=== cs_out_collector ===
cs_out_collector, register map, names as in the netlist:
The bar under the picture is 20 µm long.
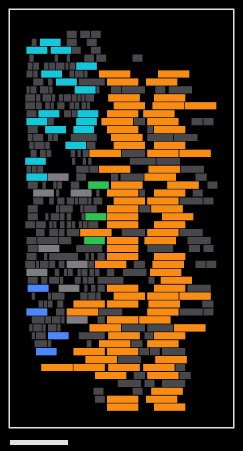

[src/rtl/cs_out_collector.sv]
// Output collector for the CS filter: drops warm-up results, buffers valid Y samples in a
// small FIFO and hands them to a consumer over valid/ready, with debug counters.
module cs_out_collector #(
  parameter int unsigned DW     = 10,
  parameter int unsigned DEPTH  = 8,
  parameter int unsigned WARMUP = 8
) (
  input  logic                     clk,
  input  logic                     reset,
  input  logic [DW-1:0]            y_in,
  input  logic                     in_en,
  output logic [DW-1:0]            out_data,
  output logic                     out_valid,
  input  logic                     out_ready,
  output logic [$clog2(DEPTH):0]   level,
  output logic                     warm,
  output logic [15:0]              out_cnt,
  output logic                     overflow
);

  localparam int unsigned AW = $clog2(DEPTH);
  localparam int unsigned LW = AW + 1;
  // Wide enough to hold WARMUP itself, and at least one bit when WARMUP is 0.
  localparam int unsigned WW = $clog2(WARMUP + 2);

  logic [WW-1:0] wcnt_q, wcnt_d;
  logic [AW-1:0] rd_ptr_q, rd_ptr_d;
  logic [AW-1:0] wr_ptr_q, wr_ptr_d;
  logic [LW-1:0] level_q, level_d;
  logic [15:0]   out_cnt_q, out_cnt_d;
  logic          overflow_q, overflow_d;
  logic [DW-1:0] mem_q [DEPTH];
  logic [DW-1:0] mem_d [DEPTH];

  logic warm_w, push_req, push, pop;

  assign warm_w    = (wcnt_q == WW'(WARMUP));
  assign pop       = (level_q != '0) && out_ready;
  assign push_req  = warm_w && in_en;
  // A full FIFO still accepts a push when the head leaves in the same cycle.
  assign push      = push_req && ((level_q < LW'(DEPTH)) || pop);

  assign warm      = warm_w;
  assign out_valid = (level_q != '0);
  assign out_data  = mem_q[rd_ptr_q];
  assign level     = level_q;
  assign out_cnt   = out_cnt_q;
  assign overflow  = overflow_q;

  always_comb begin
    wcnt_d     = wcnt_q;
    rd_ptr_d   = rd_ptr_q;
    wr_ptr_d   = wr_ptr_q;
    level_d    = level_q;
    out_cnt_d  = out_cnt_q;
    overflow_d = overflow_q;
    mem_d      = mem_q;

    if (!warm_w && in_en) begin
      wcnt_d = wcnt_q + WW'(1);
    end
    if (push) begin
      mem_d[wr_ptr_q] = y_in;
      wr_ptr_d        = wr_ptr_q + AW'(1);
    end
    if (pop) begin
      rd_ptr_d  = rd_ptr_q + AW'(1);
      out_cnt_d = out_cnt_q + 16'd1;
    end
    if (push_req && !push) begin
      overflow_d = 1'b1;
    end

    unique case ({push, pop})
      2'b10:   level_d = level_q + LW'(1);
      2'b01:   level_d = level_q - LW'(1);
      default: level_d = level_q;
    endcase
  end

  always_ff @(posedge clk) begin
    if (!reset) begin
      wcnt_q     <= '0;
      rd_ptr_q   <= '0;
      wr_ptr_q   <= '0;
      level_q    <= '0;
      out_cnt_q  <= '0;
      overflow_q <= 1'b0;
    end else begin
      wcnt_q     <= wcnt_d;
      rd_ptr_q   <= rd_ptr_d;
      wr_ptr_q   <= wr_ptr_d;
      level_q    <= level_d;
      out_cnt_q  <= out_cnt_d;
      overflow_q <= overflow_d;
    end
  end

  // Storage is never cleared; it is simply not written on reset edges.
  always_ff @(posedge clk) begin
    if (reset) begin
      mem_q <= mem_d;
    end
  end

endmodule

[config.mk]
export PLATFORM = sky130hd
export DESIGN_NAME = cs_out_collector
export DESIGN_NICKNAME = d
export VERILOG_FILES = /design/src/rtl/cs_out_collector.sv
export SDC_FILE = /design/constraint.sdc
export NUM_CORES = 1
export LEC_CHECK = 0
export CAP_MARGIN = 20
export CELL_PAD_IN_SITES_DETAIL_PLACEMENT = 0
export CELL_PAD_IN_SITES_GLOBAL_PLACEMENT = 1
export CORE_ASPECT_RATIO = 2
export CORE_MARGIN = 5
export CORE_UTILIZATION = 51
export DETAILED_ROUTE_END_ITERATION = 10
export GPL_ROUTABILITY_DRIVEN = 0
export GPL_TIMING_DRIVEN = 1
export PLACE_DENSITY = 0.95
export SETUP_SLACK_MARGIN = 0.2
export SLEW_MARGIN = 20
export SYNTH_ARGS = -nofsm -noshare
export SYNTH_HDL_FRONTEND = slang
export SYNTH_SLANG_ARGS = --single-unit
[constraint.sdc]
create_clock -name clk -period 4.7 [get_ports clk]
set_clock_uncertainty 0.05 [all_clocks]
set_input_delay 0.705 -clock clk [delete_from_list [all_inputs] [get_ports clk]]
set_output_delay 0.705 -clock clk [all_outputs]
set_load 0.02 [all_outputs]
=== multicycle_control_unit ===
===== src/rtl/multicycle_control_unit.sv =====
// Multi-cycle RISC-V main control FSM: FETCH/DECODE/EXEC/MEM/WB sequencing,
// bounded mem_ready wait, retired-instruction counter.
// Ports: clk, rst (sync, active high); op_code/zero/mem_ready in;
//   datapath strobes, alu selects, instr_done, bus_error, illegal_instr,
//   retire_cnt out.
// Build option: define ILLEGAL_TRAP_EN to trap on unknown opcodes
//   (otherwise they retire as NOPs).
module multicycle_control_unit #(
  parameter int OPCODE_W       = 7,
  parameter int ALU_OP_W       = 2,
  parameter int TIMEOUT_CYCLES = 16,
  parameter int RETIRE_CNT_W   = 32
) (
  input  logic                    clk,
  input  logic                    rst,
  input  logic [OPCODE_W-1:0]     op_code,
  input  logic                    zero,
  input  logic                    mem_ready,
  output logic                    pc_write,
  output logic                    ir_write,
  output logic                    i_or_d,
  output logic                    mem_read,
  output logic                    mem_write,
  output logic                    mem_to_reg,
  output logic                    reg_write,
  output logic [1:0]              alu_src_a,
  output logic [1:0]              alu_src_b,
  output logic [ALU_OP_W-1:0]     alu_op,
  output logic                    pc_src,
  output logic                    instr_done,
  output logic                    bus_error,
  output logic                    illegal_instr,
  output logic [RETIRE_CNT_W-1:0] retire_cnt
);

  localparam int WAIT_W =
    (TIMEOUT_CYCLES > 0) ? $clog2(TIMEOUT_CYCLES + 1) : 1;

  localparam logic [OPCODE_W-1:0] OP_LOAD  = OPCODE_W'(7'b0000011);
  localparam logic [OPCODE_W-1:0] OP_STORE = OPCODE_W'(7'b0100011);
  localparam logic [OPCODE_W-1:0] OP_R     = OPCODE_W'(7'b0110011);
  localparam logic [OPCODE_W-1:0] OP_I     = OPCODE_W'(7'b0010011);
  localparam logic [OPCODE_W-1:0] OP_BEQ   = OPCODE_W'(7'b1100011);

  localparam logic [ALU_OP_W-1:0] ALU_ADD = ALU_OP_W'(2'b00);
  localparam logic [ALU_OP_W-1:0] ALU_SUB = ALU_OP_W'(2'b01);
  localparam logic [ALU_OP_W-1:0] ALU_RF  = ALU_OP_W'(2'b10);
  localparam logic [ALU_OP_W-1:0] ALU_IF  = ALU_OP_W'(2'b11);

  typedef enum logic [2:0] {
    S_FETCH,
    S_DECODE,
    S_EXEC,
    S_MEM,
    S_WB,
    S_TRAP
  } state_e;

  state_e                  state_q, state_d;
  logic [OPCODE_W-1:0]     op_q, op_d;
  logic [WAIT_W-1:0]       wait_q, wait_d;
  logic [RETIRE_CNT_W-1:0] cnt_q, cnt_d;

  logic is_ld, is_st, is_r, is_i, is_beq;
  logic dec_known;
  logic waiting, expired;

  assign is_ld  = (op_q == OP_LOAD);
  assign is_st  = (op_q == OP_STORE);
  assign is_r   = (op_q == OP_R);
  assign is_i   = (op_q == OP_I);
  assign is_beq = (op_q == OP_BEQ);

  assign dec_known = (op_code == OP_LOAD) || (op_code == OP_STORE) ||
                     (op_code == OP_R)    || (op_code == OP_I)     ||
                     (op_code == OP_BEQ);

  assign waiting = ((state_q == S_FETCH) || (state_q == S_MEM)) &&
                   !mem_ready;

  // Fires on the last allowed stalled cycle; a late mem_ready still wins.
  assign expired = (TIMEOUT_CYCLES != 0) && waiting &&
                   (wait_q == WAIT_W'(TIMEOUT_CYCLES - 1));

  always_comb begin
    state_d       = state_q;
    op_d          = op_q;
    pc_write      = 1'b0;
    ir_write      = 1'b0;
    i_or_d        = 1'b0;
    mem_read      = 1'b0;
    mem_write     = 1'b0;
    mem_to_reg    = 1'b0;
    reg_write     = 1'b0;
    alu_src_a     = 2'b00;
    alu_src_b     = 2'b00;
    alu_op        = ALU_ADD;
    pc_src        = 1'b0;
    instr_done    = 1'b0;
    bus_error     = 1'b0;
    illegal_instr = 1'b0;
    unique case (state_q)
      S_FETCH: begin
        mem_read  = 1'b1;
        alu_src_b = 2'b01;
        if (mem_ready) begin
          ir_write = 1'b1;
          pc_write = 1'b1;
          state_d  = S_DECODE;
        end else if (expired) begin
          bus_error = 1'b1;
          state_d   = S_FETCH;
        end
      end
      S_DECODE: begin
        alu_src_b = 2'b10;
        op_d      = op_code;
        if (dec_known) begin
          state_d = S_EXEC;
        end else begin
`ifdef ILLEGAL_TRAP_EN
          state_d = S_TRAP;
`else
          instr_done = 1'b1;
          state_d    = S_FETCH;
`endif
        end
      end
      S_EXEC: begin
        alu_src_a = 2'b01;
        unique case (1'b1)
          is_ld, is_st: begin
            alu_src_b = 2'b10;
            state_d   = S_MEM;
          end
          is_r: begin
            alu_op  = ALU_RF;
            state_d = S_WB;
          end
          is_i: begin
            alu_src_b = 2'b10;
            alu_op    = ALU_IF;
            state_d   = S_WB;
          end
          is_beq: begin
            alu_op     = ALU_SUB;
            pc_src     = 1'b1;
            pc_write   = zero;
            instr_done = 1'b1;
            state_d    = S_FETCH;
          end
          default: state_d = S_FETCH;
        endcase
      end
      S_MEM: begin
        i_or_d    = 1'b1;
        mem_read  = is_ld;
        mem_write = is_st;
        if (mem_ready) begin
          if (is_ld) begin
            state_d = S_WB;
          end else begin
            instr_done = 1'b1;
            state_d    = S_FETCH;
          end
        end else if (expired) begin
          bus_error = 1'b1;
          state_d   = S_FETCH;
        end
      end
      S_WB: begin
        reg_write  = 1'b1;
        mem_to_reg = is_ld;
        instr_done = 1'b1;
        state_d    = S_FETCH;
      end
      S_TRAP: begin
`ifdef ILLEGAL_TRAP_EN
        illegal_instr = 1'b1;
`endif
        state_d = S_TRAP;
      end
      default: state_d = S_FETCH;
    endcase
    // Outputs are forced quiet during reset so an abandoned
    // instruction cannot write anything on the reset cycle.
    if (rst) begin
      pc_write      = 1'b0;
      ir_write      = 1'b0;
      i_or_d        = 1'b0;
      mem_read      = 1'b0;
      mem_write     = 1'b0;
      mem_to_reg    = 1'b0;
      reg_write     = 1'b0;
      alu_src_a     = 2'b00;
      alu_src_b     = 2'b00;
      alu_op        = ALU_ADD;
      pc_src        = 1'b0;
      instr_done    = 1'b0;
      bus_error     = 1'b0;
      illegal_instr = 1'b0;
    end
  end

  always_comb begin
    wait_d = '0;
    if (waiting && !expired && (TIMEOUT_CYCLES != 0)) begin
      wait_d = wait_q + WAIT_W'(1);
    end
  end

  always_comb begin
    cnt_d = cnt_q + {{(RETIRE_CNT_W-1){1'b0}}, instr_done};
  end

  always_ff @(posedge clk) begin
    if (rst) begin
      state_q <= S_FETCH;
      op_q    <= '0;
      wait_q  <= '0;
      cnt_q   <= '0;
    end else begin
      state_q <= state_d;
      op_q    <= op_d;
      wait_q  <= wait_d;
      cnt_q   <= cnt_d;
    end
  end

  assign retire_cnt = cnt_q;

endmodule


===== config.mk =====
export PLATFORM = sky130hd
export DESIGN_NAME = multicycle_control_unit
export DESIGN_NICKNAME = d
export VERILOG_FILES = /design/src/rtl/multicycle_control_unit.sv
export SDC_FILE = /design/constraint.sdc
export NUM_CORES = 1
export LEC_CHECK = 0
export ABC_CLOCK_PERIOD_IN_PS = 5800
export CAP_MARGIN = 20
export CORE_MARGIN = 1
export CORE_UTILIZATION = 25
export CTS_BUF_LIST = sky130_fd_sc_hd__clkbuf_16
export CTS_CLUSTER_DIAMETER = 60
export DETAILED_ROUTE_END_ITERATION = 6
export GPL_ROUTABILITY_DRIVEN = 1
export SLEW_MARGIN = 20
export SYNTH_ARGS = -nofsm -noshare
export SYNTH_HDL_FRONTEND = slang
export SYNTH_SLANG_ARGS = --single-unit

===== constraint.sdc =====
create_clock -name clk -period 5.8 [get_ports clk]
set_clock_uncertainty 0.2 [all_clocks]
set_input_delay 1.16 -clock clk [delete_from_list [all_inputs] [get_ports clk]]
set_output_delay 1.16 -clock clk [all_outputs]
set_load 0.02 [all_outputs]

=== fetch_stage ===
File: src/rtl/fetch_stage.sv
// Instruction-fetch stage: owns the PC, reads instruction memory and drives the
// IF/ID enable/flush controls. Buffers an instruction that returns during a stall.
module fetch_stage #(
  parameter logic [31:0] PC_INIT = 32'h0000_0000
) (
  input  logic        CLK,
  input  logic        RST,
  input  logic        ihit,
  input  logic [31:0] iload,
  input  logic        stall,
  input  logic        redirect,
  input  logic [31:0] redirect_addr,
  input  logic        halt,
  output logic        iREN,
  output logic [31:0] imemaddr,
  output logic [31:0] instruction,
  output logic [31:0] next_imemaddr,
  output logic        enable_IF_ID,
  output logic        flush_IF_ID,
  output logic        halted
);

  localparam int unsigned XLEN = 32;

  typedef enum logic [1:0] {
    FETCH  = 2'd0,
    HOLD   = 2'd1,
    HALTED = 2'd2
  } state_e;

  state_e            state_q, state_d;
  logic [XLEN-1:0]   pc_q, pc_d;
  logic [XLEN-1:0]   buf_q, buf_d;
  logic              halted_q, halted_d;
  logic [XLEN-1:0]   pc_plus4;
  logic [XLEN-1:0]   redirect_aligned;

  assign pc_plus4         = pc_q + XLEN'(4);
  assign redirect_aligned = redirect_addr & ~XLEN'(3);

  // State register with synchronous reset
  always_ff @(posedge CLK) begin
    if (RST) begin
      state_q  <= FETCH;
      pc_q     <= PC_INIT;
      buf_q    <= '0;
      halted_q <= 1'b0;
    end else begin
      state_q  <= state_d;
      pc_q     <= pc_d;
      buf_q    <= buf_d;
      halted_q <= halted_d;
    end
  end

  // Next-state and IF/ID control; priority is halt > redirect > stall > ihit
  always_comb begin
    state_d      = state_q;
    pc_d         = pc_q;
    buf_d        = buf_q;
    halted_d     = halted_q;
    enable_IF_ID = 1'b0;
    flush_IF_ID  = 1'b0;

    unique case (state_q)
      FETCH: begin
        if (halt) begin
          flush_IF_ID = 1'b1;
          state_d     = HALTED;
          halted_d    = 1'b1;
        end else if (redirect) begin
          flush_IF_ID = 1'b1;
          pc_d        = redirect_aligned;
        end else if (stall) begin
          if (ihit) begin
            buf_d   = iload;
            state_d = HOLD;
          end
        end else if (ihit) begin
          enable_IF_ID = 1'b1;
          pc_d         = pc_plus4;
        end else begin
          flush_IF_ID = 1'b1;
        end
      end
      HOLD: begin
        if (halt) begin
          flush_IF_ID = 1'b1;
          buf_d       = '0;
          state_d     = HALTED;
          halted_d    = 1'b1;
        end else if (redirect) begin
          flush_IF_ID = 1'b1;
          buf_d       = '0;
          pc_d        = redirect_aligned;
          state_d     = FETCH;
        end else if (!stall) begin
          enable_IF_ID = 1'b1;
          pc_d         = pc_plus4;
          state_d      = FETCH;
        end
      end
      HALTED: begin
        state_d = HALTED;
      end
      default: begin
        state_d = FETCH;
      end
    endcase

    // Reset holds IF/ID quiet regardless of the current state
    if (RST) begin
      enable_IF_ID = 1'b0;
      flush_IF_ID  = 1'b0;
    end
  end

  assign iREN          = (state_q == FETCH);
  assign imemaddr      = pc_q;
  assign next_imemaddr = pc_plus4;
  assign instruction   = (state_q == HOLD) ? buf_q : iload;
  assign halted        = halted_q;

endmodule

File: config.mk
export PLATFORM = sky130hd
export DESIGN_NAME = fetch_stage
export DESIGN_NICKNAME = d
export VERILOG_FILES = /design/src/rtl/fetch_stage.sv
export SDC_FILE = /design/constraint.sdc
export NUM_CORES = 1
export LEC_CHECK = 0
export CELL_PAD_IN_SITES_DETAIL_PLACEMENT = 1
export CELL_PAD_IN_SITES_GLOBAL_PLACEMENT = 2
export CORE_AREA = 2 2 133 135
export DETAILED_ROUTE_END_ITERATION = 7
export DIE_AREA = 0 0 135 137
export PLACE_DENSITY = 0.93
export SKIP_CTS_REPAIR_TIMING = 1
export SYNTH_ARGS = -nofsm -noshare
export SYNTH_HDL_FRONTEND = slang
export SYNTH_SLANG_ARGS = --single-unit
File: constraint.sdc
create_clock -name CLK -period 2.7 [get_ports CLK]
set_input_delay 0.405 -clock CLK [delete_from_list [all_inputs] [get_ports CLK]]
set_output_delay 0.405 -clock CLK [all_outputs]
set_load 0.05 [all_outputs]
cs_out_collector, layout detail:
The bar under the picture is 20 µm long. Window x 13 to 63, y 75 to 125 µm. Cells in gray, sequential cells in the stronger gray; small squares are vias.
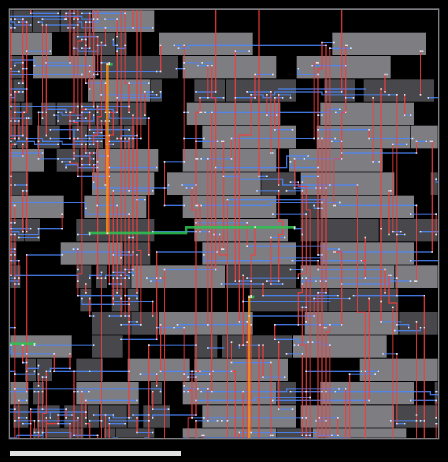
legend:
  blue:
    layer: M1
  green:
    layer: M3
  red:
    layer: M2
  orange:
    layer: M4
netlist names of flops here include: mem_q (28), out_cnt (10), level (2)
cells with their middle in the window: 110
sequential cells in the window: 41
most frequent: edfxtp_1 (28), dfxtp_1 (13)

cs_out_collector, clock nets:
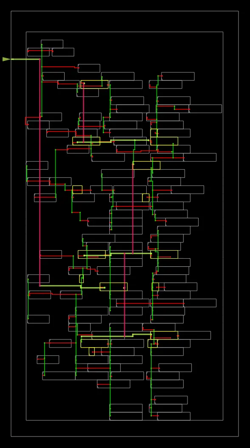
clk latency of the worst-skew pair: 340 ps
Clock Buffer Count: 10
total clock network power: 0.000682 W
clock sink count: 111
number of buffers created by CTS: 9

About 'register map, names as in the netlist' of cs_out_collector:
legend:
  cyan:
    signal: out_cnt
    sequential_cells: 16
    where: north-west
  orange:
    signal: mem_q
    sequential_cells: 80
  blue:
    signal: wcnt_q
    sequential_cells: 4
    where: south-west
  green:
    signal: rd_ptr_q
    sequential_cells: 3
not colored: 8

==> run summary, cs_out_collector <==
State of the implementation.

- The area share of and/or/nand/nor cells after synthesis is slightly below 9%, for reference.
- The maximum number of buffers from clock root to sink is 2, for reference.
- The number of storage elements in the synthesis netlist is roughly 110, for reference.
- The register containing the most flip-flops in the final layout is mem_q, for reference.
- The critical path is of the reg2out type.
- In the post-route analysis, the smallest setup slack over all paths is 1325 ps.
- The diode insertion count for antenna repair is 0, for reference.
- The cell-mix breakdown from Yosys lists the adder-cell area share as 2.663%.
- Per the final report, the share of cell area in clock cells is 5.041%.
- The met2 capacity usage during global routing is ~29%, for reference.
- The final route contains around 2,600 vias.
- For this run, the post-layout net count is between 300 and 400.
- The most instantiated flip-flop cell in the synthesis netlist is sky130_fd_sc_hd__edfxtp_1, for reference.
- The flow ran to the end, and the final reports show no timing, DRC or antenna violations.
- The reported leakage power is 1.705 nW, for reference.
- The worst-case reg-to-reg setup slack stands at around 1500 ps.
- The first-iteration detailed-routing DRC count is between 100 and 150, for reference.
- In this run the standard cell core region covers about 8600 µm².
==> cs_out_collector: worst max-delay path, stage by stage (launching register included) <==
cell and delay [ps]:
sky130_fd_sc_hd__dfxtp_1 1010, sky130_fd_sc_hd__mux4_2 430, sky130_fd_sc_hd__mux2_2 290, sky130_fd_sc_hd__clkdlybuf4s50_1 540
==> cs_out_collector: synthesized netlist by cell type, drive strengths merged (8+ instances only) <==
cell	count
edfxtp	80
or3	8
mux4	20
o21ai	8
nor2	25
a21oi	17
clkbuf	8
inv	9
mux2	10
ha	8
dfxtp	31
nor3	8
nand2	13
fetch_stage, register map, names as in the netlist:
The bar under the picture is 50 µm long.
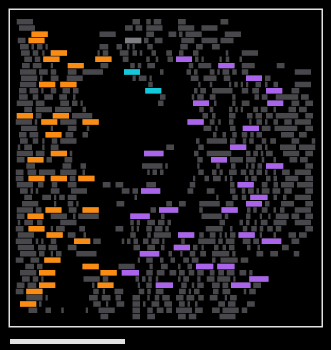
legend:
  purple:
    signal: imemaddr
    sequential_cells: 30
  cyan:
    signal: state_q
    sequential_cells: 2
  orange:
    signal: buf_q
    sequential_cells: 32
    where: a vertical strip on the left

==> run summary, fetch_stage <==
State of the implementation.

- The sequential area share after synthesis is around 32%, for reference.
- Clock tree buffers and inverters occupy 3.986% of the routed design's cell area.
- Per report_power, the clock group accounts for a little over a third of the total.
- For the worst setup path, the data required time is approximately 2300 ps.
- The total number of H-tree levels is 3, for reference.
- The final critical-path required period is roughly 2600 ps, for reference.
- The flow reported a cell area power density of roughly 460 nW/µm².
- The OpenROAD warning count is 29, for reference.
- The cell depth of the worst flop-to-flop path is 7, for reference.
- The number of nets in the final layout is 718, for reference.
- The count of final hold-check violations is 0, for reference.
- The depth of the critical timing path with buffers and inverters included is 5, for reference.
- The number of remaining DRC errors is 0, for reference.
- Per STA, the highest per-stage delay on the worst path measures around 470 ps.
- After layout, the worst setup slack is approximately 52 ps.
- The flow ran to the end, and the final reports show no timing, DRC or antenna violations.
- In the final timing run, aggregate negative setup slack is 0 ps.
- Of all nets on the critical path, the largest fanout is 10.
- The mean post-synth cell area is 8.262 µm², for reference.
- The number of setup violations in the final report is 0, for reference.
- In this run the clock root is driven by a sky130_fd_sc_hd__clkbuf_16.
- The fraction of synthesized cell area in xor and xnor cells is 6.070%, for reference.
- The number of multi-input combinational cells is 366, for reference.
- The register area is ~1300 µm², for reference.
- The core utilization of the finished layout is about two fifths, for reference.
- The average via count per standard cell is slightly above 5, for reference.
## fetch_stage: cells by family after synthesis
| logic type | after synthesis |
|---|---|
| AOI/OAI and AO/OA | 121 |
| xor gates and xnor gates | 28 |
| adders and majority gates | 1 |
| buffers and inverters | 61 |
| DFF | 65 |
| muxes | 34 |
| other | 1 |
| and+or+nand+nor | 178 |
## fetch_stage: metal layers
metal / global-route usage [%] / up-vias / share of wire (%)
met4: 5.961 / 0 / 1.6
met3: 5.593 / 19 / 7.7
met1: 19.83 / 2217 / 40
li1: - / 2095 / -
met2: 30.23 / 164 / 50
met5: 0 / - / 0
multicycle_control_unit, I/O pins on the die edge:
The bar under the picture is 20 µm long. Pins as bars across the die edge, other pins in gray.
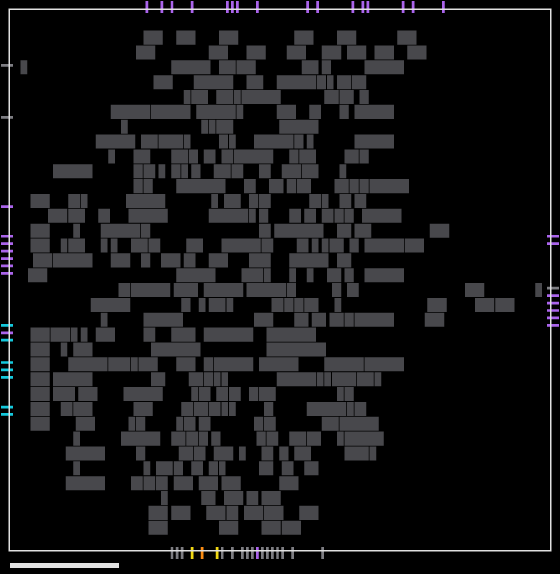
legend:
  purple:
    port: retire_cnt
    pins: 32
    direction: output
    edge: 16 north, 8 west, 7 east, 1 south
  cyan:
    port: op_code
    pins: 7
    direction: input
    edge: west
  yellow:
    port: alu_op
    pins: 2
    direction: output
    edge: south
  orange:
    port: instr_done
    pins: 1
    direction: output
    edge: south
all pins by edge: 19 south, 17 west, 16 north, 8 east

==> run summary, multicycle_control_unit <==
State of the implementation.

- The final critical-path required period is approximately 4700 ps, for reference.
- The number of hold buffers added after CTS was 0.
- After detailed routing, the met3 layer carries 197 µm of wire.
- The met3 capacity usage during global routing is roughly 2.8%, for reference.
- The post-synthesis chip area from yosys is approximately 2300 µm², for reference.
- The type of element capturing the critical path is a primary output, for reference.
- The final HPWL from detailed placement is 4112 µm, for reference.
- The first detailed-routing pass took 4 iterations.
- Between the synthesized netlist and the finished layout, the area growth was recorded as 34.33%.
- Per STA, the library cell used most along the worst path is sky130_fd_sc_hd__clkdlybuf4s50_1.
- The overall power consumption is 0.0006892 W, for reference.
- The run finished with clean final reports.
- The final layout report lists a filler cell count of 926.
- The combined buffer and inverter count along the critical path is 3, for reference.
- The clock buffers instantiated in the layout total 5.
multicycle_control_unit: where the power goes:
part	switching, W	total [W]	internal [W]
Clock	0.000116	0.000317	0.000201
Sequential	0.00000468	0.000331	0.000327
Combinational	0.0000217	0.0000410	0.0000193
multicycle_control_unit: flip-flops by register name (all words and copies together) (netlist names):
signal / cells
retire_cnt: 32
op_q: 7
wait_q: 5
state_q: 3
multicycle_control_unit: worst reg2reg max path: cells and delay by family, from the launching register on:
family	cells	cell delay (ps)
AND-OR/OR-AND	3	420
adder cells (fa/ha/maj)	2	490
flip-flops	1	520
AND/OR/NAND/NOR	4	1740
buffers and inverters	1	170

==> gallery <==
Signal wires on met1.
picture 1
The bar under the picture is 20 µm long.
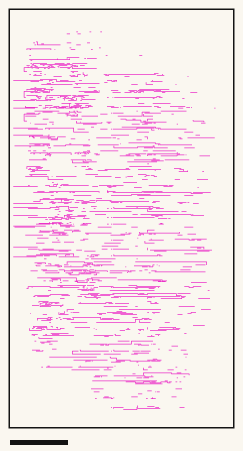
picture 2
The bar under the picture is 50 µm long.
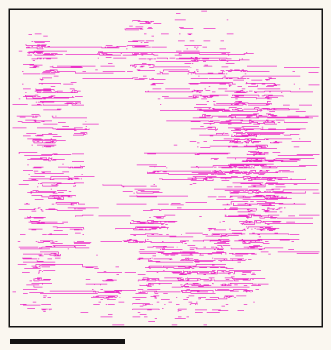
picture 3
The bar under the picture is 20 µm long.
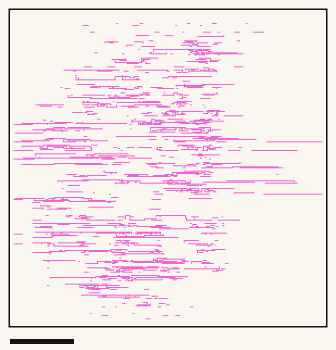
- largest die: picture 2
| picture | from |
|---|---|
| picture 3 | multicycle_control_unit |
| picture 2 | fetch_stage |
| picture 1 | cs_out_collector |

Key to picture 3:
nets with wire on the layer: 315
main direction: horizontal


=== uart_rx_pkt_ctrl ===
uart_rx_pkt_ctrl, register map, names as in the netlist:
The bar under the picture is 50 µm long.
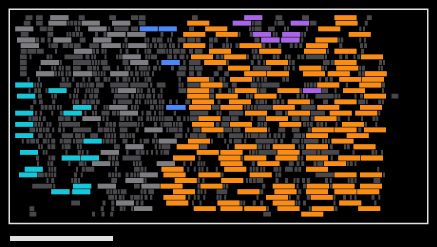

`config.mk`:
```
export PLATFORM = sky130hd
export DESIGN_NAME = uart_rx_pkt_ctrl
export DESIGN_NICKNAME = d
export VERILOG_FILES = /design/src/rtl/uart_pkg.sv /design/src/rtl/uart_pkt_buf.sv /design/src/rtl/uart_rx_pkt_ctrl.sv
export SDC_FILE = /design/constraint.sdc
export NUM_CORES = 1
export LEC_CHECK = 0
export ABC_AREA = 1
export CORE_ASPECT_RATIO = 0.5
export CORE_MARGIN = 2
export CORE_UTILIZATION = 46
export CTS_BUF_LIST = sky130_fd_sc_hd__clkbuf_16
export DETAILED_ROUTE_END_ITERATION = 12
export GPL_TIMING_DRIVEN = 0
export HOLD_SLACK_MARGIN = 0.05
export SLEW_MARGIN = 25
export SYNTH_ARGS = -nofsm -noshare
export SYNTH_HDL_FRONTEND = slang
export SYNTH_SLANG_ARGS = --single-unit
```
`constraint.sdc`:
```
create_clock -name clk -period 2 [get_ports clk]
set_input_delay 0.4 -clock clk [delete_from_list [all_inputs] [get_ports clk]]
set_output_delay 0.4 -clock clk [all_outputs]
set_load 0.01 [all_outputs]
```
`src/rtl/uart_pkg.sv`:
```
// Shared types and constants for the UART receive packet controller.
package uart_pkg;

  typedef enum logic [2:0] {
    IDLE,
    LEN,
    PAYLOAD,
    CSUM,
    DRAIN
  } state_t;

  typedef enum logic [1:0] {
    ERR_NONE    = 2'd0,
    ERR_CSUM    = 2'd1,
    ERR_LEN     = 2'd2,
    ERR_TIMEOUT = 2'd3
  } err_t;

  localparam logic [7:0] SYNC_BYTE_DEFAULT = 8'hA5;

endpackage

```
`src/rtl/uart_pkt_buf.sv`:
```
// Payload buffer: DEPTH x 8 register array, one synchronous write port and
// one combinational read port. Contents are not reset; the controller never
// reads a location it has not written in the current frame.
module uart_pkt_buf #(
  parameter int DEPTH = 16,
  parameter int AW    = 4
) (
  input  logic          clk,
  input  logic          we,
  input  logic [AW-1:0] waddr,
  input  logic [7:0]    wdata,
  input  logic [AW-1:0] raddr,
  output logic [7:0]    rdata
);

  logic [7:0] mem [DEPTH];

  // Store one payload byte per write strobe.
  always_ff @(posedge clk) begin
    if (we) mem[waddr] <= wdata;
  end

  assign rdata = mem[raddr];

endmodule

```
`src/rtl/uart_rx_pkt_ctrl.sv`:
```
// Packet controller behind uart_rx: hunts for the sync byte, collects a
// length/payload/XOR-checksum frame, and releases verified payloads on a
// valid/ready byte stream while holding the receiver off.
//
//   state   | meaning
//   --------+------------------------------------------------------------
//   IDLE    | waiting for SYNC_BYTE, all other bytes ignored
//   LEN     | next byte is the payload length (1..MAX_LEN)
//   PAYLOAD | storing payload bytes into the buffer, folding the checksum
//   CSUM    | next byte must equal the running XOR of length and payload
//   DRAIN   | presenting buffered payload downstream, receiver gated off
module uart_rx_pkt_ctrl
  import uart_pkg::*;
#(
  parameter logic [7:0] SYNC_BYTE      = SYNC_BYTE_DEFAULT,
  parameter int         MAX_LEN        = 16,
  parameter int         TIMEOUT_CYCLES = 104_170
) (
  input  logic       clk,
  input  logic       resetn,
  input  logic       rx_valid,
  input  logic [7:0] rx_data,
  output logic       rx_en,
  output logic [7:0] m_data,
  output logic       m_valid,
  input  logic       m_ready,
  output logic       m_last,
  output logic       pkt_done,
  output logic       pkt_err,
  output logic [1:0] err_code,
  output logic       busy,
  output logic [7:0] drop_cnt
);

  localparam int PTR_W = (MAX_LEN > 1) ? $clog2(MAX_LEN) : 1;
  localparam int TMR_W = $clog2(TIMEOUT_CYCLES + 1);
  // The idle cycle whose increment would land on TIMEOUT_CYCLES-1 ends the
  // frame, so the error pulse appears TIMEOUT_CYCLES cycles after the last byte.
  localparam logic [TMR_W-1:0] TMR_FIRE = TMR_W'(TIMEOUT_CYCLES - 2);

  state_t             state;
  err_t               err_q;
  logic [7:0]         len_q;
  logic [7:0]         csum;
  logic [PTR_W-1:0]   wr_ptr;
  logic [PTR_W-1:0]   rd_ptr;
  logic [TMR_W-1:0]   tmr;

  logic               buf_we;
  logic [PTR_W-1:0]   rd_addr;
  logic [7:0]         rd_data;
  logic               tmr_hit;
  logic               len_ok;

  assign buf_we  = (state == PAYLOAD) && rx_valid;
  // In CSUM the first byte is fetched; in DRAIN the next byte is prefetched
  // so m_data can advance on the same edge that accepts the current byte.
  assign rd_addr = (state == DRAIN) ? rd_ptr + PTR_W'(1) : '0;
  assign tmr_hit = (tmr == TMR_FIRE);
  assign len_ok  = (rx_data != 8'd0) && (rx_data <= 8'(MAX_LEN));

  assign rx_en    = (state != DRAIN);
  assign busy     = (state != IDLE);
  assign err_code = err_q;

  uart_pkt_buf #(
    .DEPTH (MAX_LEN),
    .AW    (PTR_W)
  ) u_buf (
    .clk   (clk),
    .we    (buf_we),
    .waddr (wr_ptr),
    .wdata (rx_data),
    .raddr (rd_addr),
    .rdata (rd_data)
  );

  // Frame FSM with inter-byte timer, output stream registers and drop counter.
  always_ff @(posedge clk or negedge resetn) begin
    if (!resetn) begin
      state    <= IDLE;
      err_q    <= ERR_NONE;
      len_q    <= '0;
      csum     <= '0;
      wr_ptr   <= '0;
      rd_ptr   <= '0;
      tmr      <= '0;
      m_valid  <= 1'b0;
      m_data   <= '0;
      m_last   <= 1'b0;
      pkt_done <= 1'b0;
      pkt_err  <= 1'b0;
      drop_cnt <= '0;
    end else begin
      pkt_done <= 1'b0;
      pkt_err  <= 1'b0;

      if ((state == LEN) || (state == PAYLOAD) || (state == CSUM)) begin
        if (rx_valid)     tmr <= '0;
        else if (!tmr_hit) tmr <= tmr + TMR_W'(1);
      end else begin
        tmr <= '0;
      end

      case (state)
        IDLE: begin
          if (rx_valid && (rx_data == SYNC_BYTE)) state <= LEN;
        end

        LEN: begin
          if (rx_valid) begin
            len_q <= rx_data;
            csum  <= rx_data;
            if (len_ok) begin
              wr_ptr <= '0;
              state  <= PAYLOAD;
            end else begin
              pkt_err <= 1'b1;
              err_q   <= ERR_LEN;
              state   <= IDLE;
            end
          end else if (tmr_hit) begin
            pkt_err <= 1'b1;
            err_q   <= ERR_TIMEOUT;
            state   <= IDLE;
          end
        end

        PAYLOAD: begin
          if (rx_valid) begin
            csum <= csum ^ rx_data;
            if (8'(wr_ptr) == len_q - 8'd1) state <= CSUM;
            else                            wr_ptr <= wr_ptr + PTR_W'(1);
          end else if (tmr_hit) begin
            pkt_err <= 1'b1;
            err_q   <= ERR_TIMEOUT;
            state   <= IDLE;
          end
        end

        CSUM: begin
          if (rx_valid) begin
            if (rx_data == csum) begin
              rd_ptr  <= '0;
              m_valid <= 1'b1;
              m_data  <= rd_data;
              m_last  <= (len_q == 8'd1);
              state   <= DRAIN;
            end else begin
              pkt_err <= 1'b1;
              err_q   <= ERR_CSUM;
              state   <= IDLE;
            end
          end else if (tmr_hit) begin
            pkt_err <= 1'b1;
            err_q   <= ERR_TIMEOUT;
            state   <= IDLE;
          end
        end

        DRAIN: begin
          if (rx_valid && (drop_cnt != 8'hFF)) drop_cnt <= drop_cnt + 8'd1;
          if (m_ready) begin
            if (m_last) begin
              m_valid  <= 1'b0;
              m_data   <= '0;
              m_last   <= 1'b0;
              pkt_done <= 1'b1;
              state    <= IDLE;
            end else begin
              rd_ptr <= rd_ptr + PTR_W'(1);
              m_data <= rd_data;
              m_last <= (8'(rd_ptr) + 8'd2 == len_q);
            end
          end
        end

        default: state <= IDLE;
      endcase
    end
  end

endmodule
```
=== line_cmd_sequencer ===
$ cat config.mk
export PLATFORM = sky130hd
export DESIGN_NAME = line_cmd_sequencer
export DESIGN_NICKNAME = d
export VERILOG_FILES = /design/src/rtl/line_cmd_sequencer.sv
export SDC_FILE = /design/constraint.sdc
export NUM_CORES = 1
export LEC_CHECK = 0
export CORE_MARGIN = 3
export CORE_UTILIZATION = 35
export DETAILED_ROUTE_END_ITERATION = 16
export SLEW_MARGIN = 15
export SYNTH_ARGS = -nofsm -noshare
export SYNTH_HDL_FRONTEND = slang
export SYNTH_SLANG_ARGS = --single-unit
$ cat constraint.sdc
create_clock -name clk -period 7.2 [get_ports clk]
set_clock_uncertainty 0.1 [all_clocks]
set_input_delay 0.72 -clock clk [delete_from_list [all_inputs] [get_ports clk]]
set_output_delay 0.72 -clock clk [all_outputs]
set_load 0.01 [all_outputs]
$ cat src/rtl/line_cmd_sequencer.sv
// line_cmd_sequencer
//   Queues line commands (x0,y0,x1,y1) in a small FIFO and feeds them one at
//   a time to the line drawer: latch the coordinates, pulse the drawer reset,
//   hold start until the drawer reports finish (or the watchdog expires), then
//   count the line and move on.
//   Optional feature macro: LINE_CLIP_EN clamps coordinates to the visible
//   screen (SCREEN_W x SCREEN_H) when they are loaded.
module line_cmd_sequencer #(
  parameter int WIDTH    = 13,
  parameter int DEPTH    = 8,
  parameter int TIMEOUT  = 600000,
  parameter int SCREEN_W = 640,
  parameter int SCREEN_H = 480
) (
  input  logic                       clk,
  input  logic                       reset,
  input  logic                       cmd_valid,
  output logic                       cmd_ready,
  input  logic [WIDTH-1:0]           cmd_x0,
  input  logic [WIDTH-1:0]           cmd_y0,
  input  logic [WIDTH-1:0]           cmd_x1,
  input  logic [WIDTH-1:0]           cmd_y1,
  output logic                       draw_reset,
  output logic                       draw_start,
  output logic [WIDTH-1:0]           draw_x0,
  output logic [WIDTH-1:0]           draw_y0,
  output logic [WIDTH-1:0]           draw_x1,
  output logic [WIDTH-1:0]           draw_y1,
  input  logic                       draw_finish,
  output logic                       busy,
  output logic [$clog2(DEPTH):0]     fifo_count,
  output logic [15:0]                lines_done,
  output logic                       timeout_err
);

  localparam int AW  = $clog2(DEPTH);
  localparam int CW  = AW + 1;
  localparam int WDW = (TIMEOUT > 1) ? $clog2(TIMEOUT) : 1;
  localparam logic [WDW-1:0]   WD_LAST = WDW'(TIMEOUT - 1);
  localparam logic [WIDTH-1:0] X_MAX   = WIDTH'(SCREEN_W - 1);
  localparam logic [WIDTH-1:0] Y_MAX   = WIDTH'(SCREEN_H - 1);

`ifdef LINE_CLIP_EN
  localparam bit CLIP_EN = 1'b1;
`else
  localparam bit CLIP_EN = 1'b0;
`endif

  typedef enum logic [2:0] {
    IDLE,
    LOAD,
    CLR,
    START,
    WAIT,
    DONE
  } state_t;

  state_t state;
  state_t next_state;

  logic [4*WIDTH-1:0] mem [DEPTH];
  logic [AW-1:0]      wr_ptr;
  logic [AW-1:0]      rd_ptr;
  logic [CW-1:0]      count;
  logic               push;
  logic               pop;

  logic [WDW-1:0]     wd;
  logic               wd_expire;
  logic               set_timeout;

  logic [4*WIDTH-1:0] head;
  logic [WIDTH-1:0]   head_x0, head_y0, head_x1, head_y1;
  logic [WIDTH-1:0]   ld_x0, ld_y0, ld_x1, ld_y1;

  assign cmd_ready  = (count != CW'(DEPTH));
  assign push       = cmd_valid && cmd_ready;
  assign fifo_count = count;
  assign busy       = (state != IDLE) || (count != '0);
  assign wd_expire  = (TIMEOUT != 0) && (wd == WD_LAST);

  assign head = mem[rd_ptr];
  assign {head_x0, head_y0, head_x1, head_y1} = head;

  // Coordinates as they will be registered at LOAD, clamped when clipping is built in
  assign ld_x0 = (CLIP_EN && (head_x0 > X_MAX)) ? X_MAX : head_x0;
  assign ld_y0 = (CLIP_EN && (head_y0 > Y_MAX)) ? Y_MAX : head_y0;
  assign ld_x1 = (CLIP_EN && (head_x1 > X_MAX)) ? X_MAX : head_x1;
  assign ld_y1 = (CLIP_EN && (head_y1 > Y_MAX)) ? Y_MAX : head_y1;

  // FIFO storage; contents need no reset since count gates every read
  always_ff @(posedge clk) begin
    if (push) begin
      mem[wr_ptr] <= {cmd_x0, cmd_y0, cmd_x1, cmd_y1};
    end
  end

  // FIFO pointers and occupancy; a simultaneous push and pop leaves count unchanged
  always_ff @(posedge clk) begin
    if (reset) begin
      wr_ptr <= '0;
      rd_ptr <= '0;
      count  <= '0;
    end else begin
      if (push) begin
        wr_ptr <= wr_ptr + 1'b1;
      end
      if (pop) begin
        rd_ptr <= rd_ptr + 1'b1;
      end
      if (push && !pop) begin
        count <= count + 1'b1;
      end else if (!push && pop) begin
        count <= count - 1'b1;
      end
    end
  end

  // Dispatch state register
  always_ff @(posedge clk) begin
    if (reset) begin
      state <= IDLE;
    end else begin
      state <= next_state;
    end
  end

  // Next-state and drawer handshake; finish is only looked at while waiting
  always_comb begin
    next_state  = state;
    draw_reset  = 1'b0;
    draw_start  = 1'b0;
    pop         = 1'b0;
    set_timeout = 1'b0;
    case (state)
      IDLE: begin
        if (count != '0) begin
          next_state = LOAD;
        end
      end
      LOAD: begin
        pop        = 1'b1;
        next_state = CLR;
      end
      CLR: begin
        draw_reset = 1'b1;
        next_state = START;
      end
      START: begin
        draw_start = 1'b1;
        next_state = WAIT;
      end
      WAIT: begin
        draw_start = 1'b1;
        if (draw_finish) begin
          next_state = DONE;
        end else if (wd_expire) begin
          set_timeout = 1'b1;
          next_state  = DONE;
        end
      end
      DONE: begin
        next_state = IDLE;
      end
      default: begin
        next_state = IDLE;
      end
    endcase
  end

  // Latched drawer coordinates, held until the next LOAD
  always_ff @(posedge clk) begin
    if (reset) begin
      draw_x0 <= '0;
      draw_y0 <= '0;
      draw_x1 <= '0;
      draw_y1 <= '0;
    end else if (state == LOAD) begin
      draw_x0 <= ld_x0;
      draw_y0 <= ld_y0;
      draw_x1 <= ld_x1;
      draw_y1 <= ld_y1;
    end
  end

  // Watchdog: restarts at START, counts every cycle spent waiting for finish
  always_ff @(posedge clk) begin
    if (reset) begin
      wd <= '0;
    end else if (state == START) begin
      wd <= '0;
    end else if (state == WAIT) begin
      wd <= wd + 1'b1;
    end
  end

  // Completed-line counter and sticky timeout flag
  always_ff @(posedge clk) begin
    if (reset) begin
      lines_done  <= '0;
      timeout_err <= 1'b0;
    end else begin
      if (state == DONE) begin
        lines_done <= lines_done + 16'd1;
      end
      if (set_timeout) begin
        timeout_err <= 1'b1;
      end
    end
  end

endmodule

=== cpu_trace_ctl_flat ===
### src/rtl/cpu_trace_ctl_if.sv
// Read-out stream of the trace controller: valid/ready handshake carrying
// one captured pipeline entry per transfer, plus an end-of-dump marker.
interface cpu_trace_ctl_if;
  logic        rd_valid;
  logic        rd_ready;
  logic [34:0] rd_data;   // {stall_2a, kill_4a, st__push_5a, pc_4a}
  logic        rd_last;

  // Trace controller side: produces the stream.
  modport master (
    output rd_valid,
    output rd_data,
    output rd_last,
    input  rd_ready
  );

  // Debug consumer side: accepts the stream.
  modport slave (
    input  rd_valid,
    input  rd_data,
    input  rd_last,
    output rd_ready
  );
endinterface

### src/rtl/cpu_trace_ctl.sv
// Trace-capture controller for the 5-stage CPU pipeline. Once armed it
// records stage-4 state every cycle into a circular buffer, stops after a
// PC-match trigger plus a post-trigger count, and streams the retained
// entries out oldest-first. Pure observer: nothing feeds back into the core.
module cpu_trace_ctl #(
  parameter int DEPTH_LOG2 = 4
) (
  input  logic                  clk,
  input  logic                  rst,
  input  logic [31:0]           pc_4a,
  input  logic                  kill_4a,
  input  logic                  stall_2a,
  input  logic                  st__push_5a,
  input  logic                  arm,
  input  logic                  abort,
  input  logic                  trig_en,
  input  logic [31:0]           trig_pc,
  input  logic [DEPTH_LOG2-1:0] post_cnt,
  cpu_trace_ctl_if.master       rd,
  output logic [1:0]            state,
  output logic                  triggered,
  output logic                  done
);

  localparam int DEPTH = 1 << DEPTH_LOG2;
  // Occupancy value meaning "buffer completely full".
  localparam logic [DEPTH_LOG2:0] FILL_FULL = {1'b1, {DEPTH_LOG2{1'b0}}};

  typedef enum logic [1:0] {
    S_IDLE  = 2'd0,
    S_ARMED = 2'd1,
    S_POST  = 2'd2,
    S_DUMP  = 2'd3
  } state_t;

  state_t                r_state;
  logic [DEPTH_LOG2-1:0] r_wr_ptr;
  logic [DEPTH_LOG2-1:0] r_rd_ptr;
  logic [DEPTH_LOG2-1:0] r_post_left;
  logic [DEPTH_LOG2:0]   r_fill;       // entries held, saturates at DEPTH
  logic [DEPTH_LOG2:0]   r_remaining;  // entries still to stream out
  logic                  r_triggered;
  logic                  r_done;
  logic                  r_rd_valid;
  logic                  r_rd_last;
  logic [34:0]           r_buf [DEPTH];

  logic                  w_capture;
  logic [34:0]           w_entry;
  logic                  w_trigger;
  logic [DEPTH_LOG2-1:0] w_wr_ptr_nxt;
  logic [DEPTH_LOG2:0]   w_fill_nxt;
  logic [DEPTH_LOG2-1:0] w_dump_rd_ptr;
  logic                  w_dump_last;
  logic                  w_handshake;

  assign w_capture    = (r_state == S_ARMED) || (r_state == S_POST);
  assign w_entry      = {stall_2a, kill_4a, st__push_5a, pc_4a};
  assign w_trigger    = trig_en && (pc_4a == trig_pc) && !kill_4a;
  assign w_wr_ptr_nxt = r_wr_ptr + 1'b1;
  assign w_fill_nxt   = (r_fill == FILL_FULL) ? r_fill : r_fill + 1'b1;
  // The capture in the cycle that enters DUMP is part of the dump, so the
  // read start and count are derived from the post-capture pointer/fill.
  assign w_dump_rd_ptr = (w_fill_nxt == FILL_FULL) ? w_wr_ptr_nxt : '0;
  assign w_dump_last   = (w_fill_nxt == (DEPTH_LOG2 + 1)'(1));
  assign w_handshake   = r_rd_valid && rd.rd_ready;

  // Trace memory: one entry written per capturing cycle.
  // NOTE: the buffer is deliberately not reset; fill/rd_ptr decide which
  // entries are ever read, and a reset would block RAM inference.
  always_ff @(posedge clk) begin
    if (w_capture) begin
      r_buf[r_wr_ptr] <= w_entry;
    end
  end

  // Combinational read straight off the read pointer: no added latency.
  assign rd.rd_data  = r_buf[r_rd_ptr];
  assign rd.rd_valid = r_rd_valid;
  assign rd.rd_last  = r_rd_last;
  assign state       = r_state;
  assign triggered   = r_triggered;
  assign done        = r_done;

  // Control FSM with registered status and stream outputs.
  // NOTE: all state here uses non-blocking assignments so every branch sees
  // the pre-edge values; later assignments in the block override earlier ones.
  always_ff @(posedge clk) begin
    if (rst) begin
      r_state     <= S_IDLE;
      r_wr_ptr    <= '0;
      r_rd_ptr    <= '0;
      r_fill      <= '0;
      r_post_left <= '0;
      r_remaining <= '0;
      r_triggered <= 1'b0;
      r_done      <= 1'b0;
      r_rd_valid  <= 1'b0;
      r_rd_last   <= 1'b0;
    end else begin
      case (r_state)
        S_IDLE: begin
          // abort wins over a simultaneous arm.
          if (arm && !abort) begin
            r_state     <= S_ARMED;
            r_wr_ptr    <= '0;
            r_fill      <= '0;
            r_triggered <= 1'b0;
            r_done      <= 1'b0;
          end
        end

        S_ARMED: begin
          if (abort) begin
            r_state <= S_IDLE;
          end else begin
            r_wr_ptr <= w_wr_ptr_nxt;
            r_fill   <= w_fill_nxt;
            if (w_trigger) begin
              r_triggered <= 1'b1;
              if (post_cnt == '0) begin
                r_state     <= S_DUMP;
                r_rd_ptr    <= w_dump_rd_ptr;
                r_remaining <= w_fill_nxt;
                r_rd_valid  <= 1'b1;
                r_rd_last   <= w_dump_last;
              end else begin
                r_post_left <= post_cnt;
                r_state     <= S_POST;
              end
            end
          end
        end

        S_POST: begin
          if (abort) begin
            r_state <= S_IDLE;
          end else begin
            r_wr_ptr    <= w_wr_ptr_nxt;
            r_fill      <= w_fill_nxt;
            r_post_left <= r_post_left - 1'b1;
            if (r_post_left == DEPTH_LOG2'(1)) begin
              r_state     <= S_DUMP;
              r_rd_ptr    <= w_dump_rd_ptr;
              r_remaining <= w_fill_nxt;
              r_rd_valid  <= 1'b1;
              r_rd_last   <= w_dump_last;
            end
          end
        end

        S_DUMP: begin
          if (w_handshake) begin
            r_rd_ptr    <= r_rd_ptr + 1'b1;
            r_remaining <= r_remaining - 1'b1;
            r_rd_last   <= (r_remaining == (DEPTH_LOG2 + 1)'(2));
          end
          // A final handshake still completes under abort, but only a clean
          // finish reports done.
          if (abort || (w_handshake && r_rd_last)) begin
            r_state    <= S_IDLE;
            r_rd_valid <= 1'b0;
            r_rd_last  <= 1'b0;
            if (!abort) begin
              r_done <= 1'b1;
            end
          end
        end

        default: r_state <= S_IDLE;
      endcase
    end
  end

endmodule

### src/flat_wrapper.sv
// flat-port wrapper written by rule: the top's interface ports become plain ports
module cpu_trace_ctl_flat 
#(
  parameter int DEPTH_LOG2 = 4
)
  (clk, rst, pc_4a, kill_4a, stall_2a, st__push_5a, arm, abort, trig_en, trig_pc, post_cnt, state, triggered, done, rd_rd_valid, rd_rd_data, rd_rd_last, rd_rd_ready);
  cpu_trace_ctl_if rd_i ();
  input  logic clk;
  input  logic rst;
  input  logic [31:0] pc_4a;
  input  logic kill_4a;
  input  logic stall_2a;
  input  logic st__push_5a;
  input  logic arm;
  input  logic abort;
  input  logic trig_en;
  input  logic [31:0] trig_pc;
  input  logic [DEPTH_LOG2-1:0] post_cnt;
  output logic [1:0] state;
  output logic triggered;
  output logic done;
  output wire logic [$bits(rd_i.rd_valid)-1:0] rd_rd_valid;
  output wire logic [$bits(rd_i.rd_data)-1:0] rd_rd_data;
  output wire logic [$bits(rd_i.rd_last)-1:0] rd_rd_last;
  input wire logic [$bits(rd_i.rd_ready)-1:0] rd_rd_ready;
  assign rd_rd_valid = rd_i.rd_valid;
  assign rd_rd_data = rd_i.rd_data;
  assign rd_rd_last = rd_i.rd_last;
  assign rd_i.rd_ready = rd_rd_ready;
  cpu_trace_ctl #(.DEPTH_LOG2(DEPTH_LOG2)) u_core (.clk(clk), .rst(rst), .pc_4a(pc_4a), .kill_4a(kill_4a), .stall_2a(stall_2a), .st__push_5a(st__push_5a), .arm(arm), .abort(abort), .trig_en(trig_en), .trig_pc(trig_pc), .post_cnt(post_cnt), .rd(rd_i), .state(state), .triggered(triggered), .done(done));
endmodule
### config.mk
export PLATFORM = sky130hd
export DESIGN_NAME = cpu_trace_ctl_flat
export DESIGN_NICKNAME = d
export VERILOG_FILES = /design/src/rtl/cpu_trace_ctl_if.sv /design/src/rtl/cpu_trace_ctl.sv /design/src/flat_wrapper.sv
export SDC_FILE = /design/constraint.sdc
export NUM_CORES = 1
export LEC_CHECK = 0
export CAP_MARGIN = 20
export CORE_MARGIN = 8
export CORE_UTILIZATION = 32
export DETAILED_ROUTE_END_ITERATION = 10
export GPL_ROUTABILITY_DRIVEN = 0
export HOLD_SLACK_MARGIN = 0.12
export PLACE_DENSITY = 0.47
export SETUP_SLACK_MARGIN = 0.15
export SYNTH_ARGS = -nofsm -noshare
export SYNTH_HDL_FRONTEND = slang
export SYNTH_SLANG_ARGS = --single-unit
### constraint.sdc
create_clock -name clk -period 12.9 [get_ports clk]
set_clock_uncertainty 0.1 [all_clocks]
set_input_delay 2.58 -clock clk [delete_from_list [all_inputs] [get_ports clk]]
set_output_delay 2.58 -clock clk [all_outputs]
set_load 0.1 [all_outputs]
line_cmd_sequencer, signal wires on met1:
The bar under the picture is 50 µm long.
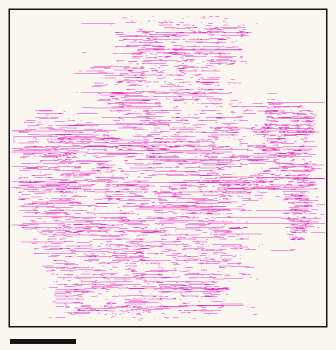
wire length on this layer: 18,100 µm
nets with wire on the layer: 1,206
share of all routed wire: 43%
main direction: horizontal
longest straight run: 74.1 µm

line_cmd_sequencer, I/O pins on the die edge:
The bar under the picture is 50 µm long. Pins as bars across the die edge, other pins in gray.
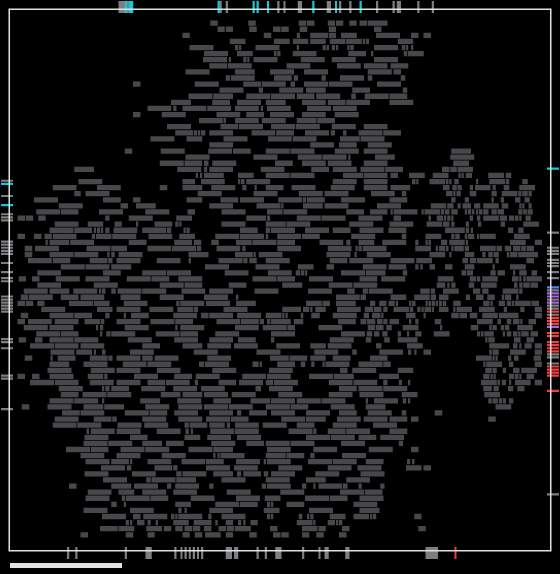
legend:
  red:
    port: lines_done
    pins: 16
    direction: output
    edge: 15 east, 1 south
  blue:
    port: busy
    pins: 1
    direction: output
    edge: east
  cyan:
    port: draw_y1
    pins: 13
    direction: output
    edge: 10 north, 2 west, 1 east
  purple:
    port: fifo_count
    pins: 4
    direction: output
    edge: east
all pins by edge: 39 east, 36 south, 30 north, 28 west

==> run summary, line_cmd_sequencer <==
State of the implementation.

- The flip-flop and latch count is 518, for reference.
- Counting the warning lines in the Yosys log gives 0.
- The HPWL after detailed placement is roughly 23,000 µm.
- For this configuration, the core starts out at a cell density of 35.68%.
- The proportion of synthesized flip-flops having asynchronous set or reset is 0%, for reference.
- Global route summary, busiest routing layer listed as met2.
- The largest area contributor in the netlist is sky130_fd_sc_hd__edfxtp_1, for reference.
- The post-synthesis mux area share is about an eighth, for reference.
- Per STA, the startpoint of the critical path is state[2].
- The synthesis report names the predominant flop master as sky130_fd_sc_hd__edfxtp_1.
- The critical path maximum fanout is 13.
- The run finished with clean final reports.
- The setup slack of the most critical reg-to-reg path is just under 4000 ps, for reference.
- The routed wirelength on the met1 layer is recorded as 18,090 µm.
- In the final report, the number of pins over their slew limit comes to 0.
- The tally of non-filler cells in the final layout is 1,958, for reference.
-- line_cmd_sequencer: power by group --
part | switching (W) | leakage [nW] | internal [W]
clock | 0.00115 | 0.849 | 0.00159
combinational | 0.000896 | 1.78 | 0.000888
sequential | 0.000200 | 4.61 | 0.00353
total | 0.00225 | 7.23 | 0.00601
-- line_cmd_sequencer: registers in the layout (all words and copies together) (netlist names) --
signal	count
draw_x0	13
draw_x1	13
draw_y0	13
draw_y1	13
fifo_count	4
lines_done	16
mem	416
rd_ptr	3
state	3
timeout_err	1
wd	20
wr_ptr	3
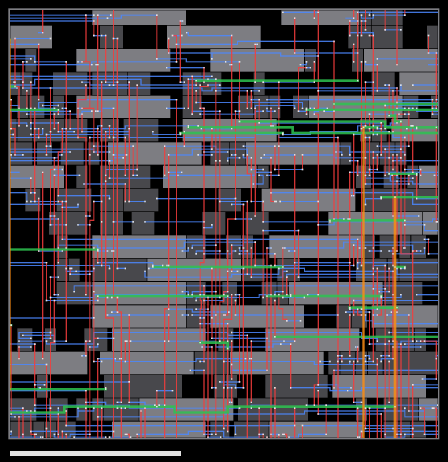
uart_rx_pkt_ctrl: layout detail
The bar under the picture is 20 µm long. Window x 76 to 126, y 47 to 97 µm. Cells in gray, sequential cells in the stronger gray; small squares are vias.
legend:
  orange:
    layer: M4
  blue:
    layer: M1
  green:
    layer: M3
  red:
    layer: M2
most frequent: nand2_1 (32), edfxtp_1 (28), nand3_1 (22)
netlist names of flops here include: u_buf.mem (28), rd_ptr (3), m_data (2)
sequential cells in the window: 33
cells with their middle in the window: 157

About 'register map, names as in the netlist' of uart_rx_pkt_ctrl:
legend:
  orange:
    signal: u_buf.mem
    sequential_cells: 128
  cyan:
    signal: tmr
    sequential_cells: 17
  blue:
    signal: rd_ptr
    sequential_cells: 4
  purple:
    signal: m_data
    sequential_cells: 8
not colored: 37

==> run summary, uart_rx_pkt_ctrl <==
State of the implementation.

- In this run, power in the clock network comes to ~0.0033 W.
- The worst-case reg-to-reg setup slack stands at about 66 ps.
- STA classifies the critical path endpoint as a flip-flop.
- By instance count, the leading cell after synthesis is sky130_fd_sc_hd__nand2_1.
- Once layout is done, the placed cells without fillers occupy between 10,000 and 15,000 µm².
- Clock-pin slew was measured on the worst setup and hold paths at approximately 80 ps.
- After layout, the worst path uses a little over nine tenths of the clock period.
- The required time at the worst endpoint is listed as 2330 ps.
- The largest non-sequential cell family by area is simple AND/OR/NAND/NOR gates, for reference.
- The global-route congestion overflow total is 0, for reference.
- The number of clock sinks is 194, for reference.
- The diode insertion count for antenna repair is 0, for reference.
- The smallest hold slack is about 420 ps, for reference.
- The post-synthesis mux area share is 0.1251%, for reference.
- The share of power burned in combinational logic is 41.9%, for reference.
- By area the synthesized netlist is led by sky130_fd_sc_hd__edfxtp_1 43%, sky130_fd_sc_hd__dfrtp_1 18%, sky130_fd_sc_hd__nand2_1 12%.
- Grouping stages by cell kind, the critical path spends the most delay in simple AND/OR/NAND/NOR gates.
- On the critical path, the stage with the largest delay is an instance of sky130_fd_sc_hd__dfrtp_2.
- The register with the most flip-flops in the layout has 128 of them.
- The run finished with clean final reports.
- The cell with the most instances on the worst path is sky130_fd_sc_hd__nand3_1, for reference.
- The post-detailed-routing wire length is 23,600 µm, for reference.
- For reference, the critical path cell chain is ha_1 -> or2_2 -> a21oi_4 -> inv_4 -> buf_6 -> nand3_1 -> nand3_1 -> nand3_1 -> nand2_1.
- The count of final hold-check violations is 0, for reference.
- The sequential group power is approximately 0.005 W, for reference.
- The net switching share of the total power is between 40% and 50%, for reference.
- The detailed route wirelength on metal3 is 1630 µm, for reference.
- The count of distinct cell types in the synthesized netlist is 38, for reference.
- The clock arrives with approximately 13 ps of skew.
uart_rx_pkt_ctrl: area by class of cell:
| class | instances | area, µm² | area share (%) |
|---|---|---|---|
| clock inverters | 15 | 133.9 | 1.224 |
| inverters | 73 | 287.8 | 2.632 |
| flip-flops and latches | 194 | 5499 | 50.29 |
| clock buffers | 17 | 425.4 | 3.890 |
| repair buffers | 73 | 740.7 | 6.773 |
| well taps | 266 | 332.8 | 3.043 |
| plain buffers | 28 | 201.4 | 1.842 |
| multi-input cells | 645 | 3314 | 30.31 |
cpu_trace_ctl_flat, clock nets:
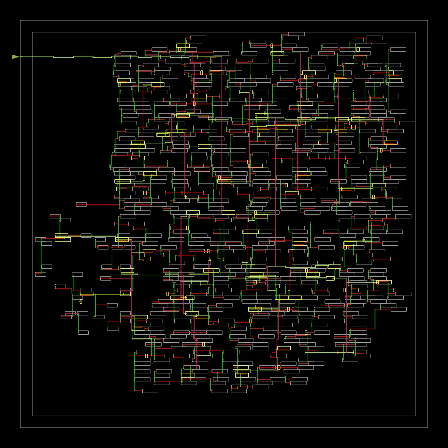
clk latency of the worst-skew pair: 610 ps
total number of sequential cells: 592
number of buffers created by CTS: 67
Clock Buffer Count: 77

==> run summary, cpu_trace_ctl_flat <==
State of the implementation.

- The flow ran to the end, and the final reports show no timing, DRC or antenna violations.
- Dividing the synthesized area by the synthesized cell count gives ~22 µm².
- The flow reports that the clock network draws 43.6% of the design power.
- The critical path class is reg2out, for reference.
- The first-pass GRT wire length is 86,170 µm, for reference.
- The final timing report gives a worst setup slack of between 5000 and 6000 ps.
- The largest total area in the synthesized netlist belongs to sky130_fd_sc_hd__edfxtp_1.
- The layer with the highest usage after global routing is met2, for reference.
- The share of synthesized cell area in and-or and or-and compound cells is between 1.5 and 2%, for reference.
- The clock passes through at most 3 buffers.
- For this run, the total global-route usage over all layers was measured as between 10 and 15%.
- The script computed a power per unit cell area of 156.3 nW/µm².
- The core utilization of the finished layout is ~39%, for reference.
- The clock-pin transition on the worst setup and hold timing paths is roughly 60 ps, for reference.
- The number of global-route vias before repair is 12,060, for reference.
- The proportion of synthesized flip-flops having asynchronous set or reset is 0%, for reference.
- The setup slack at placement is between 5000 and 6000 ps, for reference.
- The arrival time reported for the critical path endpoint is around 5000 ps, for reference.
- The power in the clock group is 0.00190 W, for reference.
- The number of routed nets with antenna violations is 0, for reference.
- For this design, the sink count on the clock tree is 592.
- The report counts max-capacitance violations totalling 0.
- Of the post-synthesis cell area, the dominant cell type holds between 70% and 80%.
- After detailed routing, the number of vias per cell comes to between 4 and 5.
- The final layout reports a setup TNS of 0 ps.
- The root buffer cell is sky130_fd_sc_hd__clkbuf_16, for reference.
- The launch instance of the worst min-delay path is u_core.done, for reference.
- Warnings raised by the tools during the run amount to 35.
- The overall power consumption is ~0.0044 W, for reference.
- The synthesis stats list as the most numerous cell sky130_fd_sc_hd__edfxtp_1.
- The worst hold path was traced through 2 stages.
- Setup repair after global routing left no endpoint under its margin.
- The flow reports an fmax of 130.2 MHz.
- The cell depth of the worst flop-to-flop path is 5, for reference.
- The main area contributors are sky130_fd_sc_hd__edfxtp_1 72%, sky130_fd_sc_hd__mux4_2 17%, sky130_fd_sc_hd__dfxtp_1 2.8%.
- Buffers inserted to repair hold after CTS numbered 0.
- The post-cts resize count is 0, for reference.
- Of the post-synthesis cell area, the part taken by muxes is 17.24%.
- The final critical-path required period is between 7000 and 8000 ps, for reference.
- The pin count of the biggest net entering global routing is 97, for reference.
- The post-route netlist has approximately 25% of its cells at a drive strength greater than 1.
-- cpu_trace_ctl_flat: final cells by class --
| type | count | area [µm²] |
|---|---|---|
| repair buffers | 140 | 1356 |
| clock inverters | 44 | 457.9 |
| well taps | 959 | 1200 |
| clock buffers | 77 | 1745 |
| multi-input cells | 413 | 5632 |
| flip-flops and latches | 592 | 17470 |
| inverters | 21 | 78.83 |
| fillers | 6552 | 44520 |
-- cpu_trace_ctl_flat: critical path: cells and delay by family (launching register included) --
kind	cells	cell delay, ps
mux	2	990
flops	1	810
buf+inv	3	2500

=== mem_ctrl ===
mem_ctrl, layout detail:
The bar under the picture is 20 µm long. Window x 67 to 117, y 103 to 153 µm. Cells in gray, sequential cells in the stronger gray; small squares are vias.
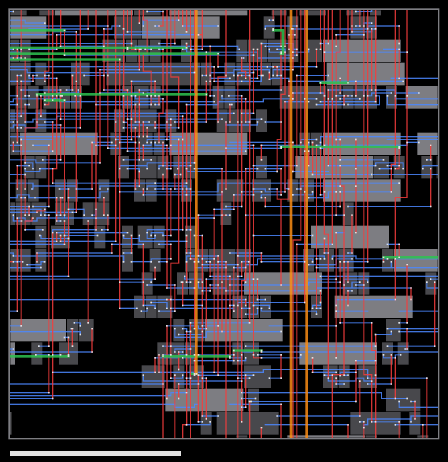

===== src/rtl/mem_ctrl.sv =====
// mem_ctrl: N-port round-robin byte-bus memory controller.
// Serialises 1/2/4-byte little-endian loads and stores from NUM_PORTS
// requesters onto a single 8-bit RAM/IO bus. Supports per-port read
// flush and a global rdy_in freeze.
module mem_ctrl #(
   parameter int NUM_PORTS = 2,
   parameter int PTR_W     = 3
) (
   input  logic                   clk_in,
   input  logic                   rst_in,
   input  logic                   rdy_in,
   input  logic [NUM_PORTS-1:0]   req_valid,
   input  logic [NUM_PORTS-1:0]   req_write,
   input  logic [NUM_PORTS*32-1:0] req_addr,
   input  logic [NUM_PORTS*2-1:0] req_size,
   input  logic [NUM_PORTS*32-1:0] req_wdata,
   input  logic [NUM_PORTS-1:0]   flush_in,
   output logic [NUM_PORTS-1:0]   req_ready,
   output logic [NUM_PORTS-1:0]   resp_valid,
   output logic [31:0]            resp_rdata,
   input  logic [7:0]             mem_din,
   output logic [7:0]             mem_dout,
   output logic [31:0]            mem_a,
   output logic                   mem_wr
);

   typedef enum logic [1:0] {IDLE, READ, WRITE} state_t;

   state_t               state;
   logic [PTR_W-1:0]     rr_ptr;
   logic [31:0]          addr_q;
   logic [31:0]          wdata_q;
   logic [31:0]          rbuf;
   logic [1:0]           last_q;   // index of final byte (0, 1 or 3)
   logic [1:0]           cnt;
   logic [NUM_PORTS-1:0] own_oh;   // owner of the in-flight transfer
   logic                 wr_flag;

   logic                 gnt_any, hi_any;
   logic [PTR_W-1:0]     gnt_idx, hi_idx, lo_idx, rr_nxt;
   logic [31:0]          sel_addr, sel_wdata;
   logic [1:0]           sel_size, sel_last;
   logic                 sel_write;
   logic [31:0]          rd_asm, nxt_a;
   logic [1:0]           nxt_cnt;
   logic [7:0]           wbyte;

   // Round-robin grant: lowest requester at or above rr_ptr, else lowest overall
   always_comb begin
      gnt_any = 1'b0;
      hi_any  = 1'b0;
      hi_idx  = '0;
      lo_idx  = '0;
      for (int p = NUM_PORTS-1; p >= 0; p--) begin
         if (req_valid[p]) begin
            gnt_any = 1'b1;
            lo_idx  = PTR_W'(p);
            if (PTR_W'(p) >= rr_ptr) begin
               hi_any = 1'b1;
               hi_idx = PTR_W'(p);
            end
         end
      end
      gnt_idx = hi_any ? hi_idx : lo_idx;
      rr_nxt  = (gnt_idx == PTR_W'(NUM_PORTS-1)) ? '0 : gnt_idx + PTR_W'(1);
   end

   // Accept strobe and mux of the granted port's request fields
   always_comb begin
      req_ready = '0;
      sel_addr  = '0;
      sel_wdata = '0;
      sel_size  = '0;
      sel_write = 1'b0;
      for (int p = 0; p < NUM_PORTS; p++) begin
         if (gnt_idx == PTR_W'(p)) begin
            req_ready[p] = (state == IDLE) && rdy_in && gnt_any;
            sel_addr     = req_addr[32*p +: 32];
            sel_wdata    = req_wdata[32*p +: 32];
            sel_size     = req_size[2*p +: 2];
            sel_write    = req_write[p];
         end
      end
      case (sel_size)
         2'b00:   sel_last = 2'd0;
         2'b01:   sel_last = 2'd1;
         default: sel_last = 2'd3;
      endcase
   end

   // Per-beat datapath: next address, next store byte, assembled load word
   always_comb begin
      nxt_cnt = cnt + 2'd1;
      nxt_a   = addr_q + 32'(nxt_cnt);
      wbyte   = wdata_q[{nxt_cnt, 3'b000} +: 8];
      rd_asm  = rbuf;
      rd_asm[{cnt, 3'b000} +: 8] = mem_din;
   end

   // Writes only strobe while the system is running, so a frozen cycle never
   // double-writes a byte.
   assign mem_wr = wr_flag & rdy_in;

   // Controller FSM; every register holds while rdy_in is low
   always_ff @(posedge clk_in or posedge rst_in) begin
      if (rst_in) begin
         state      <= IDLE;
         rr_ptr     <= '0;
         addr_q     <= '0;
         wdata_q    <= '0;
         rbuf       <= '0;
         last_q     <= '0;
         cnt        <= '0;
         own_oh     <= '0;
         wr_flag    <= 1'b0;
         mem_a      <= '0;
         mem_dout   <= '0;
         resp_valid <= '0;
         resp_rdata <= '0;
      end else if (rdy_in) begin
         resp_valid <= '0;
         case (state)
            IDLE: if (gnt_any) begin
               addr_q  <= sel_addr;
               wdata_q <= sel_wdata;
               last_q  <= sel_last;
               own_oh  <= req_ready;
               cnt     <= '0;
               rbuf    <= '0;
               mem_a   <= sel_addr;
               rr_ptr  <= rr_nxt;
               if (sel_write) begin
                  mem_dout <= sel_wdata[7:0];
                  wr_flag  <= 1'b1;
                  state    <= WRITE;
               end else begin
                  state    <= READ;
               end
            end
            READ: if (|(flush_in & own_oh)) begin
               // kill wins over completion; result register untouched
               mem_a <= '0;
               state <= IDLE;
            end else begin
               rbuf <= rd_asm;
               cnt  <= nxt_cnt;
               if (cnt != last_q) begin
                  mem_a <= nxt_a;
               end else begin
                  resp_rdata <= rd_asm;
                  resp_valid <= own_oh;
                  mem_a      <= '0;
                  state      <= IDLE;
               end
            end
            WRITE: if (cnt != last_q) begin
               mem_a    <= nxt_a;
               mem_dout <= wbyte;
               cnt      <= nxt_cnt;
            end else begin
               wr_flag    <= 1'b0;
               mem_a      <= '0;
               resp_valid <= own_oh;
               state      <= IDLE;
            end
            default: state <= IDLE;
         endcase
      end
   end

endmodule

===== config.mk =====
export PLATFORM = sky130hd
export DESIGN_NAME = mem_ctrl
export DESIGN_NICKNAME = d
export VERILOG_FILES = /design/src/rtl/mem_ctrl.sv
export SDC_FILE = /design/constraint.sdc
export NUM_CORES = 1
export LEC_CHECK = 0
export ABC_AREA = 1
export CAP_MARGIN = 0
export CORE_MARGIN = 2
export CORE_UTILIZATION = 30
export CTS_BUF_LIST = sky130_fd_sc_hd__clkbuf_8
export DETAILED_ROUTE_END_ITERATION = 10
export DONT_BUFFER_PORTS = 1
export PLACE_DENSITY = 0.57
export SYNTH_ARGS = -nofsm -noshare
export SYNTH_HDL_FRONTEND = slang
export SYNTH_SLANG_ARGS = --single-unit

===== constraint.sdc =====
create_clock -name clk_in -period 5 [get_ports clk_in]
set_input_delay 0.5 -clock clk_in [delete_from_list [all_inputs] [get_ports clk_in]]
set_output_delay 0.5 -clock clk_in [all_outputs]
set_load 0.05 [all_outputs]

=== rr_arb_4_pol_grant ===
--- config.mk ---
export PLATFORM = sky130hd
export DESIGN_NAME = rr_arb_4_pol_grant
export DESIGN_NICKNAME = d
export VERILOG_FILES = /design/src/rtl/rr_arb_pkg.sv /design/src/rtl/rr_arb_4_pol_grant_dec.sv /design/src/rtl/rr_arb_4_pol_grant.sv
export SDC_FILE = /design/constraint.sdc
export NUM_CORES = 1
export LEC_CHECK = 0
export ABC_AREA = 1
export ABC_CLOCK_PERIOD_IN_PS = 2500
export CAP_MARGIN = 10
export CORE_MARGIN = 2
export CORE_UTILIZATION = 47
export CTS_CLUSTER_SIZE = 40
export DETAILED_ROUTE_END_ITERATION = 12
export GPL_TIMING_DRIVEN = 1
export PLACE_DENSITY = 0.73
export SKIP_CTS_REPAIR_TIMING = 1
export SLEW_MARGIN = 20
export SYNTH_ARGS = -nofsm -noshare
export SYNTH_HDL_FRONTEND = slang
export SYNTH_HIERARCHICAL = 1
export SYNTH_SLANG_ARGS = --single-unit
--- constraint.sdc ---
create_clock -name clk -period 2.5 [get_ports clk]
set_input_delay 0.5 -clock clk [delete_from_list [all_inputs] [get_ports clk]]
set_output_delay 0.5 -clock clk [all_outputs]
set_load 0.05 [all_outputs]
--- src/rtl/rr_arb_pkg.sv ---
// rtl/rr_arb_pkg.sv - shared types and round-robin pick function for the 4-way arbiter
package rr_arb_pkg;

  typedef enum logic {IDLE, GRANT} arb_state_t;

  typedef logic [1:0] req_idx_t;

  // Scan last_ptr+1 .. last_ptr+4 (mod 4) and return the first requester found.
  // Scanning from the far end lets the nearest set bit overwrite the others.
  // With no request set, last_ptr comes back; the caller only uses it when req != 0.
  function automatic req_idx_t rr_pick(input logic [3:0] req, input req_idx_t last_ptr);
    req_idx_t idx;
    rr_pick = last_ptr;
    for (int i = 4; i >= 1; i--) begin
      idx = last_ptr + req_idx_t'(i);
      if (req[idx]) rr_pick = idx;
    end
  endfunction

endpackage

--- src/rtl/rr_arb_4_pol_grant_dec.sv ---
// rtl/rr_arb_4_pol_grant_dec.sv - 2-to-4 decoder with enable and output polarity
module dec_2_to_4_en_pol (
  input  logic A1,
  input  logic A0,
  input  logic EN,
  input  logic POL,
  output logic Y3,
  output logic Y2,
  output logic Y1,
  output logic Y0
);

  logic [1:0] sel;

  assign sel = {A1, A0};

  // A line is active only when enabled and selected; POL flips every line to active-low.
  assign Y0 = (EN & (sel == 2'd0)) ^ POL;
  assign Y1 = (EN & (sel == 2'd1)) ^ POL;
  assign Y2 = (EN & (sel == 2'd2)) ^ POL;
  assign Y3 = (EN & (sel == 2'd3)) ^ POL;

endmodule

--- src/rtl/rr_arb_4_pol_grant.sv ---
// rtl/rr_arb_4_pol_grant.sv - four-requester round-robin arbiter with hold timeout and grant polarity
module rr_arb_4_pol_grant
  import rr_arb_pkg::*;
#(
  parameter int MAX_HOLD   = 15,
  parameter bit ACTIVE_LOW = 1'b0
) (
  input  logic       clk,
  input  logic       rst_n,
  input  logic [3:0] req_i,
  input  logic       release_i,
  output logic [3:0] grant_o,
  output logic [1:0] owner_o,
  output logic       busy_o,
  output logic       timeout_o
);

  localparam int HW = (MAX_HOLD < 2) ? 1 : $clog2(MAX_HOLD + 1);
  localparam logic [HW-1:0] HOLD_MAX = HW'(MAX_HOLD);
  // With no timeout the counter just parks at all-ones; it has no visible effect.
  localparam logic [HW-1:0] HOLD_SAT = (MAX_HOLD == 0) ? {HW{1'b1}} : HOLD_MAX;

  arb_state_t    state_q;
  req_idx_t      owner_q;
  req_idx_t      last_q;
  logic [HW-1:0] hold_q;
  logic          timeout_q;

  req_idx_t      pick_d;
  logic          rel_end_d;
  logic          exp_end_d;
  logic [HW-1:0] hold_d;

  // Next owner candidate, ownership-end conditions and the saturating hold increment.
  always_comb begin
    pick_d    = rr_pick(req_i, last_q);
    rel_end_d = release_i | ~req_i[owner_q];
    exp_end_d = (MAX_HOLD != 0) && (hold_q == HOLD_MAX);
    hold_d    = (hold_q == HOLD_SAT) ? hold_q : hold_q + HW'(1);
  end

  // Arbitration FSM: owner selection, pointer update, hold counting and timeout pulse.
  always_ff @(posedge clk) begin
    if (!rst_n) begin
      state_q   <= IDLE;
      owner_q   <= 2'd0;
      last_q    <= 2'd3;
      hold_q    <= '0;
      timeout_q <= 1'b0;
    end else if (state_q == IDLE) begin
      timeout_q <= 1'b0;
      if (|req_i) begin
        state_q <= GRANT;
        owner_q <= pick_d;
        hold_q  <= HW'(1);
      end
    end else begin
      if (rel_end_d | exp_end_d) begin
        // Always drop back to IDLE so consecutive grants are separated by one idle cycle.
        state_q   <= IDLE;
        last_q    <= owner_q;
        hold_q    <= '0;
        timeout_q <= exp_end_d & ~rel_end_d;
      end else begin
        timeout_q <= 1'b0;
        hold_q    <= hold_d;
      end
    end
  end

  assign busy_o    = (state_q == GRANT);
  assign owner_o   = owner_q;
  assign timeout_o = timeout_q;

  dec_2_to_4_en_pol u_dec (
    .A1  (owner_q[1]),
    .A0  (owner_q[0]),
    .EN  (state_q == GRANT),
    .POL (ACTIVE_LOW),
    .Y3  (grant_o[3]),
    .Y2  (grant_o[2]),
    .Y1  (grant_o[1]),
    .Y0  (grant_o[0])
  );

endmodule

=== seg7_digit_row_streamer ===
$ cat config.mk
export PLATFORM = sky130hd
export DESIGN_NAME = seg7_digit_row_streamer
export DESIGN_NICKNAME = d
export VERILOG_FILES = /design/src/rtl/oled_pkg.sv /design/src/rtl/seg7_column_slice.sv /design/src/rtl/seg7_digit_row_streamer.sv
export SDC_FILE = /design/constraint.sdc
export NUM_CORES = 1
export LEC_CHECK = 0
export CAP_MARGIN = 15
export CORE_UTILIZATION = 53
export DETAILED_ROUTE_END_ITERATION = 10
export PLACE_DENSITY = 0.91
export SETUP_SLACK_MARGIN = 0.02
export SYNTH_ARGS = -nofsm -noshare
export SYNTH_HDL_FRONTEND = slang
export SYNTH_SLANG_ARGS = --single-unit
$ cat constraint.sdc
create_clock -name clk -period 3.2 [get_ports clk]
set_input_delay 0.64 -clock clk [delete_from_list [all_inputs] [get_ports clk]]
set_output_delay 0.64 -clock clk [all_outputs]
set_load 0.02 [all_outputs]
$ cat src/rtl/oled_pkg.sv
// Shared types and geometry for the SSD1306 seven-segment row renderer.
// Holds the per-digit segment word, the frame FSM states and the pixel coverage rule.
package oled_pkg;

  localparam int unsigned SSD1306_PAGE_ROWS = 8;
  localparam int unsigned SSD1306_MAX_PAGES = 8;

  typedef struct packed {
    logic g;
    logic f;
    logic e;
    logic d;
    logic c;
    logic b;
    logic a;
  } seg_bits_t;

  typedef union packed {
    seg_bits_t  individual;
    logic [6:0] raw;
  } Segments;

  typedef enum logic [1:0] {
    IDLE  = 2'd0,
    LOAD  = 2'd1,
    DRAIN = 2'd2
  } frame_state_t;

  // True when any enabled segment covers pixel (lx, r) of a w x h digit with stroke t.
  function automatic logic pixel_lit(
    input Segments     s,
    input int unsigned lx,
    input int unsigned r,
    input int unsigned w,
    input int unsigned h,
    input int unsigned t
  );
    int unsigned half;
    int unsigned g_top;
    logic        upper;
    logic        left;
    logic        right;
    half  = h / 32'd2;
    g_top = half - t / 32'd2;
    upper = (r < half);
    left  = (lx < t);
    right = (lx >= w - t);
    pixel_lit = (lx < w) & (
                  (s.individual.a & (r < t))
                | (s.individual.d & (r >= h - t))
                | (s.individual.g & (r >= g_top) & (r < g_top + t))
                | (s.individual.f & left  &  upper)
                | (s.individual.e & left  & ~upper)
                | (s.individual.b & right &  upper)
                | (s.individual.c & right & ~upper));
  endfunction

endpackage

$ cat src/rtl/seg7_column_slice.sv
// Combinational 8-pixel column slice of one seven-segment digit.
// Bit n of column is row page*8+n of the digit, LSB on top.
module seg7_column_slice
  import oled_pkg::*;
#(
  parameter int unsigned W         = 19,
  parameter int unsigned PAGES     = 4,
  parameter int unsigned SEG_THICK = 3,
  parameter int unsigned LX_W      = (W > 1) ? $clog2(W) : 1,
  parameter int unsigned PAGE_W    = $clog2(SSD1306_MAX_PAGES)
) (
  input  Segments           segments,
  input  logic [LX_W-1:0]   lx,
  input  logic [PAGE_W-1:0] page,
  output logic [7:0]        column
);

  // Evaluate the coverage rule for each of the eight rows in this page.
  always_comb begin
    column = 8'h00;
    for (int unsigned n = 0; n < SSD1306_PAGE_ROWS; n++) begin
      column[n] = pixel_lit(segments, 32'(lx), 32'(page) * SSD1306_PAGE_ROWS + n,
                            W, PAGES * SSD1306_PAGE_ROWS, SEG_THICK);
    end
  end

endmodule

$ cat src/rtl/seg7_digit_row_streamer.sv
// Streams a latched row of seven-segment digits as SSD1306 page-mode bytes
// (page, digit, column order) through a single valid/ready output register.
module seg7_digit_row_streamer
  import oled_pkg::*;
#(
  parameter int unsigned NUM_DIGITS  = 4,
  parameter int unsigned DIGIT_WIDTH = 21,
  parameter int unsigned SPACE       = 2,
  parameter int unsigned PAGES       = 4,
  parameter int unsigned SEG_THICK   = 3
) (
  input  logic                    clk,
  input  logic                    reset,
  input  logic                    start,
  input  logic [NUM_DIGITS*7-1:0] segments_in,
  input  logic                    invert,
  output logic                    busy,
  output logic                    done,
  output logic [7:0]              out_data,
  output logic                    out_valid,
  input  logic                    out_ready,
  output logic                    out_last,
  output logic                    out_page_start
);

  localparam int unsigned W      = DIGIT_WIDTH - SPACE;
  localparam int unsigned COL_W  = (DIGIT_WIDTH > 1) ? $clog2(DIGIT_WIDTH) : 1;
  localparam int unsigned DIG_W  = (NUM_DIGITS > 1) ? $clog2(NUM_DIGITS) : 1;
  localparam int unsigned PAGE_W = $clog2(SSD1306_MAX_PAGES);
  localparam int unsigned LX_W   = (W > 1) ? $clog2(W) : 1;

  frame_state_t      state_r;
  frame_state_t      state_next_s;
  logic [COL_W-1:0]  col_r;
  logic [DIG_W-1:0]  digit_r;
  logic [PAGE_W-1:0] page_r;
  Segments           seg_latch_r [NUM_DIGITS];
  logic              invert_r;
  logic              busy_r;
  logic              done_r;
  logic [7:0]        out_data_r;
  logic              out_valid_r;
  logic              out_last_r;
  logic              out_page_start_r;

  logic              start_ok_s;
  logic              load_s;
  logic              hs_s;
  logic              col_end_s;
  logic              digit_end_s;
  logic              last_pos_s;
  logic              blank_s;
  logic [LX_W-1:0]   lx_s;
  logic [7:0]        slice_s;
  logic [7:0]        pixel_byte_s;

  // A start landing in the done cycle is dropped so frames are separated by a cycle.
  assign start_ok_s   = (state_r == IDLE) && !done_r && start;
  assign load_s       = (state_r == LOAD) && (!out_valid_r || out_ready);
  assign hs_s         = out_valid_r && out_ready;
  assign col_end_s    = (col_r == COL_W'(DIGIT_WIDTH - 1));
  assign digit_end_s  = (digit_r == DIG_W'(NUM_DIGITS - 1));
  assign last_pos_s   = col_end_s && digit_end_s && (page_r == PAGE_W'(PAGES - 1));
  assign blank_s      = (col_r < COL_W'(SPACE));
  assign lx_s         = blank_s ? {LX_W{1'b0}} : LX_W'(col_r - COL_W'(SPACE));
  assign pixel_byte_s = (blank_s ? 8'h00 : slice_s) ^ {8{invert_r}};

  seg7_column_slice #(
    .W         (W),
    .PAGES     (PAGES),
    .SEG_THICK (SEG_THICK),
    .LX_W      (LX_W),
    .PAGE_W    (PAGE_W)
  ) u_slice (
    .segments (seg_latch_r[digit_r]),
    .lx       (lx_s),
    .page     (page_r),
    .column   (slice_s)
  );

  // Frame state register.
  always_ff @(posedge clk) begin
    if (reset) begin
      state_r <= IDLE;
    end else begin
      state_r <= state_next_s;
    end
  end

  // Frame sequencing: load bytes until the last position, then wait for its handshake.
  always_comb begin
    state_next_s = state_r;
    case (state_r)
      IDLE: begin
        if (start_ok_s) begin
          state_next_s = LOAD;
        end else begin
          state_next_s = IDLE;
        end
      end
      LOAD: begin
        if (load_s && last_pos_s) begin
          state_next_s = DRAIN;
        end else begin
          state_next_s = LOAD;
        end
      end
      DRAIN: begin
        if (hs_s) begin
          state_next_s = IDLE;
        end else begin
          state_next_s = DRAIN;
        end
      end
      default: begin
        state_next_s = IDLE;
      end
    endcase
  end

  // Input latch, position counters, output register and busy/done flags.
  always_ff @(posedge clk) begin
    if (reset) begin
      col_r            <= {COL_W{1'b0}};
      digit_r          <= {DIG_W{1'b0}};
      page_r           <= {PAGE_W{1'b0}};
      invert_r         <= 1'b0;
      busy_r           <= 1'b0;
      done_r           <= 1'b0;
      out_data_r       <= 8'h00;
      out_valid_r      <= 1'b0;
      out_last_r       <= 1'b0;
      out_page_start_r <= 1'b0;
      for (int unsigned k = 0; k < NUM_DIGITS; k++) begin
        seg_latch_r[k] <= 7'h00;
      end
    end else begin
      done_r <= 1'b0;
      if (start_ok_s) begin
        for (int unsigned k = 0; k < NUM_DIGITS; k++) begin
          seg_latch_r[k] <= segments_in[k*7 +: 7];
        end
        invert_r <= invert;
        busy_r   <= 1'b1;
        col_r    <= {COL_W{1'b0}};
        digit_r  <= {DIG_W{1'b0}};
        page_r   <= {PAGE_W{1'b0}};
      end
      if (load_s) begin
        out_data_r       <= pixel_byte_s;
        out_valid_r      <= 1'b1;
        out_last_r       <= last_pos_s;
        out_page_start_r <= (col_r == {COL_W{1'b0}}) && (digit_r == {DIG_W{1'b0}});
        if (col_end_s) begin
          col_r <= {COL_W{1'b0}};
          if (digit_end_s) begin
            digit_r <= {DIG_W{1'b0}};
            if (last_pos_s) begin
              page_r <= {PAGE_W{1'b0}};
            end else begin
              page_r <= page_r + PAGE_W'(1);
            end
          end else begin
            digit_r <= digit_r + DIG_W'(1);
          end
        end else begin
          col_r <= col_r + COL_W'(1);
        end
      end else if ((state_r == DRAIN) && hs_s) begin
        out_valid_r      <= 1'b0;
        out_last_r       <= 1'b0;
        out_page_start_r <= 1'b0;
        busy_r           <= 1'b0;
        done_r           <= 1'b1;
      end
    end
  end

  assign busy           = busy_r;
  assign done           = done_r;
  assign out_data       = out_data_r;
  assign out_valid      = out_valid_r;
  assign out_last       = out_last_r;
  assign out_page_start = out_page_start_r;

endmodule

seg7_digit_row_streamer, I/O pins on the die edge:
The bar under the picture is 20 µm long. Pins as bars across the die edge, other pins in gray.
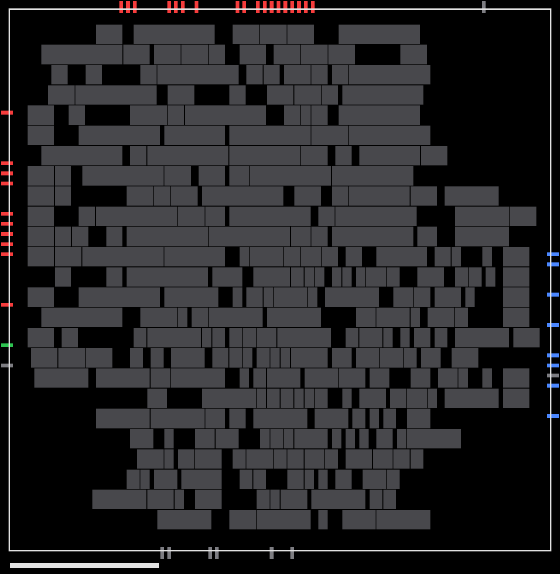
legend:
  blue:
    port: out_data
    pins: 8
    direction: output
    edge: east
  red:
    port: segments_in
    pins: 28
    direction: input
    edge: 18 north, 10 west
  green:
    port: busy
    pins: 1
    direction: output
    edge: west

seg7_digit_row_streamer, signal metal coverage by tile:
The bar under the picture is 20 µm long. 15 x 15 tiles, from dark blue (low) to red (high), scaled to the fullest tile. Values are wire area over tile area, all layers added.
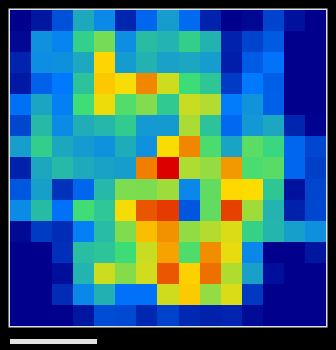
fullest tile: 0.46
nearly empty tiles: 15%
emptiest ninth of the die: north-east

==> run summary, seg7_digit_row_streamer <==
State of the implementation.

- The number of global-route vias before repair was about 1,800.
- The sequential area share after synthesis is between 40% and 50%, for reference.
- The flow ran to the end, and the final reports show no timing, DRC or antenna violations.
- The capture endpoint of the worst hold path is out_data[5], for reference.
- The share of synthesized cell area in and-or and or-and compound cells is a little under a tenth, for reference.
- After detailed routing, the total wire length is roughly 5200 µm.
- The final HPWL from detailed placement is between 3000 and 4000 µm, for reference.
- The detailed route wirelength on metal3 is roughly 220 µm, for reference.
- Setup repair after global routing left no endpoint under its margin.
- For reference, the critical path is launched at digit_r[0].
- The commonest non-fill, non-tap cell in the layout is sky130_fd_sc_hd__clkdlybuf4s50_1, for reference.
- The floorplan step records an initial core utilization of a little under three fifths.
- The post-CTS hold buffer count recorded in the log is 0.
- The warning tally printed by Yosys for this design is 0.
- The number of tap cells inserted is about 67, for reference.
- The first global-routing pass estimated 8583 µm of wire.
- In the synthesized netlist, the cells that appear most often are 31 x sky130_fd_sc_hd__and3_1, 28 x sky130_fd_sc_hd__edfxtp_1, 24 x sky130_fd_sc_hd__dfxtp_1.
- The script extracted a net switching power of between 0.0003 and 0.0004 W.
- The number of sequential cells reported for the layout is 52.
- The total clock buffers created by CTS is 5, for reference.
- The number of clock sinks is about 52, for reference.
- The OpenROAD warning count is 30, for reference.
- The fraction of area in multi-input gates is between 30% and 40%, for reference.
- The non-clock buffer area fraction after layout is about 15%, for reference.
- The skew report gives the latency at the later pin of the worst-skew pair as 310 ps.
- The global route stage reports its total congestion overflow as 0.
- Leaving out the clock tree, the finished layout contains a buffer count of between 50 and 60.
- The die is between 70 and 80 µm wide.
- The largest area contributor in the netlist is sky130_fd_sc_hd__edfxtp_1, for reference.
- The count of nets left with antenna violations once routing finished came out at 0.
- According to the report, the first pass of detailed routing completed in 6 iterations.
- The register fraction of the total cell area is roughly 40%, for reference.
- Per the slew report, the remaining headroom to the max-slew limit stands at between 60% and 70%.
- 0 antenna diodes ended up in the layout.
-- seg7_digit_row_streamer: critical path: stages, from the launching register on --
cell	delay, ps
sky130_fd_sc_hd__dfxtp_1	660
sky130_fd_sc_hd__buf_4	250
sky130_fd_sc_hd__mux2i_1	200
sky130_fd_sc_hd__mux4_2	290
sky130_fd_sc_hd__nor2_2	60
sky130_fd_sc_hd__a211oi_2	360
sky130_fd_sc_hd__a21boi_0	130
sky130_fd_sc_hd__or3_1	380
-- seg7_digit_row_streamer: metal layers --
metal	up-vias	track usage (%)
met1	959	29.08
met4	0	7.190
met2	50	34.79
met5	-	0
met3	7	4.696
li1	991	-
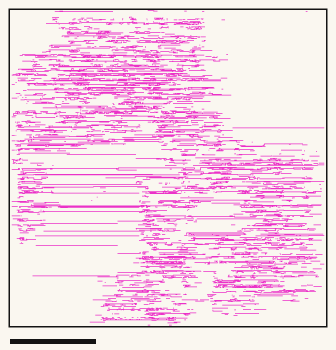
mem_ctrl: signal wires on met1
The bar under the picture is 50 µm long.
main direction: horizontal
longest straight run: 83.7 µm
share of all routed wire: 47%

## Picture notes: 'layout detail' of mem_ctrl
legend:
  red:
    layer: M2
  orange:
    layer: M4
  green:
    layer: M3
  blue:
    layer: M1
cells with their middle in the window: 165
netlist names of flops here include: addr_q (8), mem_a (8)
sequential cells in the window: 16
most frequent: nand2_1 (56), inv_1 (20), nor2_1 (19)

==> run summary, mem_ctrl <==
State of the implementation.

- Buffers added to address setup during post-CTS repair amount to 0.
- The total instance count after detailed placement is 1,624, for reference.
- The mapped netlist covers a little under 10,000 µm².
- The placed instance area is around 9900 µm², for reference.
- The share of post-route cells with drive strength above 1 is under 10%, for reference.
- For this run, the share of the core covered by cells in the final layout is roughly a third.
- The power in the clock group is about 0.0010 W, for reference.
- The biggest fanout along the worst timing path is 25, for reference.
- The pin count of the biggest net entering global routing is 107, for reference.
- Per the layout report, the design carries around 170 non-clock inverters.
- Per the final timing report, the hold violations number 0.
- Multi-input logic gates represent a cell area share of between 40% and 50%.
- The most area-hungry cell class in the final design is flip-flops and latches, for reference.
- Along the critical path, the tally of buffer and inverter instances is 3.
- The commonest non-fill, non-tap cell in the layout is sky130_fd_sc_hd__nand2_1, for reference.
- The first global-routing pass estimated ~44,000 µm of wire.
- Setup repair after global routing left no endpoint under its margin.
- Of the total standard cell area in the layout, the sequential portion is a little over two fifths.
- The sequential group power is 0.00319 W, for reference.
- The arrival time reported for the critical path endpoint is between 3000 and 4000 ps, for reference.
- The total vias in the final route is between 8,000 and 9,000, for reference.
- At the later pin of the worst-skew pair, clock insertion delay measures approximately 500 ps.
- The post-synthesis cell type with the largest instance count is sky130_fd_sc_hd__nand2_1, for reference.
- The number of storage elements in the synthesis netlist is roughly 180, for reference.
- The required arrival time at the worst endpoint is 5420 ps, for reference.
- The routed length per placed instance is 17.36 µm, for reference.
- The flow ran to the end, and the final reports show no timing, DRC or antenna violations.
mem_ctrl: worst reg2reg max path, delay by kind of cell (launching register included):
kind                       cells  cell delay (ps)
buffers and inverters          3              720
DFF                            1              400
AOI/OAI and AO/OA              1              130
and+or+nand+nor                7              860
adders and majority gates      2             1010
mem_ctrl: logic make-up after synthesis:
group	after synthesis	share of synthesized area, %
AND-OR/OR-AND	298	17.13
XOR/XNOR	7	0.6373
adder cells (fa/ha/maj)	12	1.639
buffers and inverters	228	9.598
flip-flops	180	46.82
multiplexers	2	0.2081
AND/OR/NAND/NOR	544	23.97
rr_arb_4_pol_grant, I/O pins on the die edge:
The bar under the picture is 10 µm long. Pins as bars across the die edge, other pins in gray.
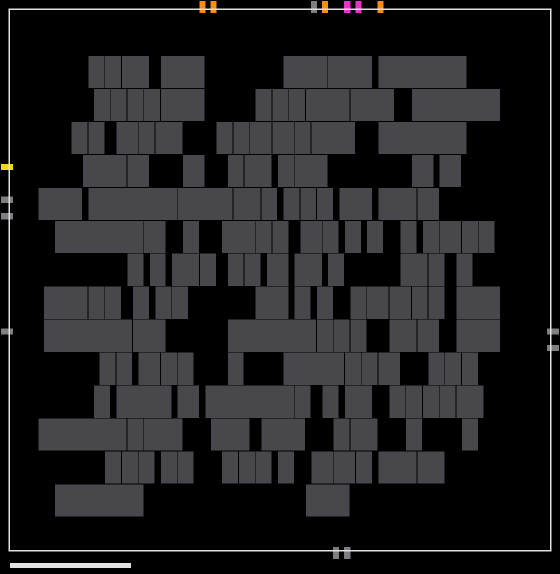
legend:
  orange:
    port: grant_o
    pins: 4
    direction: output
    edge: north
  yellow:
    port: busy_o
    pins: 1
    direction: output
    edge: west
  magenta:
    port: owner_o
    pins: 2
    direction: output
    edge: north
all pins by edge: 7 north, 4 west, 2 south, 2 east

==> run summary, rr_arb_4_pol_grant <==
State of the implementation.

- The worst path in the final design needs a cycle of around 2300 ps, including I/O delays and setup.
- The adder-cell share of the synthesized area is under 10%, for reference.
- The post-detailed-routing wire length is between 1500 and 2000 µm, for reference.
- In this run, the number of DRC markers left after iteration 0 of detailed routing was 12.
- The clock network is responsible for about a quarter of the overall power.
- The proportion of synthesized flip-flops having asynchronous set or reset is 0%, for reference.
- The number of maximum-capacitance violations is 0, for reference.
- The total power per unit cell area is between 600 and 700 nW/µm², for reference.
- Setup repair after global routing left no endpoint under its margin.
- In the post-route analysis, the smallest setup slack over all paths is around 160 ps.
- After floorplanning, the die was sized to cover about 2000 µm².
- Routing resource usage on met3 recorded by global route was 4.898%.
- The post-synthesis chip area from yosys is slightly below 800 µm², for reference.
- The die height is 44.56 µm, for reference.
- The placed instance area is 922.1 µm², for reference.
- The flow ran to the end, and the final reports show no timing, DRC or antenna violations.
- STA reports the tightest min-delay check as being of type reg2reg.
- By area the synthesized netlist is led by sky130_fd_sc_hd__dfxtp_1 26%, sky130_fd_sc_hd__nand2_1 20%, sky130_fd_sc_hd__nand3_1 9.1%.
- By instance count after routing, the leading logic cell type is sky130_fd_sc_hd__nand2_1.
- The total number of H-tree levels is 1, for reference.
- The number of cells on the worst hold path is listed as 3.
- The synthesis run shows the most used standard cells to be 41 x sky130_fd_sc_hd__nand2_1, 18 x sky130_fd_sc_hd__nor2_1, 17 x sky130_fd_sc_hd__inv_1.
- The flip-flop and latch count is 10, for reference.
- The smallest hold slack is 590.1 ps, for reference.
- The cell count in the Yosys report is about 130, for reference.
- The post-layout instance area is around 960 µm², for reference.
- Looking at the power breakdown, combinational cells take 38.9% of the total.
- The effective utilization at floorplan is between 50% and 60%, for reference.
rr_arb_4_pol_grant: power by group through the flow:
stage	clock network [W]	registers [W]	logic (W)
3_5_place_dp	0	0.000210	0.000225
5_1_grt	0.000157	0.000211	0.000253
6_report	0.000149	0.000206	0.000227
2_1_floorplan	0	0.000218	0.000162
4_1_cts	0.000153	0.000207	0.000227
3_3_place_gp	0	0.000210	0.000221
rr_arb_4_pol_grant: registers in the layout, indices dropped and copies added, names as in the netlist:
name,cells
last_q,2
busy_o,1
owner_o,2
timeout_o,1
hold_q,4

=== kronos_writeback ===
kronos_writeback, clock nets:
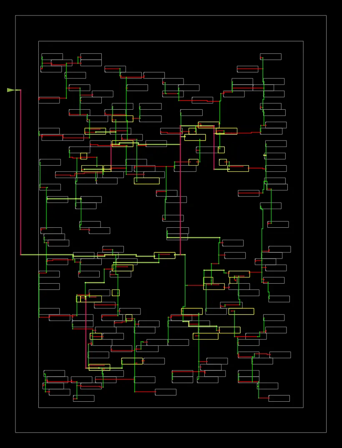

## config.mk

```make
export PLATFORM = sky130hd
export DESIGN_NAME = kronos_writeback
export DESIGN_NICKNAME = d
export VERILOG_FILES = /design/src/rtl/kronos_writeback.sv
export SDC_FILE = /design/constraint.sdc
export NUM_CORES = 1
export LEC_CHECK = 0
export ABC_AREA = 1
export CORE_ASPECT_RATIO = 1.4
export CORE_MARGIN = 10
export CORE_UTILIZATION = 41
export CTS_CLUSTER_SIZE = 25
export DETAILED_ROUTE_END_ITERATION = 10
export PLACE_DENSITY = 0.78
export SLEW_MARGIN = 40
export SYNTH_ARGS = -nofsm -noshare
export SYNTH_HDL_FRONTEND = slang
export SYNTH_SLANG_ARGS = --single-unit
export TNS_END_PERCENT = 50
```

## constraint.sdc

```tcl
create_clock -name clk -period 1.35 [get_ports clk]
set_input_delay 0.27 -clock clk [delete_from_list [all_inputs] [get_ports clk]]
set_output_delay 0.27 -clock clk [all_outputs]
set_load 0.05 [all_outputs]
```

## src/rtl/kronos_writeback.sv

```systemverilog
// kronos_writeback: EX->WB consumer stage that retires register writes, branch redirects, traps and load/store bus accesses
package kronos_wb_pkg;
   typedef struct packed {
      logic [4:0]  rd;
      logic        rd_write;
      logic        branch;
      logic        branch_cond;
      logic        ld;
      logic        st;
      logic [1:0]  data_size;
      logic        data_uns;
      logic        illegal;
      logic [31:0] result1;
      logic [31:0] result2;
   } pipeEXWB_t;
endpackage

module kronos_writeback
   import kronos_wb_pkg::*;
(
   input  logic        clk,
   input  logic        rstz,
   input  pipeEXWB_t   execute,
   input  logic        pipe_in_vld,
   output logic        pipe_in_rdy,
   output logic [31:0] regwr_data,
   output logic [4:0]  regwr_sel,
   output logic        regwr_en,
   output logic [31:0] fwd_data,
   output logic        fwd_vld,
   output logic [31:0] branch_target,
   output logic        branch_vld,
   output logic        trap,
   output logic [31:0] data_addr,
   output logic        data_req,
   output logic        data_wr_en,
   output logic [3:0]  data_mask,
   output logic [31:0] data_wr_data,
   input  logic [31:0] data_rd_data,
   input  logic        data_ack
);
   typedef enum logic {STEADY, LSU} state_t;
   state_t      state, state_next;
   logic        accept, mem, misaligned, fault;
   logic [1:0]  off;
   logic [3:0]  mask;
   logic        ld_pend, ld_uns, ld_wr;
   logic [1:0]  ld_size, ld_off;
   logic [4:0]  ld_rd;
   logic [31:0] lane, ld_data;

   assign fwd_data = regwr_data;
   assign fwd_vld  = regwr_en;

   // decode the incoming packet, extend returning load data and pick the next FSM state
   always_comb begin
      off        = execute.result1[1:0];
      accept     = pipe_in_vld && pipe_in_rdy;
      mem        = execute.ld || execute.st;
      misaligned = mem && ((execute.data_size == 2'd0) ? 1'b0 :
                           (execute.data_size == 2'd1) ? off[0] : (off != 2'd0));
      fault      = execute.illegal || misaligned;
      mask       = (execute.data_size == 2'd0) ? 4'b0001 << off :
                   (execute.data_size == 2'd1) ? 4'b0011 << off : 4'hF;
      lane       = data_rd_data >> {ld_off, 3'b000};
      ld_data    = (ld_size == 2'd0) ? {{24{~ld_uns & lane[7]}}, lane[7:0]} :
                   (ld_size == 2'd1) ? {{16{~ld_uns & lane[15]}}, lane[15:0]} : data_rd_data;
      state_next = state;
      if (state == STEADY && accept && mem && !fault)
         state_next = LSU;
      else if (state == LSU && data_ack)
         state_next = STEADY;
   end

   // FSM state register
   always_ff @(posedge clk or negedge rstz)
      if (!rstz) state <= STEADY;
      else       state <= state_next;

   // registered strobes, bus signals and held data outputs
   always_ff @(posedge clk or negedge rstz)
      if (!rstz) begin
         pipe_in_rdy   <= 1'b0;
         regwr_data    <= '0;
         regwr_sel     <= '0;
         regwr_en      <= 1'b0;
         branch_target <= '0;
         branch_vld    <= 1'b0;
         trap          <= 1'b0;
         data_addr     <= '0;
         data_req      <= 1'b0;
         data_wr_en    <= 1'b0;
         data_mask     <= '0;
         data_wr_data  <= '0;
         ld_pend       <= 1'b0;
         ld_uns        <= 1'b0;
         ld_wr         <= 1'b0;
         ld_size       <= '0;
         ld_off        <= '0;
         ld_rd         <= '0;
      end else begin
         regwr_en    <= 1'b0;
         branch_vld  <= 1'b0;
         trap        <= 1'b0;
         pipe_in_rdy <= state_next == STEADY;
         if (state == LSU) begin
            if (data_ack) begin
               data_req <= 1'b0;
               if (ld_pend && ld_wr) begin
                  regwr_en   <= 1'b1;
                  regwr_sel  <= ld_rd;
                  regwr_data <= ld_data;
               end
            end
         end else if (accept) begin
            if (fault)
               trap <= 1'b1;
            else if (mem) begin
               data_req     <= 1'b1;
               data_addr    <= {execute.result1[31:2], 2'b00};
               data_wr_en   <= execute.st;
               data_mask    <= mask;
               data_wr_data <= execute.result2 << {off, 3'b000};
               ld_pend      <= execute.ld && !execute.st;
               ld_uns       <= execute.data_uns;
               ld_wr        <= execute.rd_write;
               ld_size      <= execute.data_size;
               ld_off       <= off;
               ld_rd        <= execute.rd;
            end else if (execute.branch_cond) begin
               if (execute.result1[0]) begin
                  branch_vld    <= 1'b1;
                  branch_target <= execute.result2;
               end
            end else begin
               if (execute.branch) begin
                  branch_vld    <= 1'b1;
                  branch_target <= execute.result2;
               end
               if (execute.rd_write) begin
                  regwr_en   <= 1'b1;
                  regwr_sel  <= execute.rd;
                  regwr_data <= execute.result1;
               end
            end
         end
      end
endmodule

```

=== out_display ===
## config.mk

```make
export PLATFORM = sky130hd
export DESIGN_NAME = out_display
export DESIGN_NICKNAME = d
export VERILOG_FILES = /design/src/rtl/out_display_pkg.sv /design/src/rtl/out_display_bin_to_bcd.sv /design/src/rtl/out_display.sv
export SDC_FILE = /design/constraint.sdc
export NUM_CORES = 1
export LEC_CHECK = 0
export ABC_AREA = 1
export CELL_PAD_IN_SITES_DETAIL_PLACEMENT = 1
export CELL_PAD_IN_SITES_GLOBAL_PLACEMENT = 1
export CORE_UTILIZATION = 41
export DETAILED_ROUTE_END_ITERATION = 8
export PLACE_DENSITY = 0.79
export SYNTH_ARGS = -nofsm -noshare
export SYNTH_HDL_FRONTEND = slang
export SYNTH_HIERARCHICAL = 1
export SYNTH_SLANG_ARGS = --single-unit
```

## constraint.sdc

```tcl
create_clock -name clk -period 2.9 [get_ports clk]
set_input_delay 0.58 -clock clk [delete_from_list [all_inputs] [get_ports clk]]
set_output_delay 0.58 -clock clk [all_outputs]
set_load 0.01 [all_outputs]
```

## src/rtl/out_display_pkg.sv

```systemverilog
// Shared definitions for the output display stage: conversion FSM encoding,
// seven-segment patterns and the elaboration-time digit-count helper.
package out_display_pkg;

  typedef enum logic [1:0] {
    ST_IDLE  = 2'd0,
    ST_SHIFT = 2'd1,
    ST_DONE  = 2'd2
  } conv_state_e;

  // Segment order is {g,f,e,d,c,b,a}, active-high.
  localparam logic [6:0] SEG_BLANK = 7'h00;
  localparam logic [6:0] SEG_0     = 7'h3F;
  localparam logic [6:0] SEG_1     = 7'h06;
  localparam logic [6:0] SEG_2     = 7'h5B;
  localparam logic [6:0] SEG_3     = 7'h4F;
  localparam logic [6:0] SEG_4     = 7'h66;
  localparam logic [6:0] SEG_5     = 7'h6D;
  localparam logic [6:0] SEG_6     = 7'h7D;
  localparam logic [6:0] SEG_7     = 7'h07;
  localparam logic [6:0] SEG_8     = 7'h7F;
  localparam logic [6:0] SEG_9     = 7'h6F;

  function automatic logic [6:0] seg_decode(input logic [3:0] digit);
    logic [6:0] seg;
    case (digit)
      4'd0:    seg = SEG_0;
      4'd1:    seg = SEG_1;
      4'd2:    seg = SEG_2;
      4'd3:    seg = SEG_3;
      4'd4:    seg = SEG_4;
      4'd5:    seg = SEG_5;
      4'd6:    seg = SEG_6;
      4'd7:    seg = SEG_7;
      4'd8:    seg = SEG_8;
      4'd9:    seg = SEG_9;
      default: seg = SEG_BLANK;
    endcase
    return seg;
  endfunction

  // Smallest decimal digit count able to hold 2^width-1.
  function automatic int min_digits(input int width);
    longint unsigned max_v;
    longint unsigned pow10;
    int              n;
    max_v = (width >= 64) ? '1 : ((64'd1 << width) - 64'd1);
    pow10 = 64'd10;
    n     = 1;
    for (int i = 0; i < 19; i++) begin
      if (pow10 <= max_v) begin
        pow10 = pow10 * 64'd10;
        n     = n + 1;
      end
    end
    return n;
  endfunction

endpackage

```

## src/rtl/out_display_bin_to_bcd.sv

```systemverilog
// Sequential double-dabble converter: one shift per clock, restartable at any
// time; the result register only changes when a conversion runs to completion.
module out_display_bin_to_bcd
  import out_display_pkg::*;
#(
  parameter int WIDTH  = 16,
  parameter int DIGITS = 5
) (
  input  logic                  clk,
  input  logic                  rst,
  input  logic                  start_i,
  input  logic [WIDTH-1:0]      bin_i,
  output logic                  busy_o,
  output logic                  done_o,
  output logic [4*DIGITS-1:0]   bcd_o
);

  localparam int CNT_W = $clog2(WIDTH + 1);

  conv_state_e           state_q, state_d;
  logic [WIDTH-1:0]      bin_q, bin_d;
  logic [4*DIGITS-1:0]   acc_q, acc_d;
  logic [4*DIGITS-1:0]   adj;
  logic [CNT_W-1:0]      cnt_q, cnt_d;
  logic [4*DIGITS-1:0]   bcd_q, bcd_d;
  logic                  done_q, done_d;

  always_comb begin
    // NOTE: every signal gets a default first so no path through the case can infer a latch.
    state_d = state_q;
    bin_d   = bin_q;
    acc_d   = acc_q;
    cnt_d   = cnt_q;
    bcd_d   = bcd_q;
    done_d  = 1'b0;

    adj = acc_q;
    for (int k = 0; k < DIGITS; k++) begin
      if (acc_q[4*k +: 4] >= 4'd5) adj[4*k +: 4] = acc_q[4*k +: 4] + 4'd3;
    end

    if (start_i) begin
      // A new write always wins, silently dropping any conversion in flight.
      bin_d   = bin_i;
      acc_d   = '0;
      cnt_d   = CNT_W'(WIDTH);
      state_d = ST_SHIFT;
    end else begin
      case (state_q)
        ST_SHIFT: begin
          {acc_d, bin_d} = {adj[4*DIGITS-2:0], bin_q, 1'b0};
          cnt_d          = cnt_q - CNT_W'(1);
          if (cnt_q == CNT_W'(1)) state_d = ST_DONE;
        end
        ST_DONE: begin
          bcd_d   = acc_q;
          done_d  = 1'b1;
          state_d = ST_IDLE;
        end
        default: state_d = ST_IDLE;
      endcase
    end
  end

  always_ff @(posedge clk) begin
    // NOTE: non-blocking assignments so every register samples pre-edge values.
    if (rst) begin
      state_q <= ST_IDLE;
      bin_q   <= '0;
      acc_q   <= '0;
      cnt_q   <= '0;
      bcd_q   <= '0;
      done_q  <= 1'b0;
    end else begin
      state_q <= state_d;
      bin_q   <= bin_d;
      acc_q   <= acc_d;
      cnt_q   <= cnt_d;
      bcd_q   <= bcd_d;
      done_q  <= done_d;
    end
  end

  assign busy_o = (state_q != ST_IDLE);
  assign done_o = done_q;
  assign bcd_o  = bcd_q;

endmodule

```

## src/rtl/out_display.sv

```systemverilog
// Output-port display stage: samples CPU output writes, converts to BCD and
// scans a multiplexed 7-segment display with leading-zero blanking.
module out_display
  import out_display_pkg::*;
#(
  parameter int WIDTH    = 16,
  parameter int DIGITS   = 5,
  parameter int SCAN_DIV = 1024
) (
  input  logic                  clk,
  input  logic                  rst,
  input  logic                  clk_en,
  input  logic                  i_load_enable,
  input  logic [WIDTH-1:0]      i_load_data,
  output logic                  o_busy,
  output logic                  o_valid,
  output logic [4*DIGITS-1:0]   o_bcd,
  output logic [DIGITS-1:0]     o_an,
  output logic [6:0]            o_seg
);

  localparam int CNT_W = (SCAN_DIV > 1) ? $clog2(SCAN_DIV) : 1;
  localparam int IDX_W = (DIGITS > 1) ? $clog2(DIGITS) : 1;

  if (DIGITS < min_digits(WIDTH)) begin : g_bad_digits
    $error("out_display: DIGITS too small to hold 2^WIDTH-1");
  end
  if (SCAN_DIV < 1) begin : g_bad_scan_div
    $error("out_display: SCAN_DIV must be at least 1");
  end

  logic                  sample;
  logic [4*DIGITS-1:0]   bcd;

  // Only the write strobe is gated by clk_en; conversion and scan run on raw clk.
  assign sample = clk_en && i_load_enable;

  out_display_bin_to_bcd #(
    .WIDTH  (WIDTH),
    .DIGITS (DIGITS)
  ) u_bin_to_bcd (
    .clk     (clk),
    .rst     (rst),
    .start_i (sample),
    .bin_i   (i_load_data),
    .busy_o  (o_busy),
    .done_o  (o_valid),
    .bcd_o   (bcd)
  );

  assign o_bcd = bcd;

  logic [CNT_W-1:0]   scan_cnt_q, scan_cnt_d;
  logic [IDX_W-1:0]   idx_q, idx_d;
  logic [DIGITS-1:0]  an_q, an_d;
  logic [6:0]         seg_q, seg_d;
  logic [3:0]         digit;
  logic               all_zero;
  logic               blank;

  always_comb begin
    scan_cnt_d = scan_cnt_q + CNT_W'(1);
    idx_d      = idx_q;
    if (scan_cnt_q == CNT_W'(SCAN_DIV - 1)) begin
      scan_cnt_d = '0;
      idx_d      = (idx_q == IDX_W'(DIGITS - 1)) ? '0 : idx_q + IDX_W'(1);
    end

    // Blank a digit when it and everything above it are zero; digit 0 always shows.
    all_zero = 1'b1;
    blank    = 1'b0;
    for (int k = DIGITS - 1; k >= 1; k--) begin
      all_zero = all_zero && (bcd[4*k +: 4] == 4'd0);
      if ((int'(idx_d) == k) && all_zero) blank = 1'b1;
    end

    digit = bcd[{idx_d, 2'b00} +: 4];
    seg_d = blank ? SEG_BLANK : seg_decode(digit);
    an_d  = DIGITS'(1) << idx_d;
  end

  always_ff @(posedge clk) begin
    if (rst) begin
      scan_cnt_q <= '0;
      idx_q      <= '0;
      an_q       <= DIGITS'(1);
      seg_q      <= SEG_0;
    end else begin
      scan_cnt_q <= scan_cnt_d;
      idx_q      <= idx_d;
      an_q       <= an_d;
      seg_q      <= seg_d;
    end
  end

  assign o_an  = an_q;
  assign o_seg = seg_q;

endmodule

```

out_display, clock nets:
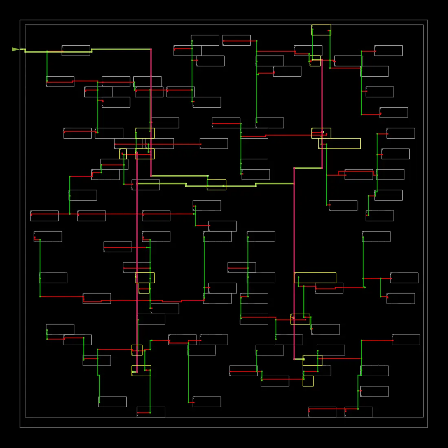
clk latency of the worst-skew pair: 370 ps
clock sink count: 89
total number of sequential cells: 89

out_display, I/O pins on the die edge:
The bar under the picture is 20 µm long. Pins as bars across the die edge, other pins in gray.
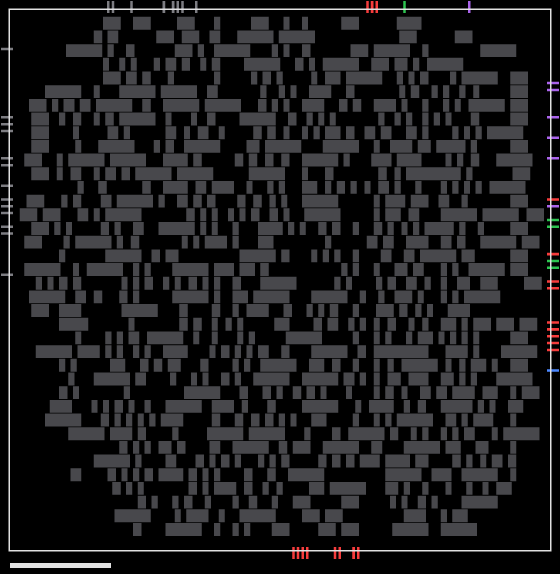
legend:
  blue:
    port: rst
    pins: 1
    direction: input
    edge: east
  green:
    port: o_an
    pins: 5
    direction: output
    edge: 4 east, 1 north
  purple:
    port: o_seg
    pins: 7
    direction: output
    edge: 6 east, 1 north
  red:
    port: o_bcd
    pins: 20
    direction: output
    edge: 9 east, 8 south, 3 north
all pins by edge: 20 east, 13 west, 13 north, 8 south

==> run summary, out_display <==
State of the implementation.

- For this run, the post-layout net count is a little over 700.
- The number of synthesis warnings is 6, for reference.
- The met2 layer wire length in the routed design is approximately 5600 µm, for reference.
- For this design the static power due to leakage is ~2.2 nW.
- At the pin with the least slew margin, the transition time is 556.6 ps.
- The final HPWL from detailed placement is 8220 µm, for reference.
- The pin count of the biggest net entering global routing is about 45, for reference.
- The post-layout instance area is about 5400 µm², for reference.
- The layout buffer count excluding clock buffers is ~60, for reference.
- The run finished with clean final reports.
- The proportion of synthesized flip-flops having asynchronous set or reset is 0%, for reference.
- The post-cts resize count is 0, for reference.
- For the clock group, total power comes out at roughly 0.00095 W.
- The clock network fraction of design power is 38.8%, for reference.
- The die height is approximately 110 µm, for reference.
- Per Yosys stat, the portion of area used by sequential elements is between 30% and 40%.
- Registers take about 1800 µm².
- The layout has 1,372 filler cells.
- The design received a total of between 100 and 150 well taps at floorplan.
- Per STA, the library cell used most along the worst path is sky130_fd_sc_hd__nand2_1.
- The OpenROAD report gives the critical path a data arrival time of between 2000 and 3000 ps.
- Traced cell by cell, the critical path runs through ha_1 -> nand2_1 -> nor2_4 -> nand3_4 -> o21ai_2 -> inv_2 -> nand2_1 -> inv_2 -> nand2_2 -> nand2_4 -> inv_2 -> ha_1 -> nand2_1 -> nand2_1 -> nand2_1 -> nand2_1 -> nand2_1.
out_display: cells by family after synthesis:
logic type	after synthesis	share of synthesized area, %
compound gates	100	13.34
fa+ha+maj	18	4.949
buf+inv	95	9.926
flops	89	39.15
xor+xnor	7	1.347
simple gates	310	31.29
out_display: through the flow:
stage / setup slack [ps] / instances / hold slack (ps)
2_1_floorplan: 690.9 / 619 / 417.5
3_3_place_gp: 426.1 / 797 / 430.7
3_5_place_dp: 284.0 / 797 / 439.6
4_1_cts: 241.1 / 813 / 457.5
5_1_grt: 12.11 / 814 / 494.7
6_report: 294.1 / 814 / 453.4
kronos_writeback, I/O pins on the die edge:
The bar under the picture is 50 µm long. Pins as bars across the die edge, other pins in gray.
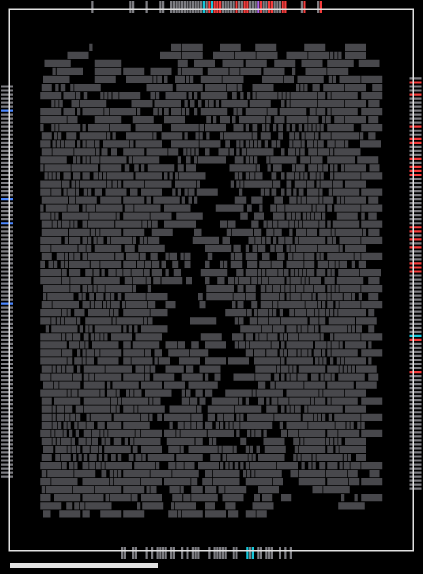
legend:
  red:
    port: regwr_data
    pins: 32
    direction: output
    edge: 18 east, 14 north
  blue:
    port: data_mask
    pins: 4
    direction: output
    edge: west
  cyan:
    port: regwr_sel
    pins: 5
    direction: output
    edge: 2 south, 2 north, 1 east
  purple:
    port: regwr_en
    pins: 1
    direction: output
    edge: north

Notes on 'clock nets' of kronos_writeback above:
number of buffers created by CTS: 17
total clock network power: 0.00510 W
clock sink count: 154
worst clock skew: 7.731 ps

==> run summary, kronos_writeback <==
State of the implementation.

- The flow ran to the end, but the final reports show violations.
- The final reports fail on negative setup slack.
- For reference, the critical path cell chain is buf_12 -> nor2_4 -> nand2_2 -> nand3_2 -> nand3_4 -> buf_12 -> buf_6 -> nand2_2 -> o21ai_2 -> nand2_1.
- The share of power burned in combinational logic is roughly three fifths, for reference.
- The fraction of power consumed by sequential logic is roughly a quarter, for reference.
- After Yosys synthesis, AND-OR and OR-AND compound gates account for 11.54% of the synthesized area.
- The share of post-route cells with drive strength above 1 is a little over a third, for reference.
- The post-route worst setup slack is -236.6 ps, for reference.
- The leakage power in the latest report is 7.188 nW.
- The length of the first detailed-routing pass in iterations is 6, for reference.
- Grouping non-sequential cells by family puts the most area in simple AND/OR/NAND/NOR gates.
- The number of buffer cells added on primary ports is roughly 290, for reference.
- The chip area is about 25,000 µm², for reference.
- The post-synthesis chip area from yosys is 7744 µm², for reference.
- The first-iteration detailed-routing DRC count is ~750, for reference.
- The number of cells reported by Yosys stat comes to 1,003.
- The number of setup violations in the final report is 159, for reference.
- Overall power consumption after layout is estimated at between 0.03 and 0.04 W.
- The number of nets in the final layout is between 1,000 and 1,500, for reference.
- The number of global-route vias before repair came to between 9,000 and 10,000.
- The capture endpoint of the worst hold path is ld_off[0], for reference.
- In this run the number of cells on the critical path is 10.
- The adder-cell share of the synthesized area is less than 1%, for reference.
- For the worst setup path, the data required time is between 1500 and 2000 ps.
- The number of flops mapped to enable cells by yosys is 0, for reference.
- The most used flip-flop cell after synthesis is sky130_fd_sc_hd__dfrtp_1.
- For this configuration, the core starts out at a cell density of approximately two fifths.
- Sequential cells consume a total of a little over 0.008 W.
- According to the floorplan report, the placeable core area is between 15,000 and 20,000 µm².
- Setup repair after global routing could not meet its margin everywhere.
- The placement stage leaves a total instance area of 13,240 µm².
- The cell depth of the worst flop-to-flop path is 10, for reference.
- The group with the largest share of power is combinational cells, for reference.
- The CTS tree is done, for reference.
- The first global-routing pass estimated about 52,000 µm of wire.
- Internal power comes to 0.01804 W.
- The total power per unit cell area is between 2000 and 2500 nW/µm², for reference.
- The post-synthesis mux area share is less than 1%, for reference.
- In this run the VDD rail shows a maximum IR drop of about 1.3 mV.
kronos_writeback: layout make-up:
type                    instances  area (µm²)
diodes                          2       5.005
clock buffers                  18       439.2
clock inverters                14       183.9
fillers                      1091        3739
inverters                      53       229.0
multi-input cells             707        3551
flip-flops and latches        154        3869
well taps                     244       305.3
repair buffers                440        6282
kronos_writeback: per-layer routing:
metal	vias to the layer above	track usage [%]	part of all wire [%]
met5	-	0	0
met3	116	10.97	11
met4	0	14.31	5.5
met1	4205	27.64	33
met2	553	47.64	51
li1	3886	-	-

## Gallery

Register map, names as in the netlist.
(a)
The bar under the picture is 20 µm long.
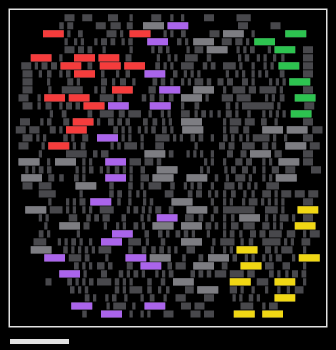
(b)
The bar under the picture is 50 µm long.
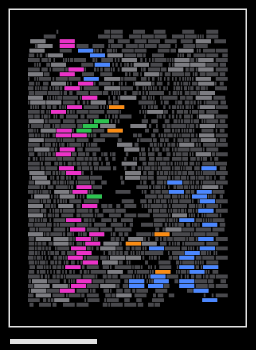
out_display: (a)
kronos_writeback: (b)
Of these, largest die: (b)

Key to (b):
legend:
  magenta:
    signal: data_wr_data
    sequential_cells: 32
    where: a vertical strip on the left
  blue:
    signal: data_addr
    sequential_cells: 30
  green:
    signal: data_mask
    sequential_cells: 4
  orange:
    signal: regwr_sel
    sequential_cells: 5
not colored: 83



==> notes/layouts.md <==
Pictures saved along the way, in no particular order.

Clock nets.
panel A
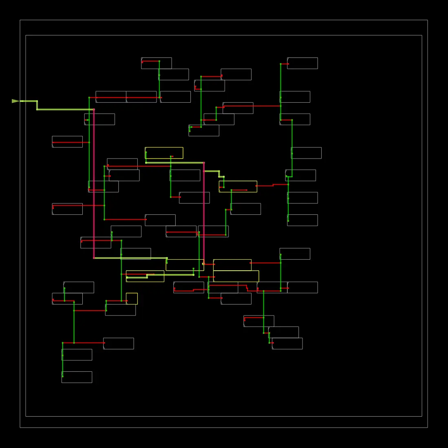
panel B
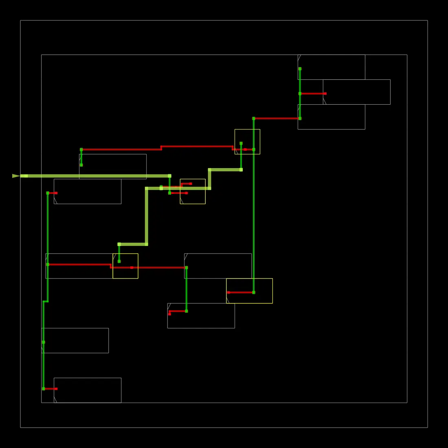
panel C
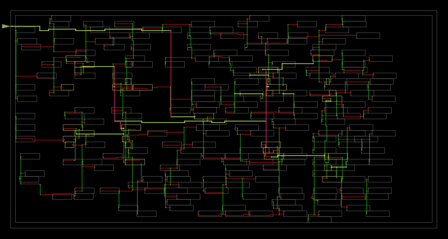
panel D
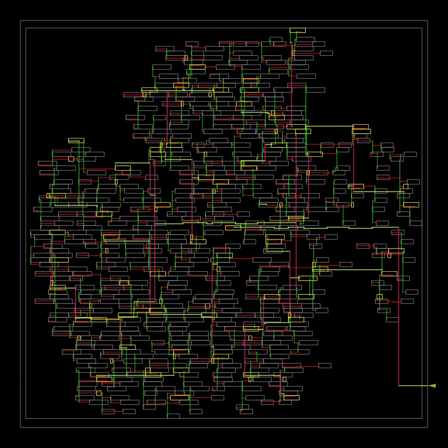
panel E
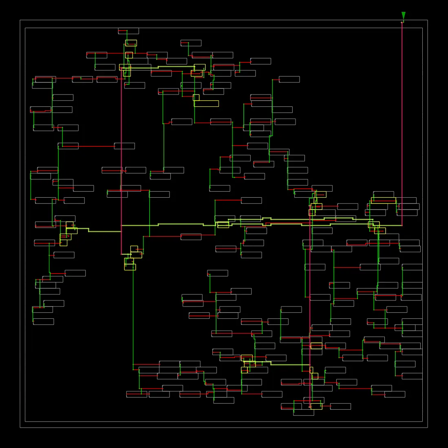
panel F
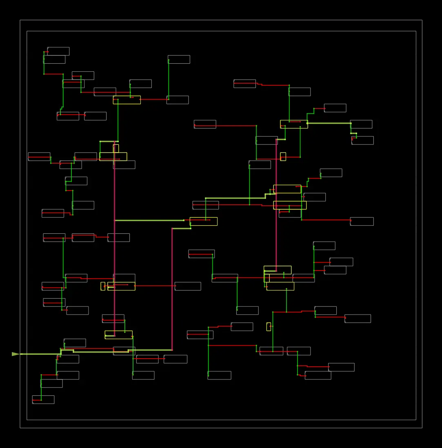
| from | picture |
|---|---|
| line_cmd_sequencer | panel D |
| multicycle_control_unit | panel A |
| rr_arb_4_pol_grant | panel B |
| mem_ctrl | panel E |
| fetch_stage | panel F |
| uart_rx_pkt_ctrl | panel C |
- most sequential cells: panel D
- fewest sequential cells: panel B


## Gallery

Layout detail.
Plate I
The bar under the picture is 20 µm long. Window x 24 to 74, y 44 to 94 µm. Cells in gray, sequential cells in the stronger gray; small squares are vias.
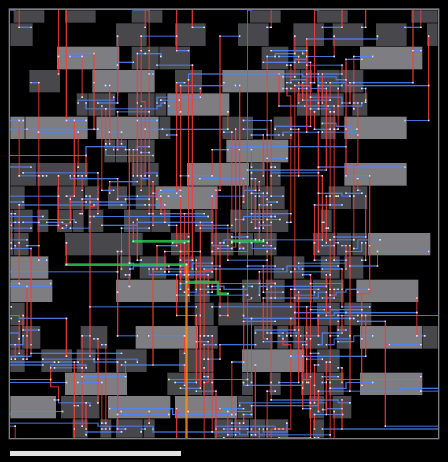
Plate II
The bar under the picture is 20 µm long. Window x 43 to 93, y 103 to 153 µm. Cells in gray, sequential cells in the stronger gray; small squares are vias.
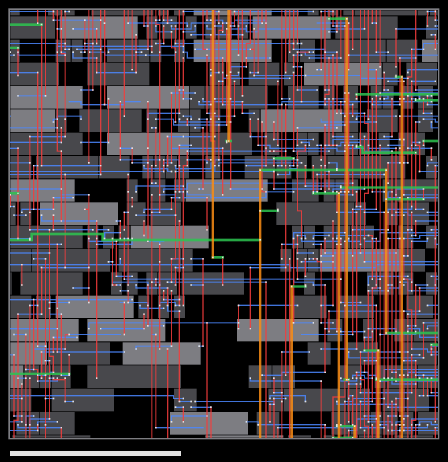
Plate III
The bar under the picture is 20 µm long. Window x 118 to 168, y 175 to 225 µm. Cells in gray, sequential cells in the stronger gray; small squares are vias.
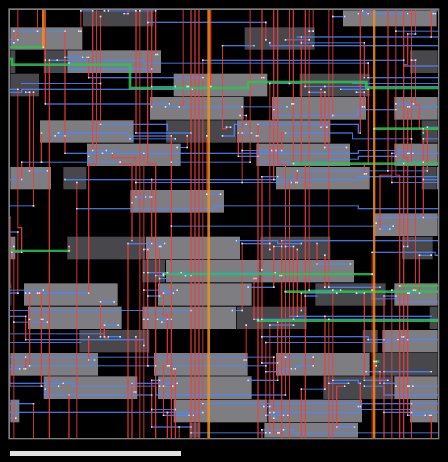
Plate IV
The bar under the picture is 20 µm long. Window x 96 to 146, y 144 to 194 µm. Cells in gray, sequential cells in the stronger gray; small squares are vias.
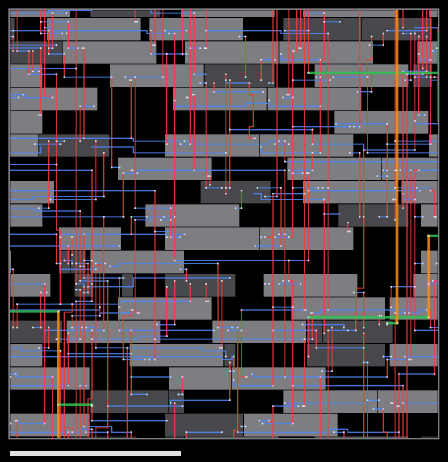
Plate V
The bar under the picture is 20 µm long. Window x 29 to 79, y 50 to 100 µm. Cells in gray, sequential cells in the stronger gray; small squares are vias.
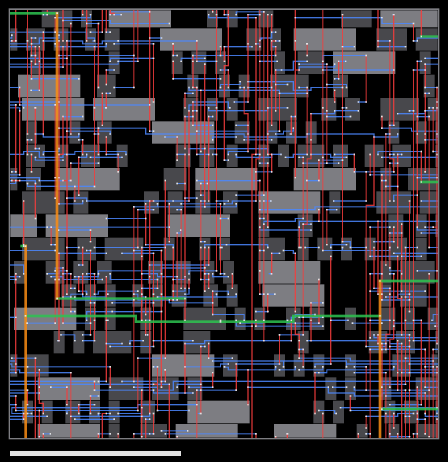
Plate VI
The bar under the picture is 20 µm long. Window x 42 to 92, y 71 to 121 µm. Cells in gray, sequential cells in the stronger gray; small squares are vias.
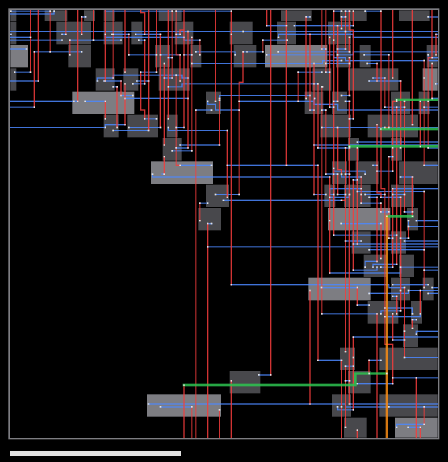
Plate III comes from cpu_trace_ctl_flat.
Plate II comes from kronos_writeback.
Plate V comes from out_display.
Plate VI comes from fetch_stage.
Plate IV comes from line_cmd_sequencer.
Plate I comes from multicycle_control_unit.
The one with the smallest die is Plate I.

Key to Plate V:
legend:
  red:
    layer: M2
  blue:
    layer: M1
  green:
    layer: M3
  orange:
    layer: M4
cells with their middle in the window: 183
most frequent: nand2_1 (43), dfxtp_1 (24), nor2_1 (18)
sequential cells in the window: 24
netlist names of flops here include: u_bin_to_bcd/bcd_o (10), u_bin_to_bcd/acc_q (8), u_bin_to_bcd/bin_q (5)

Power is estimated from default activity; no workload was simulated.
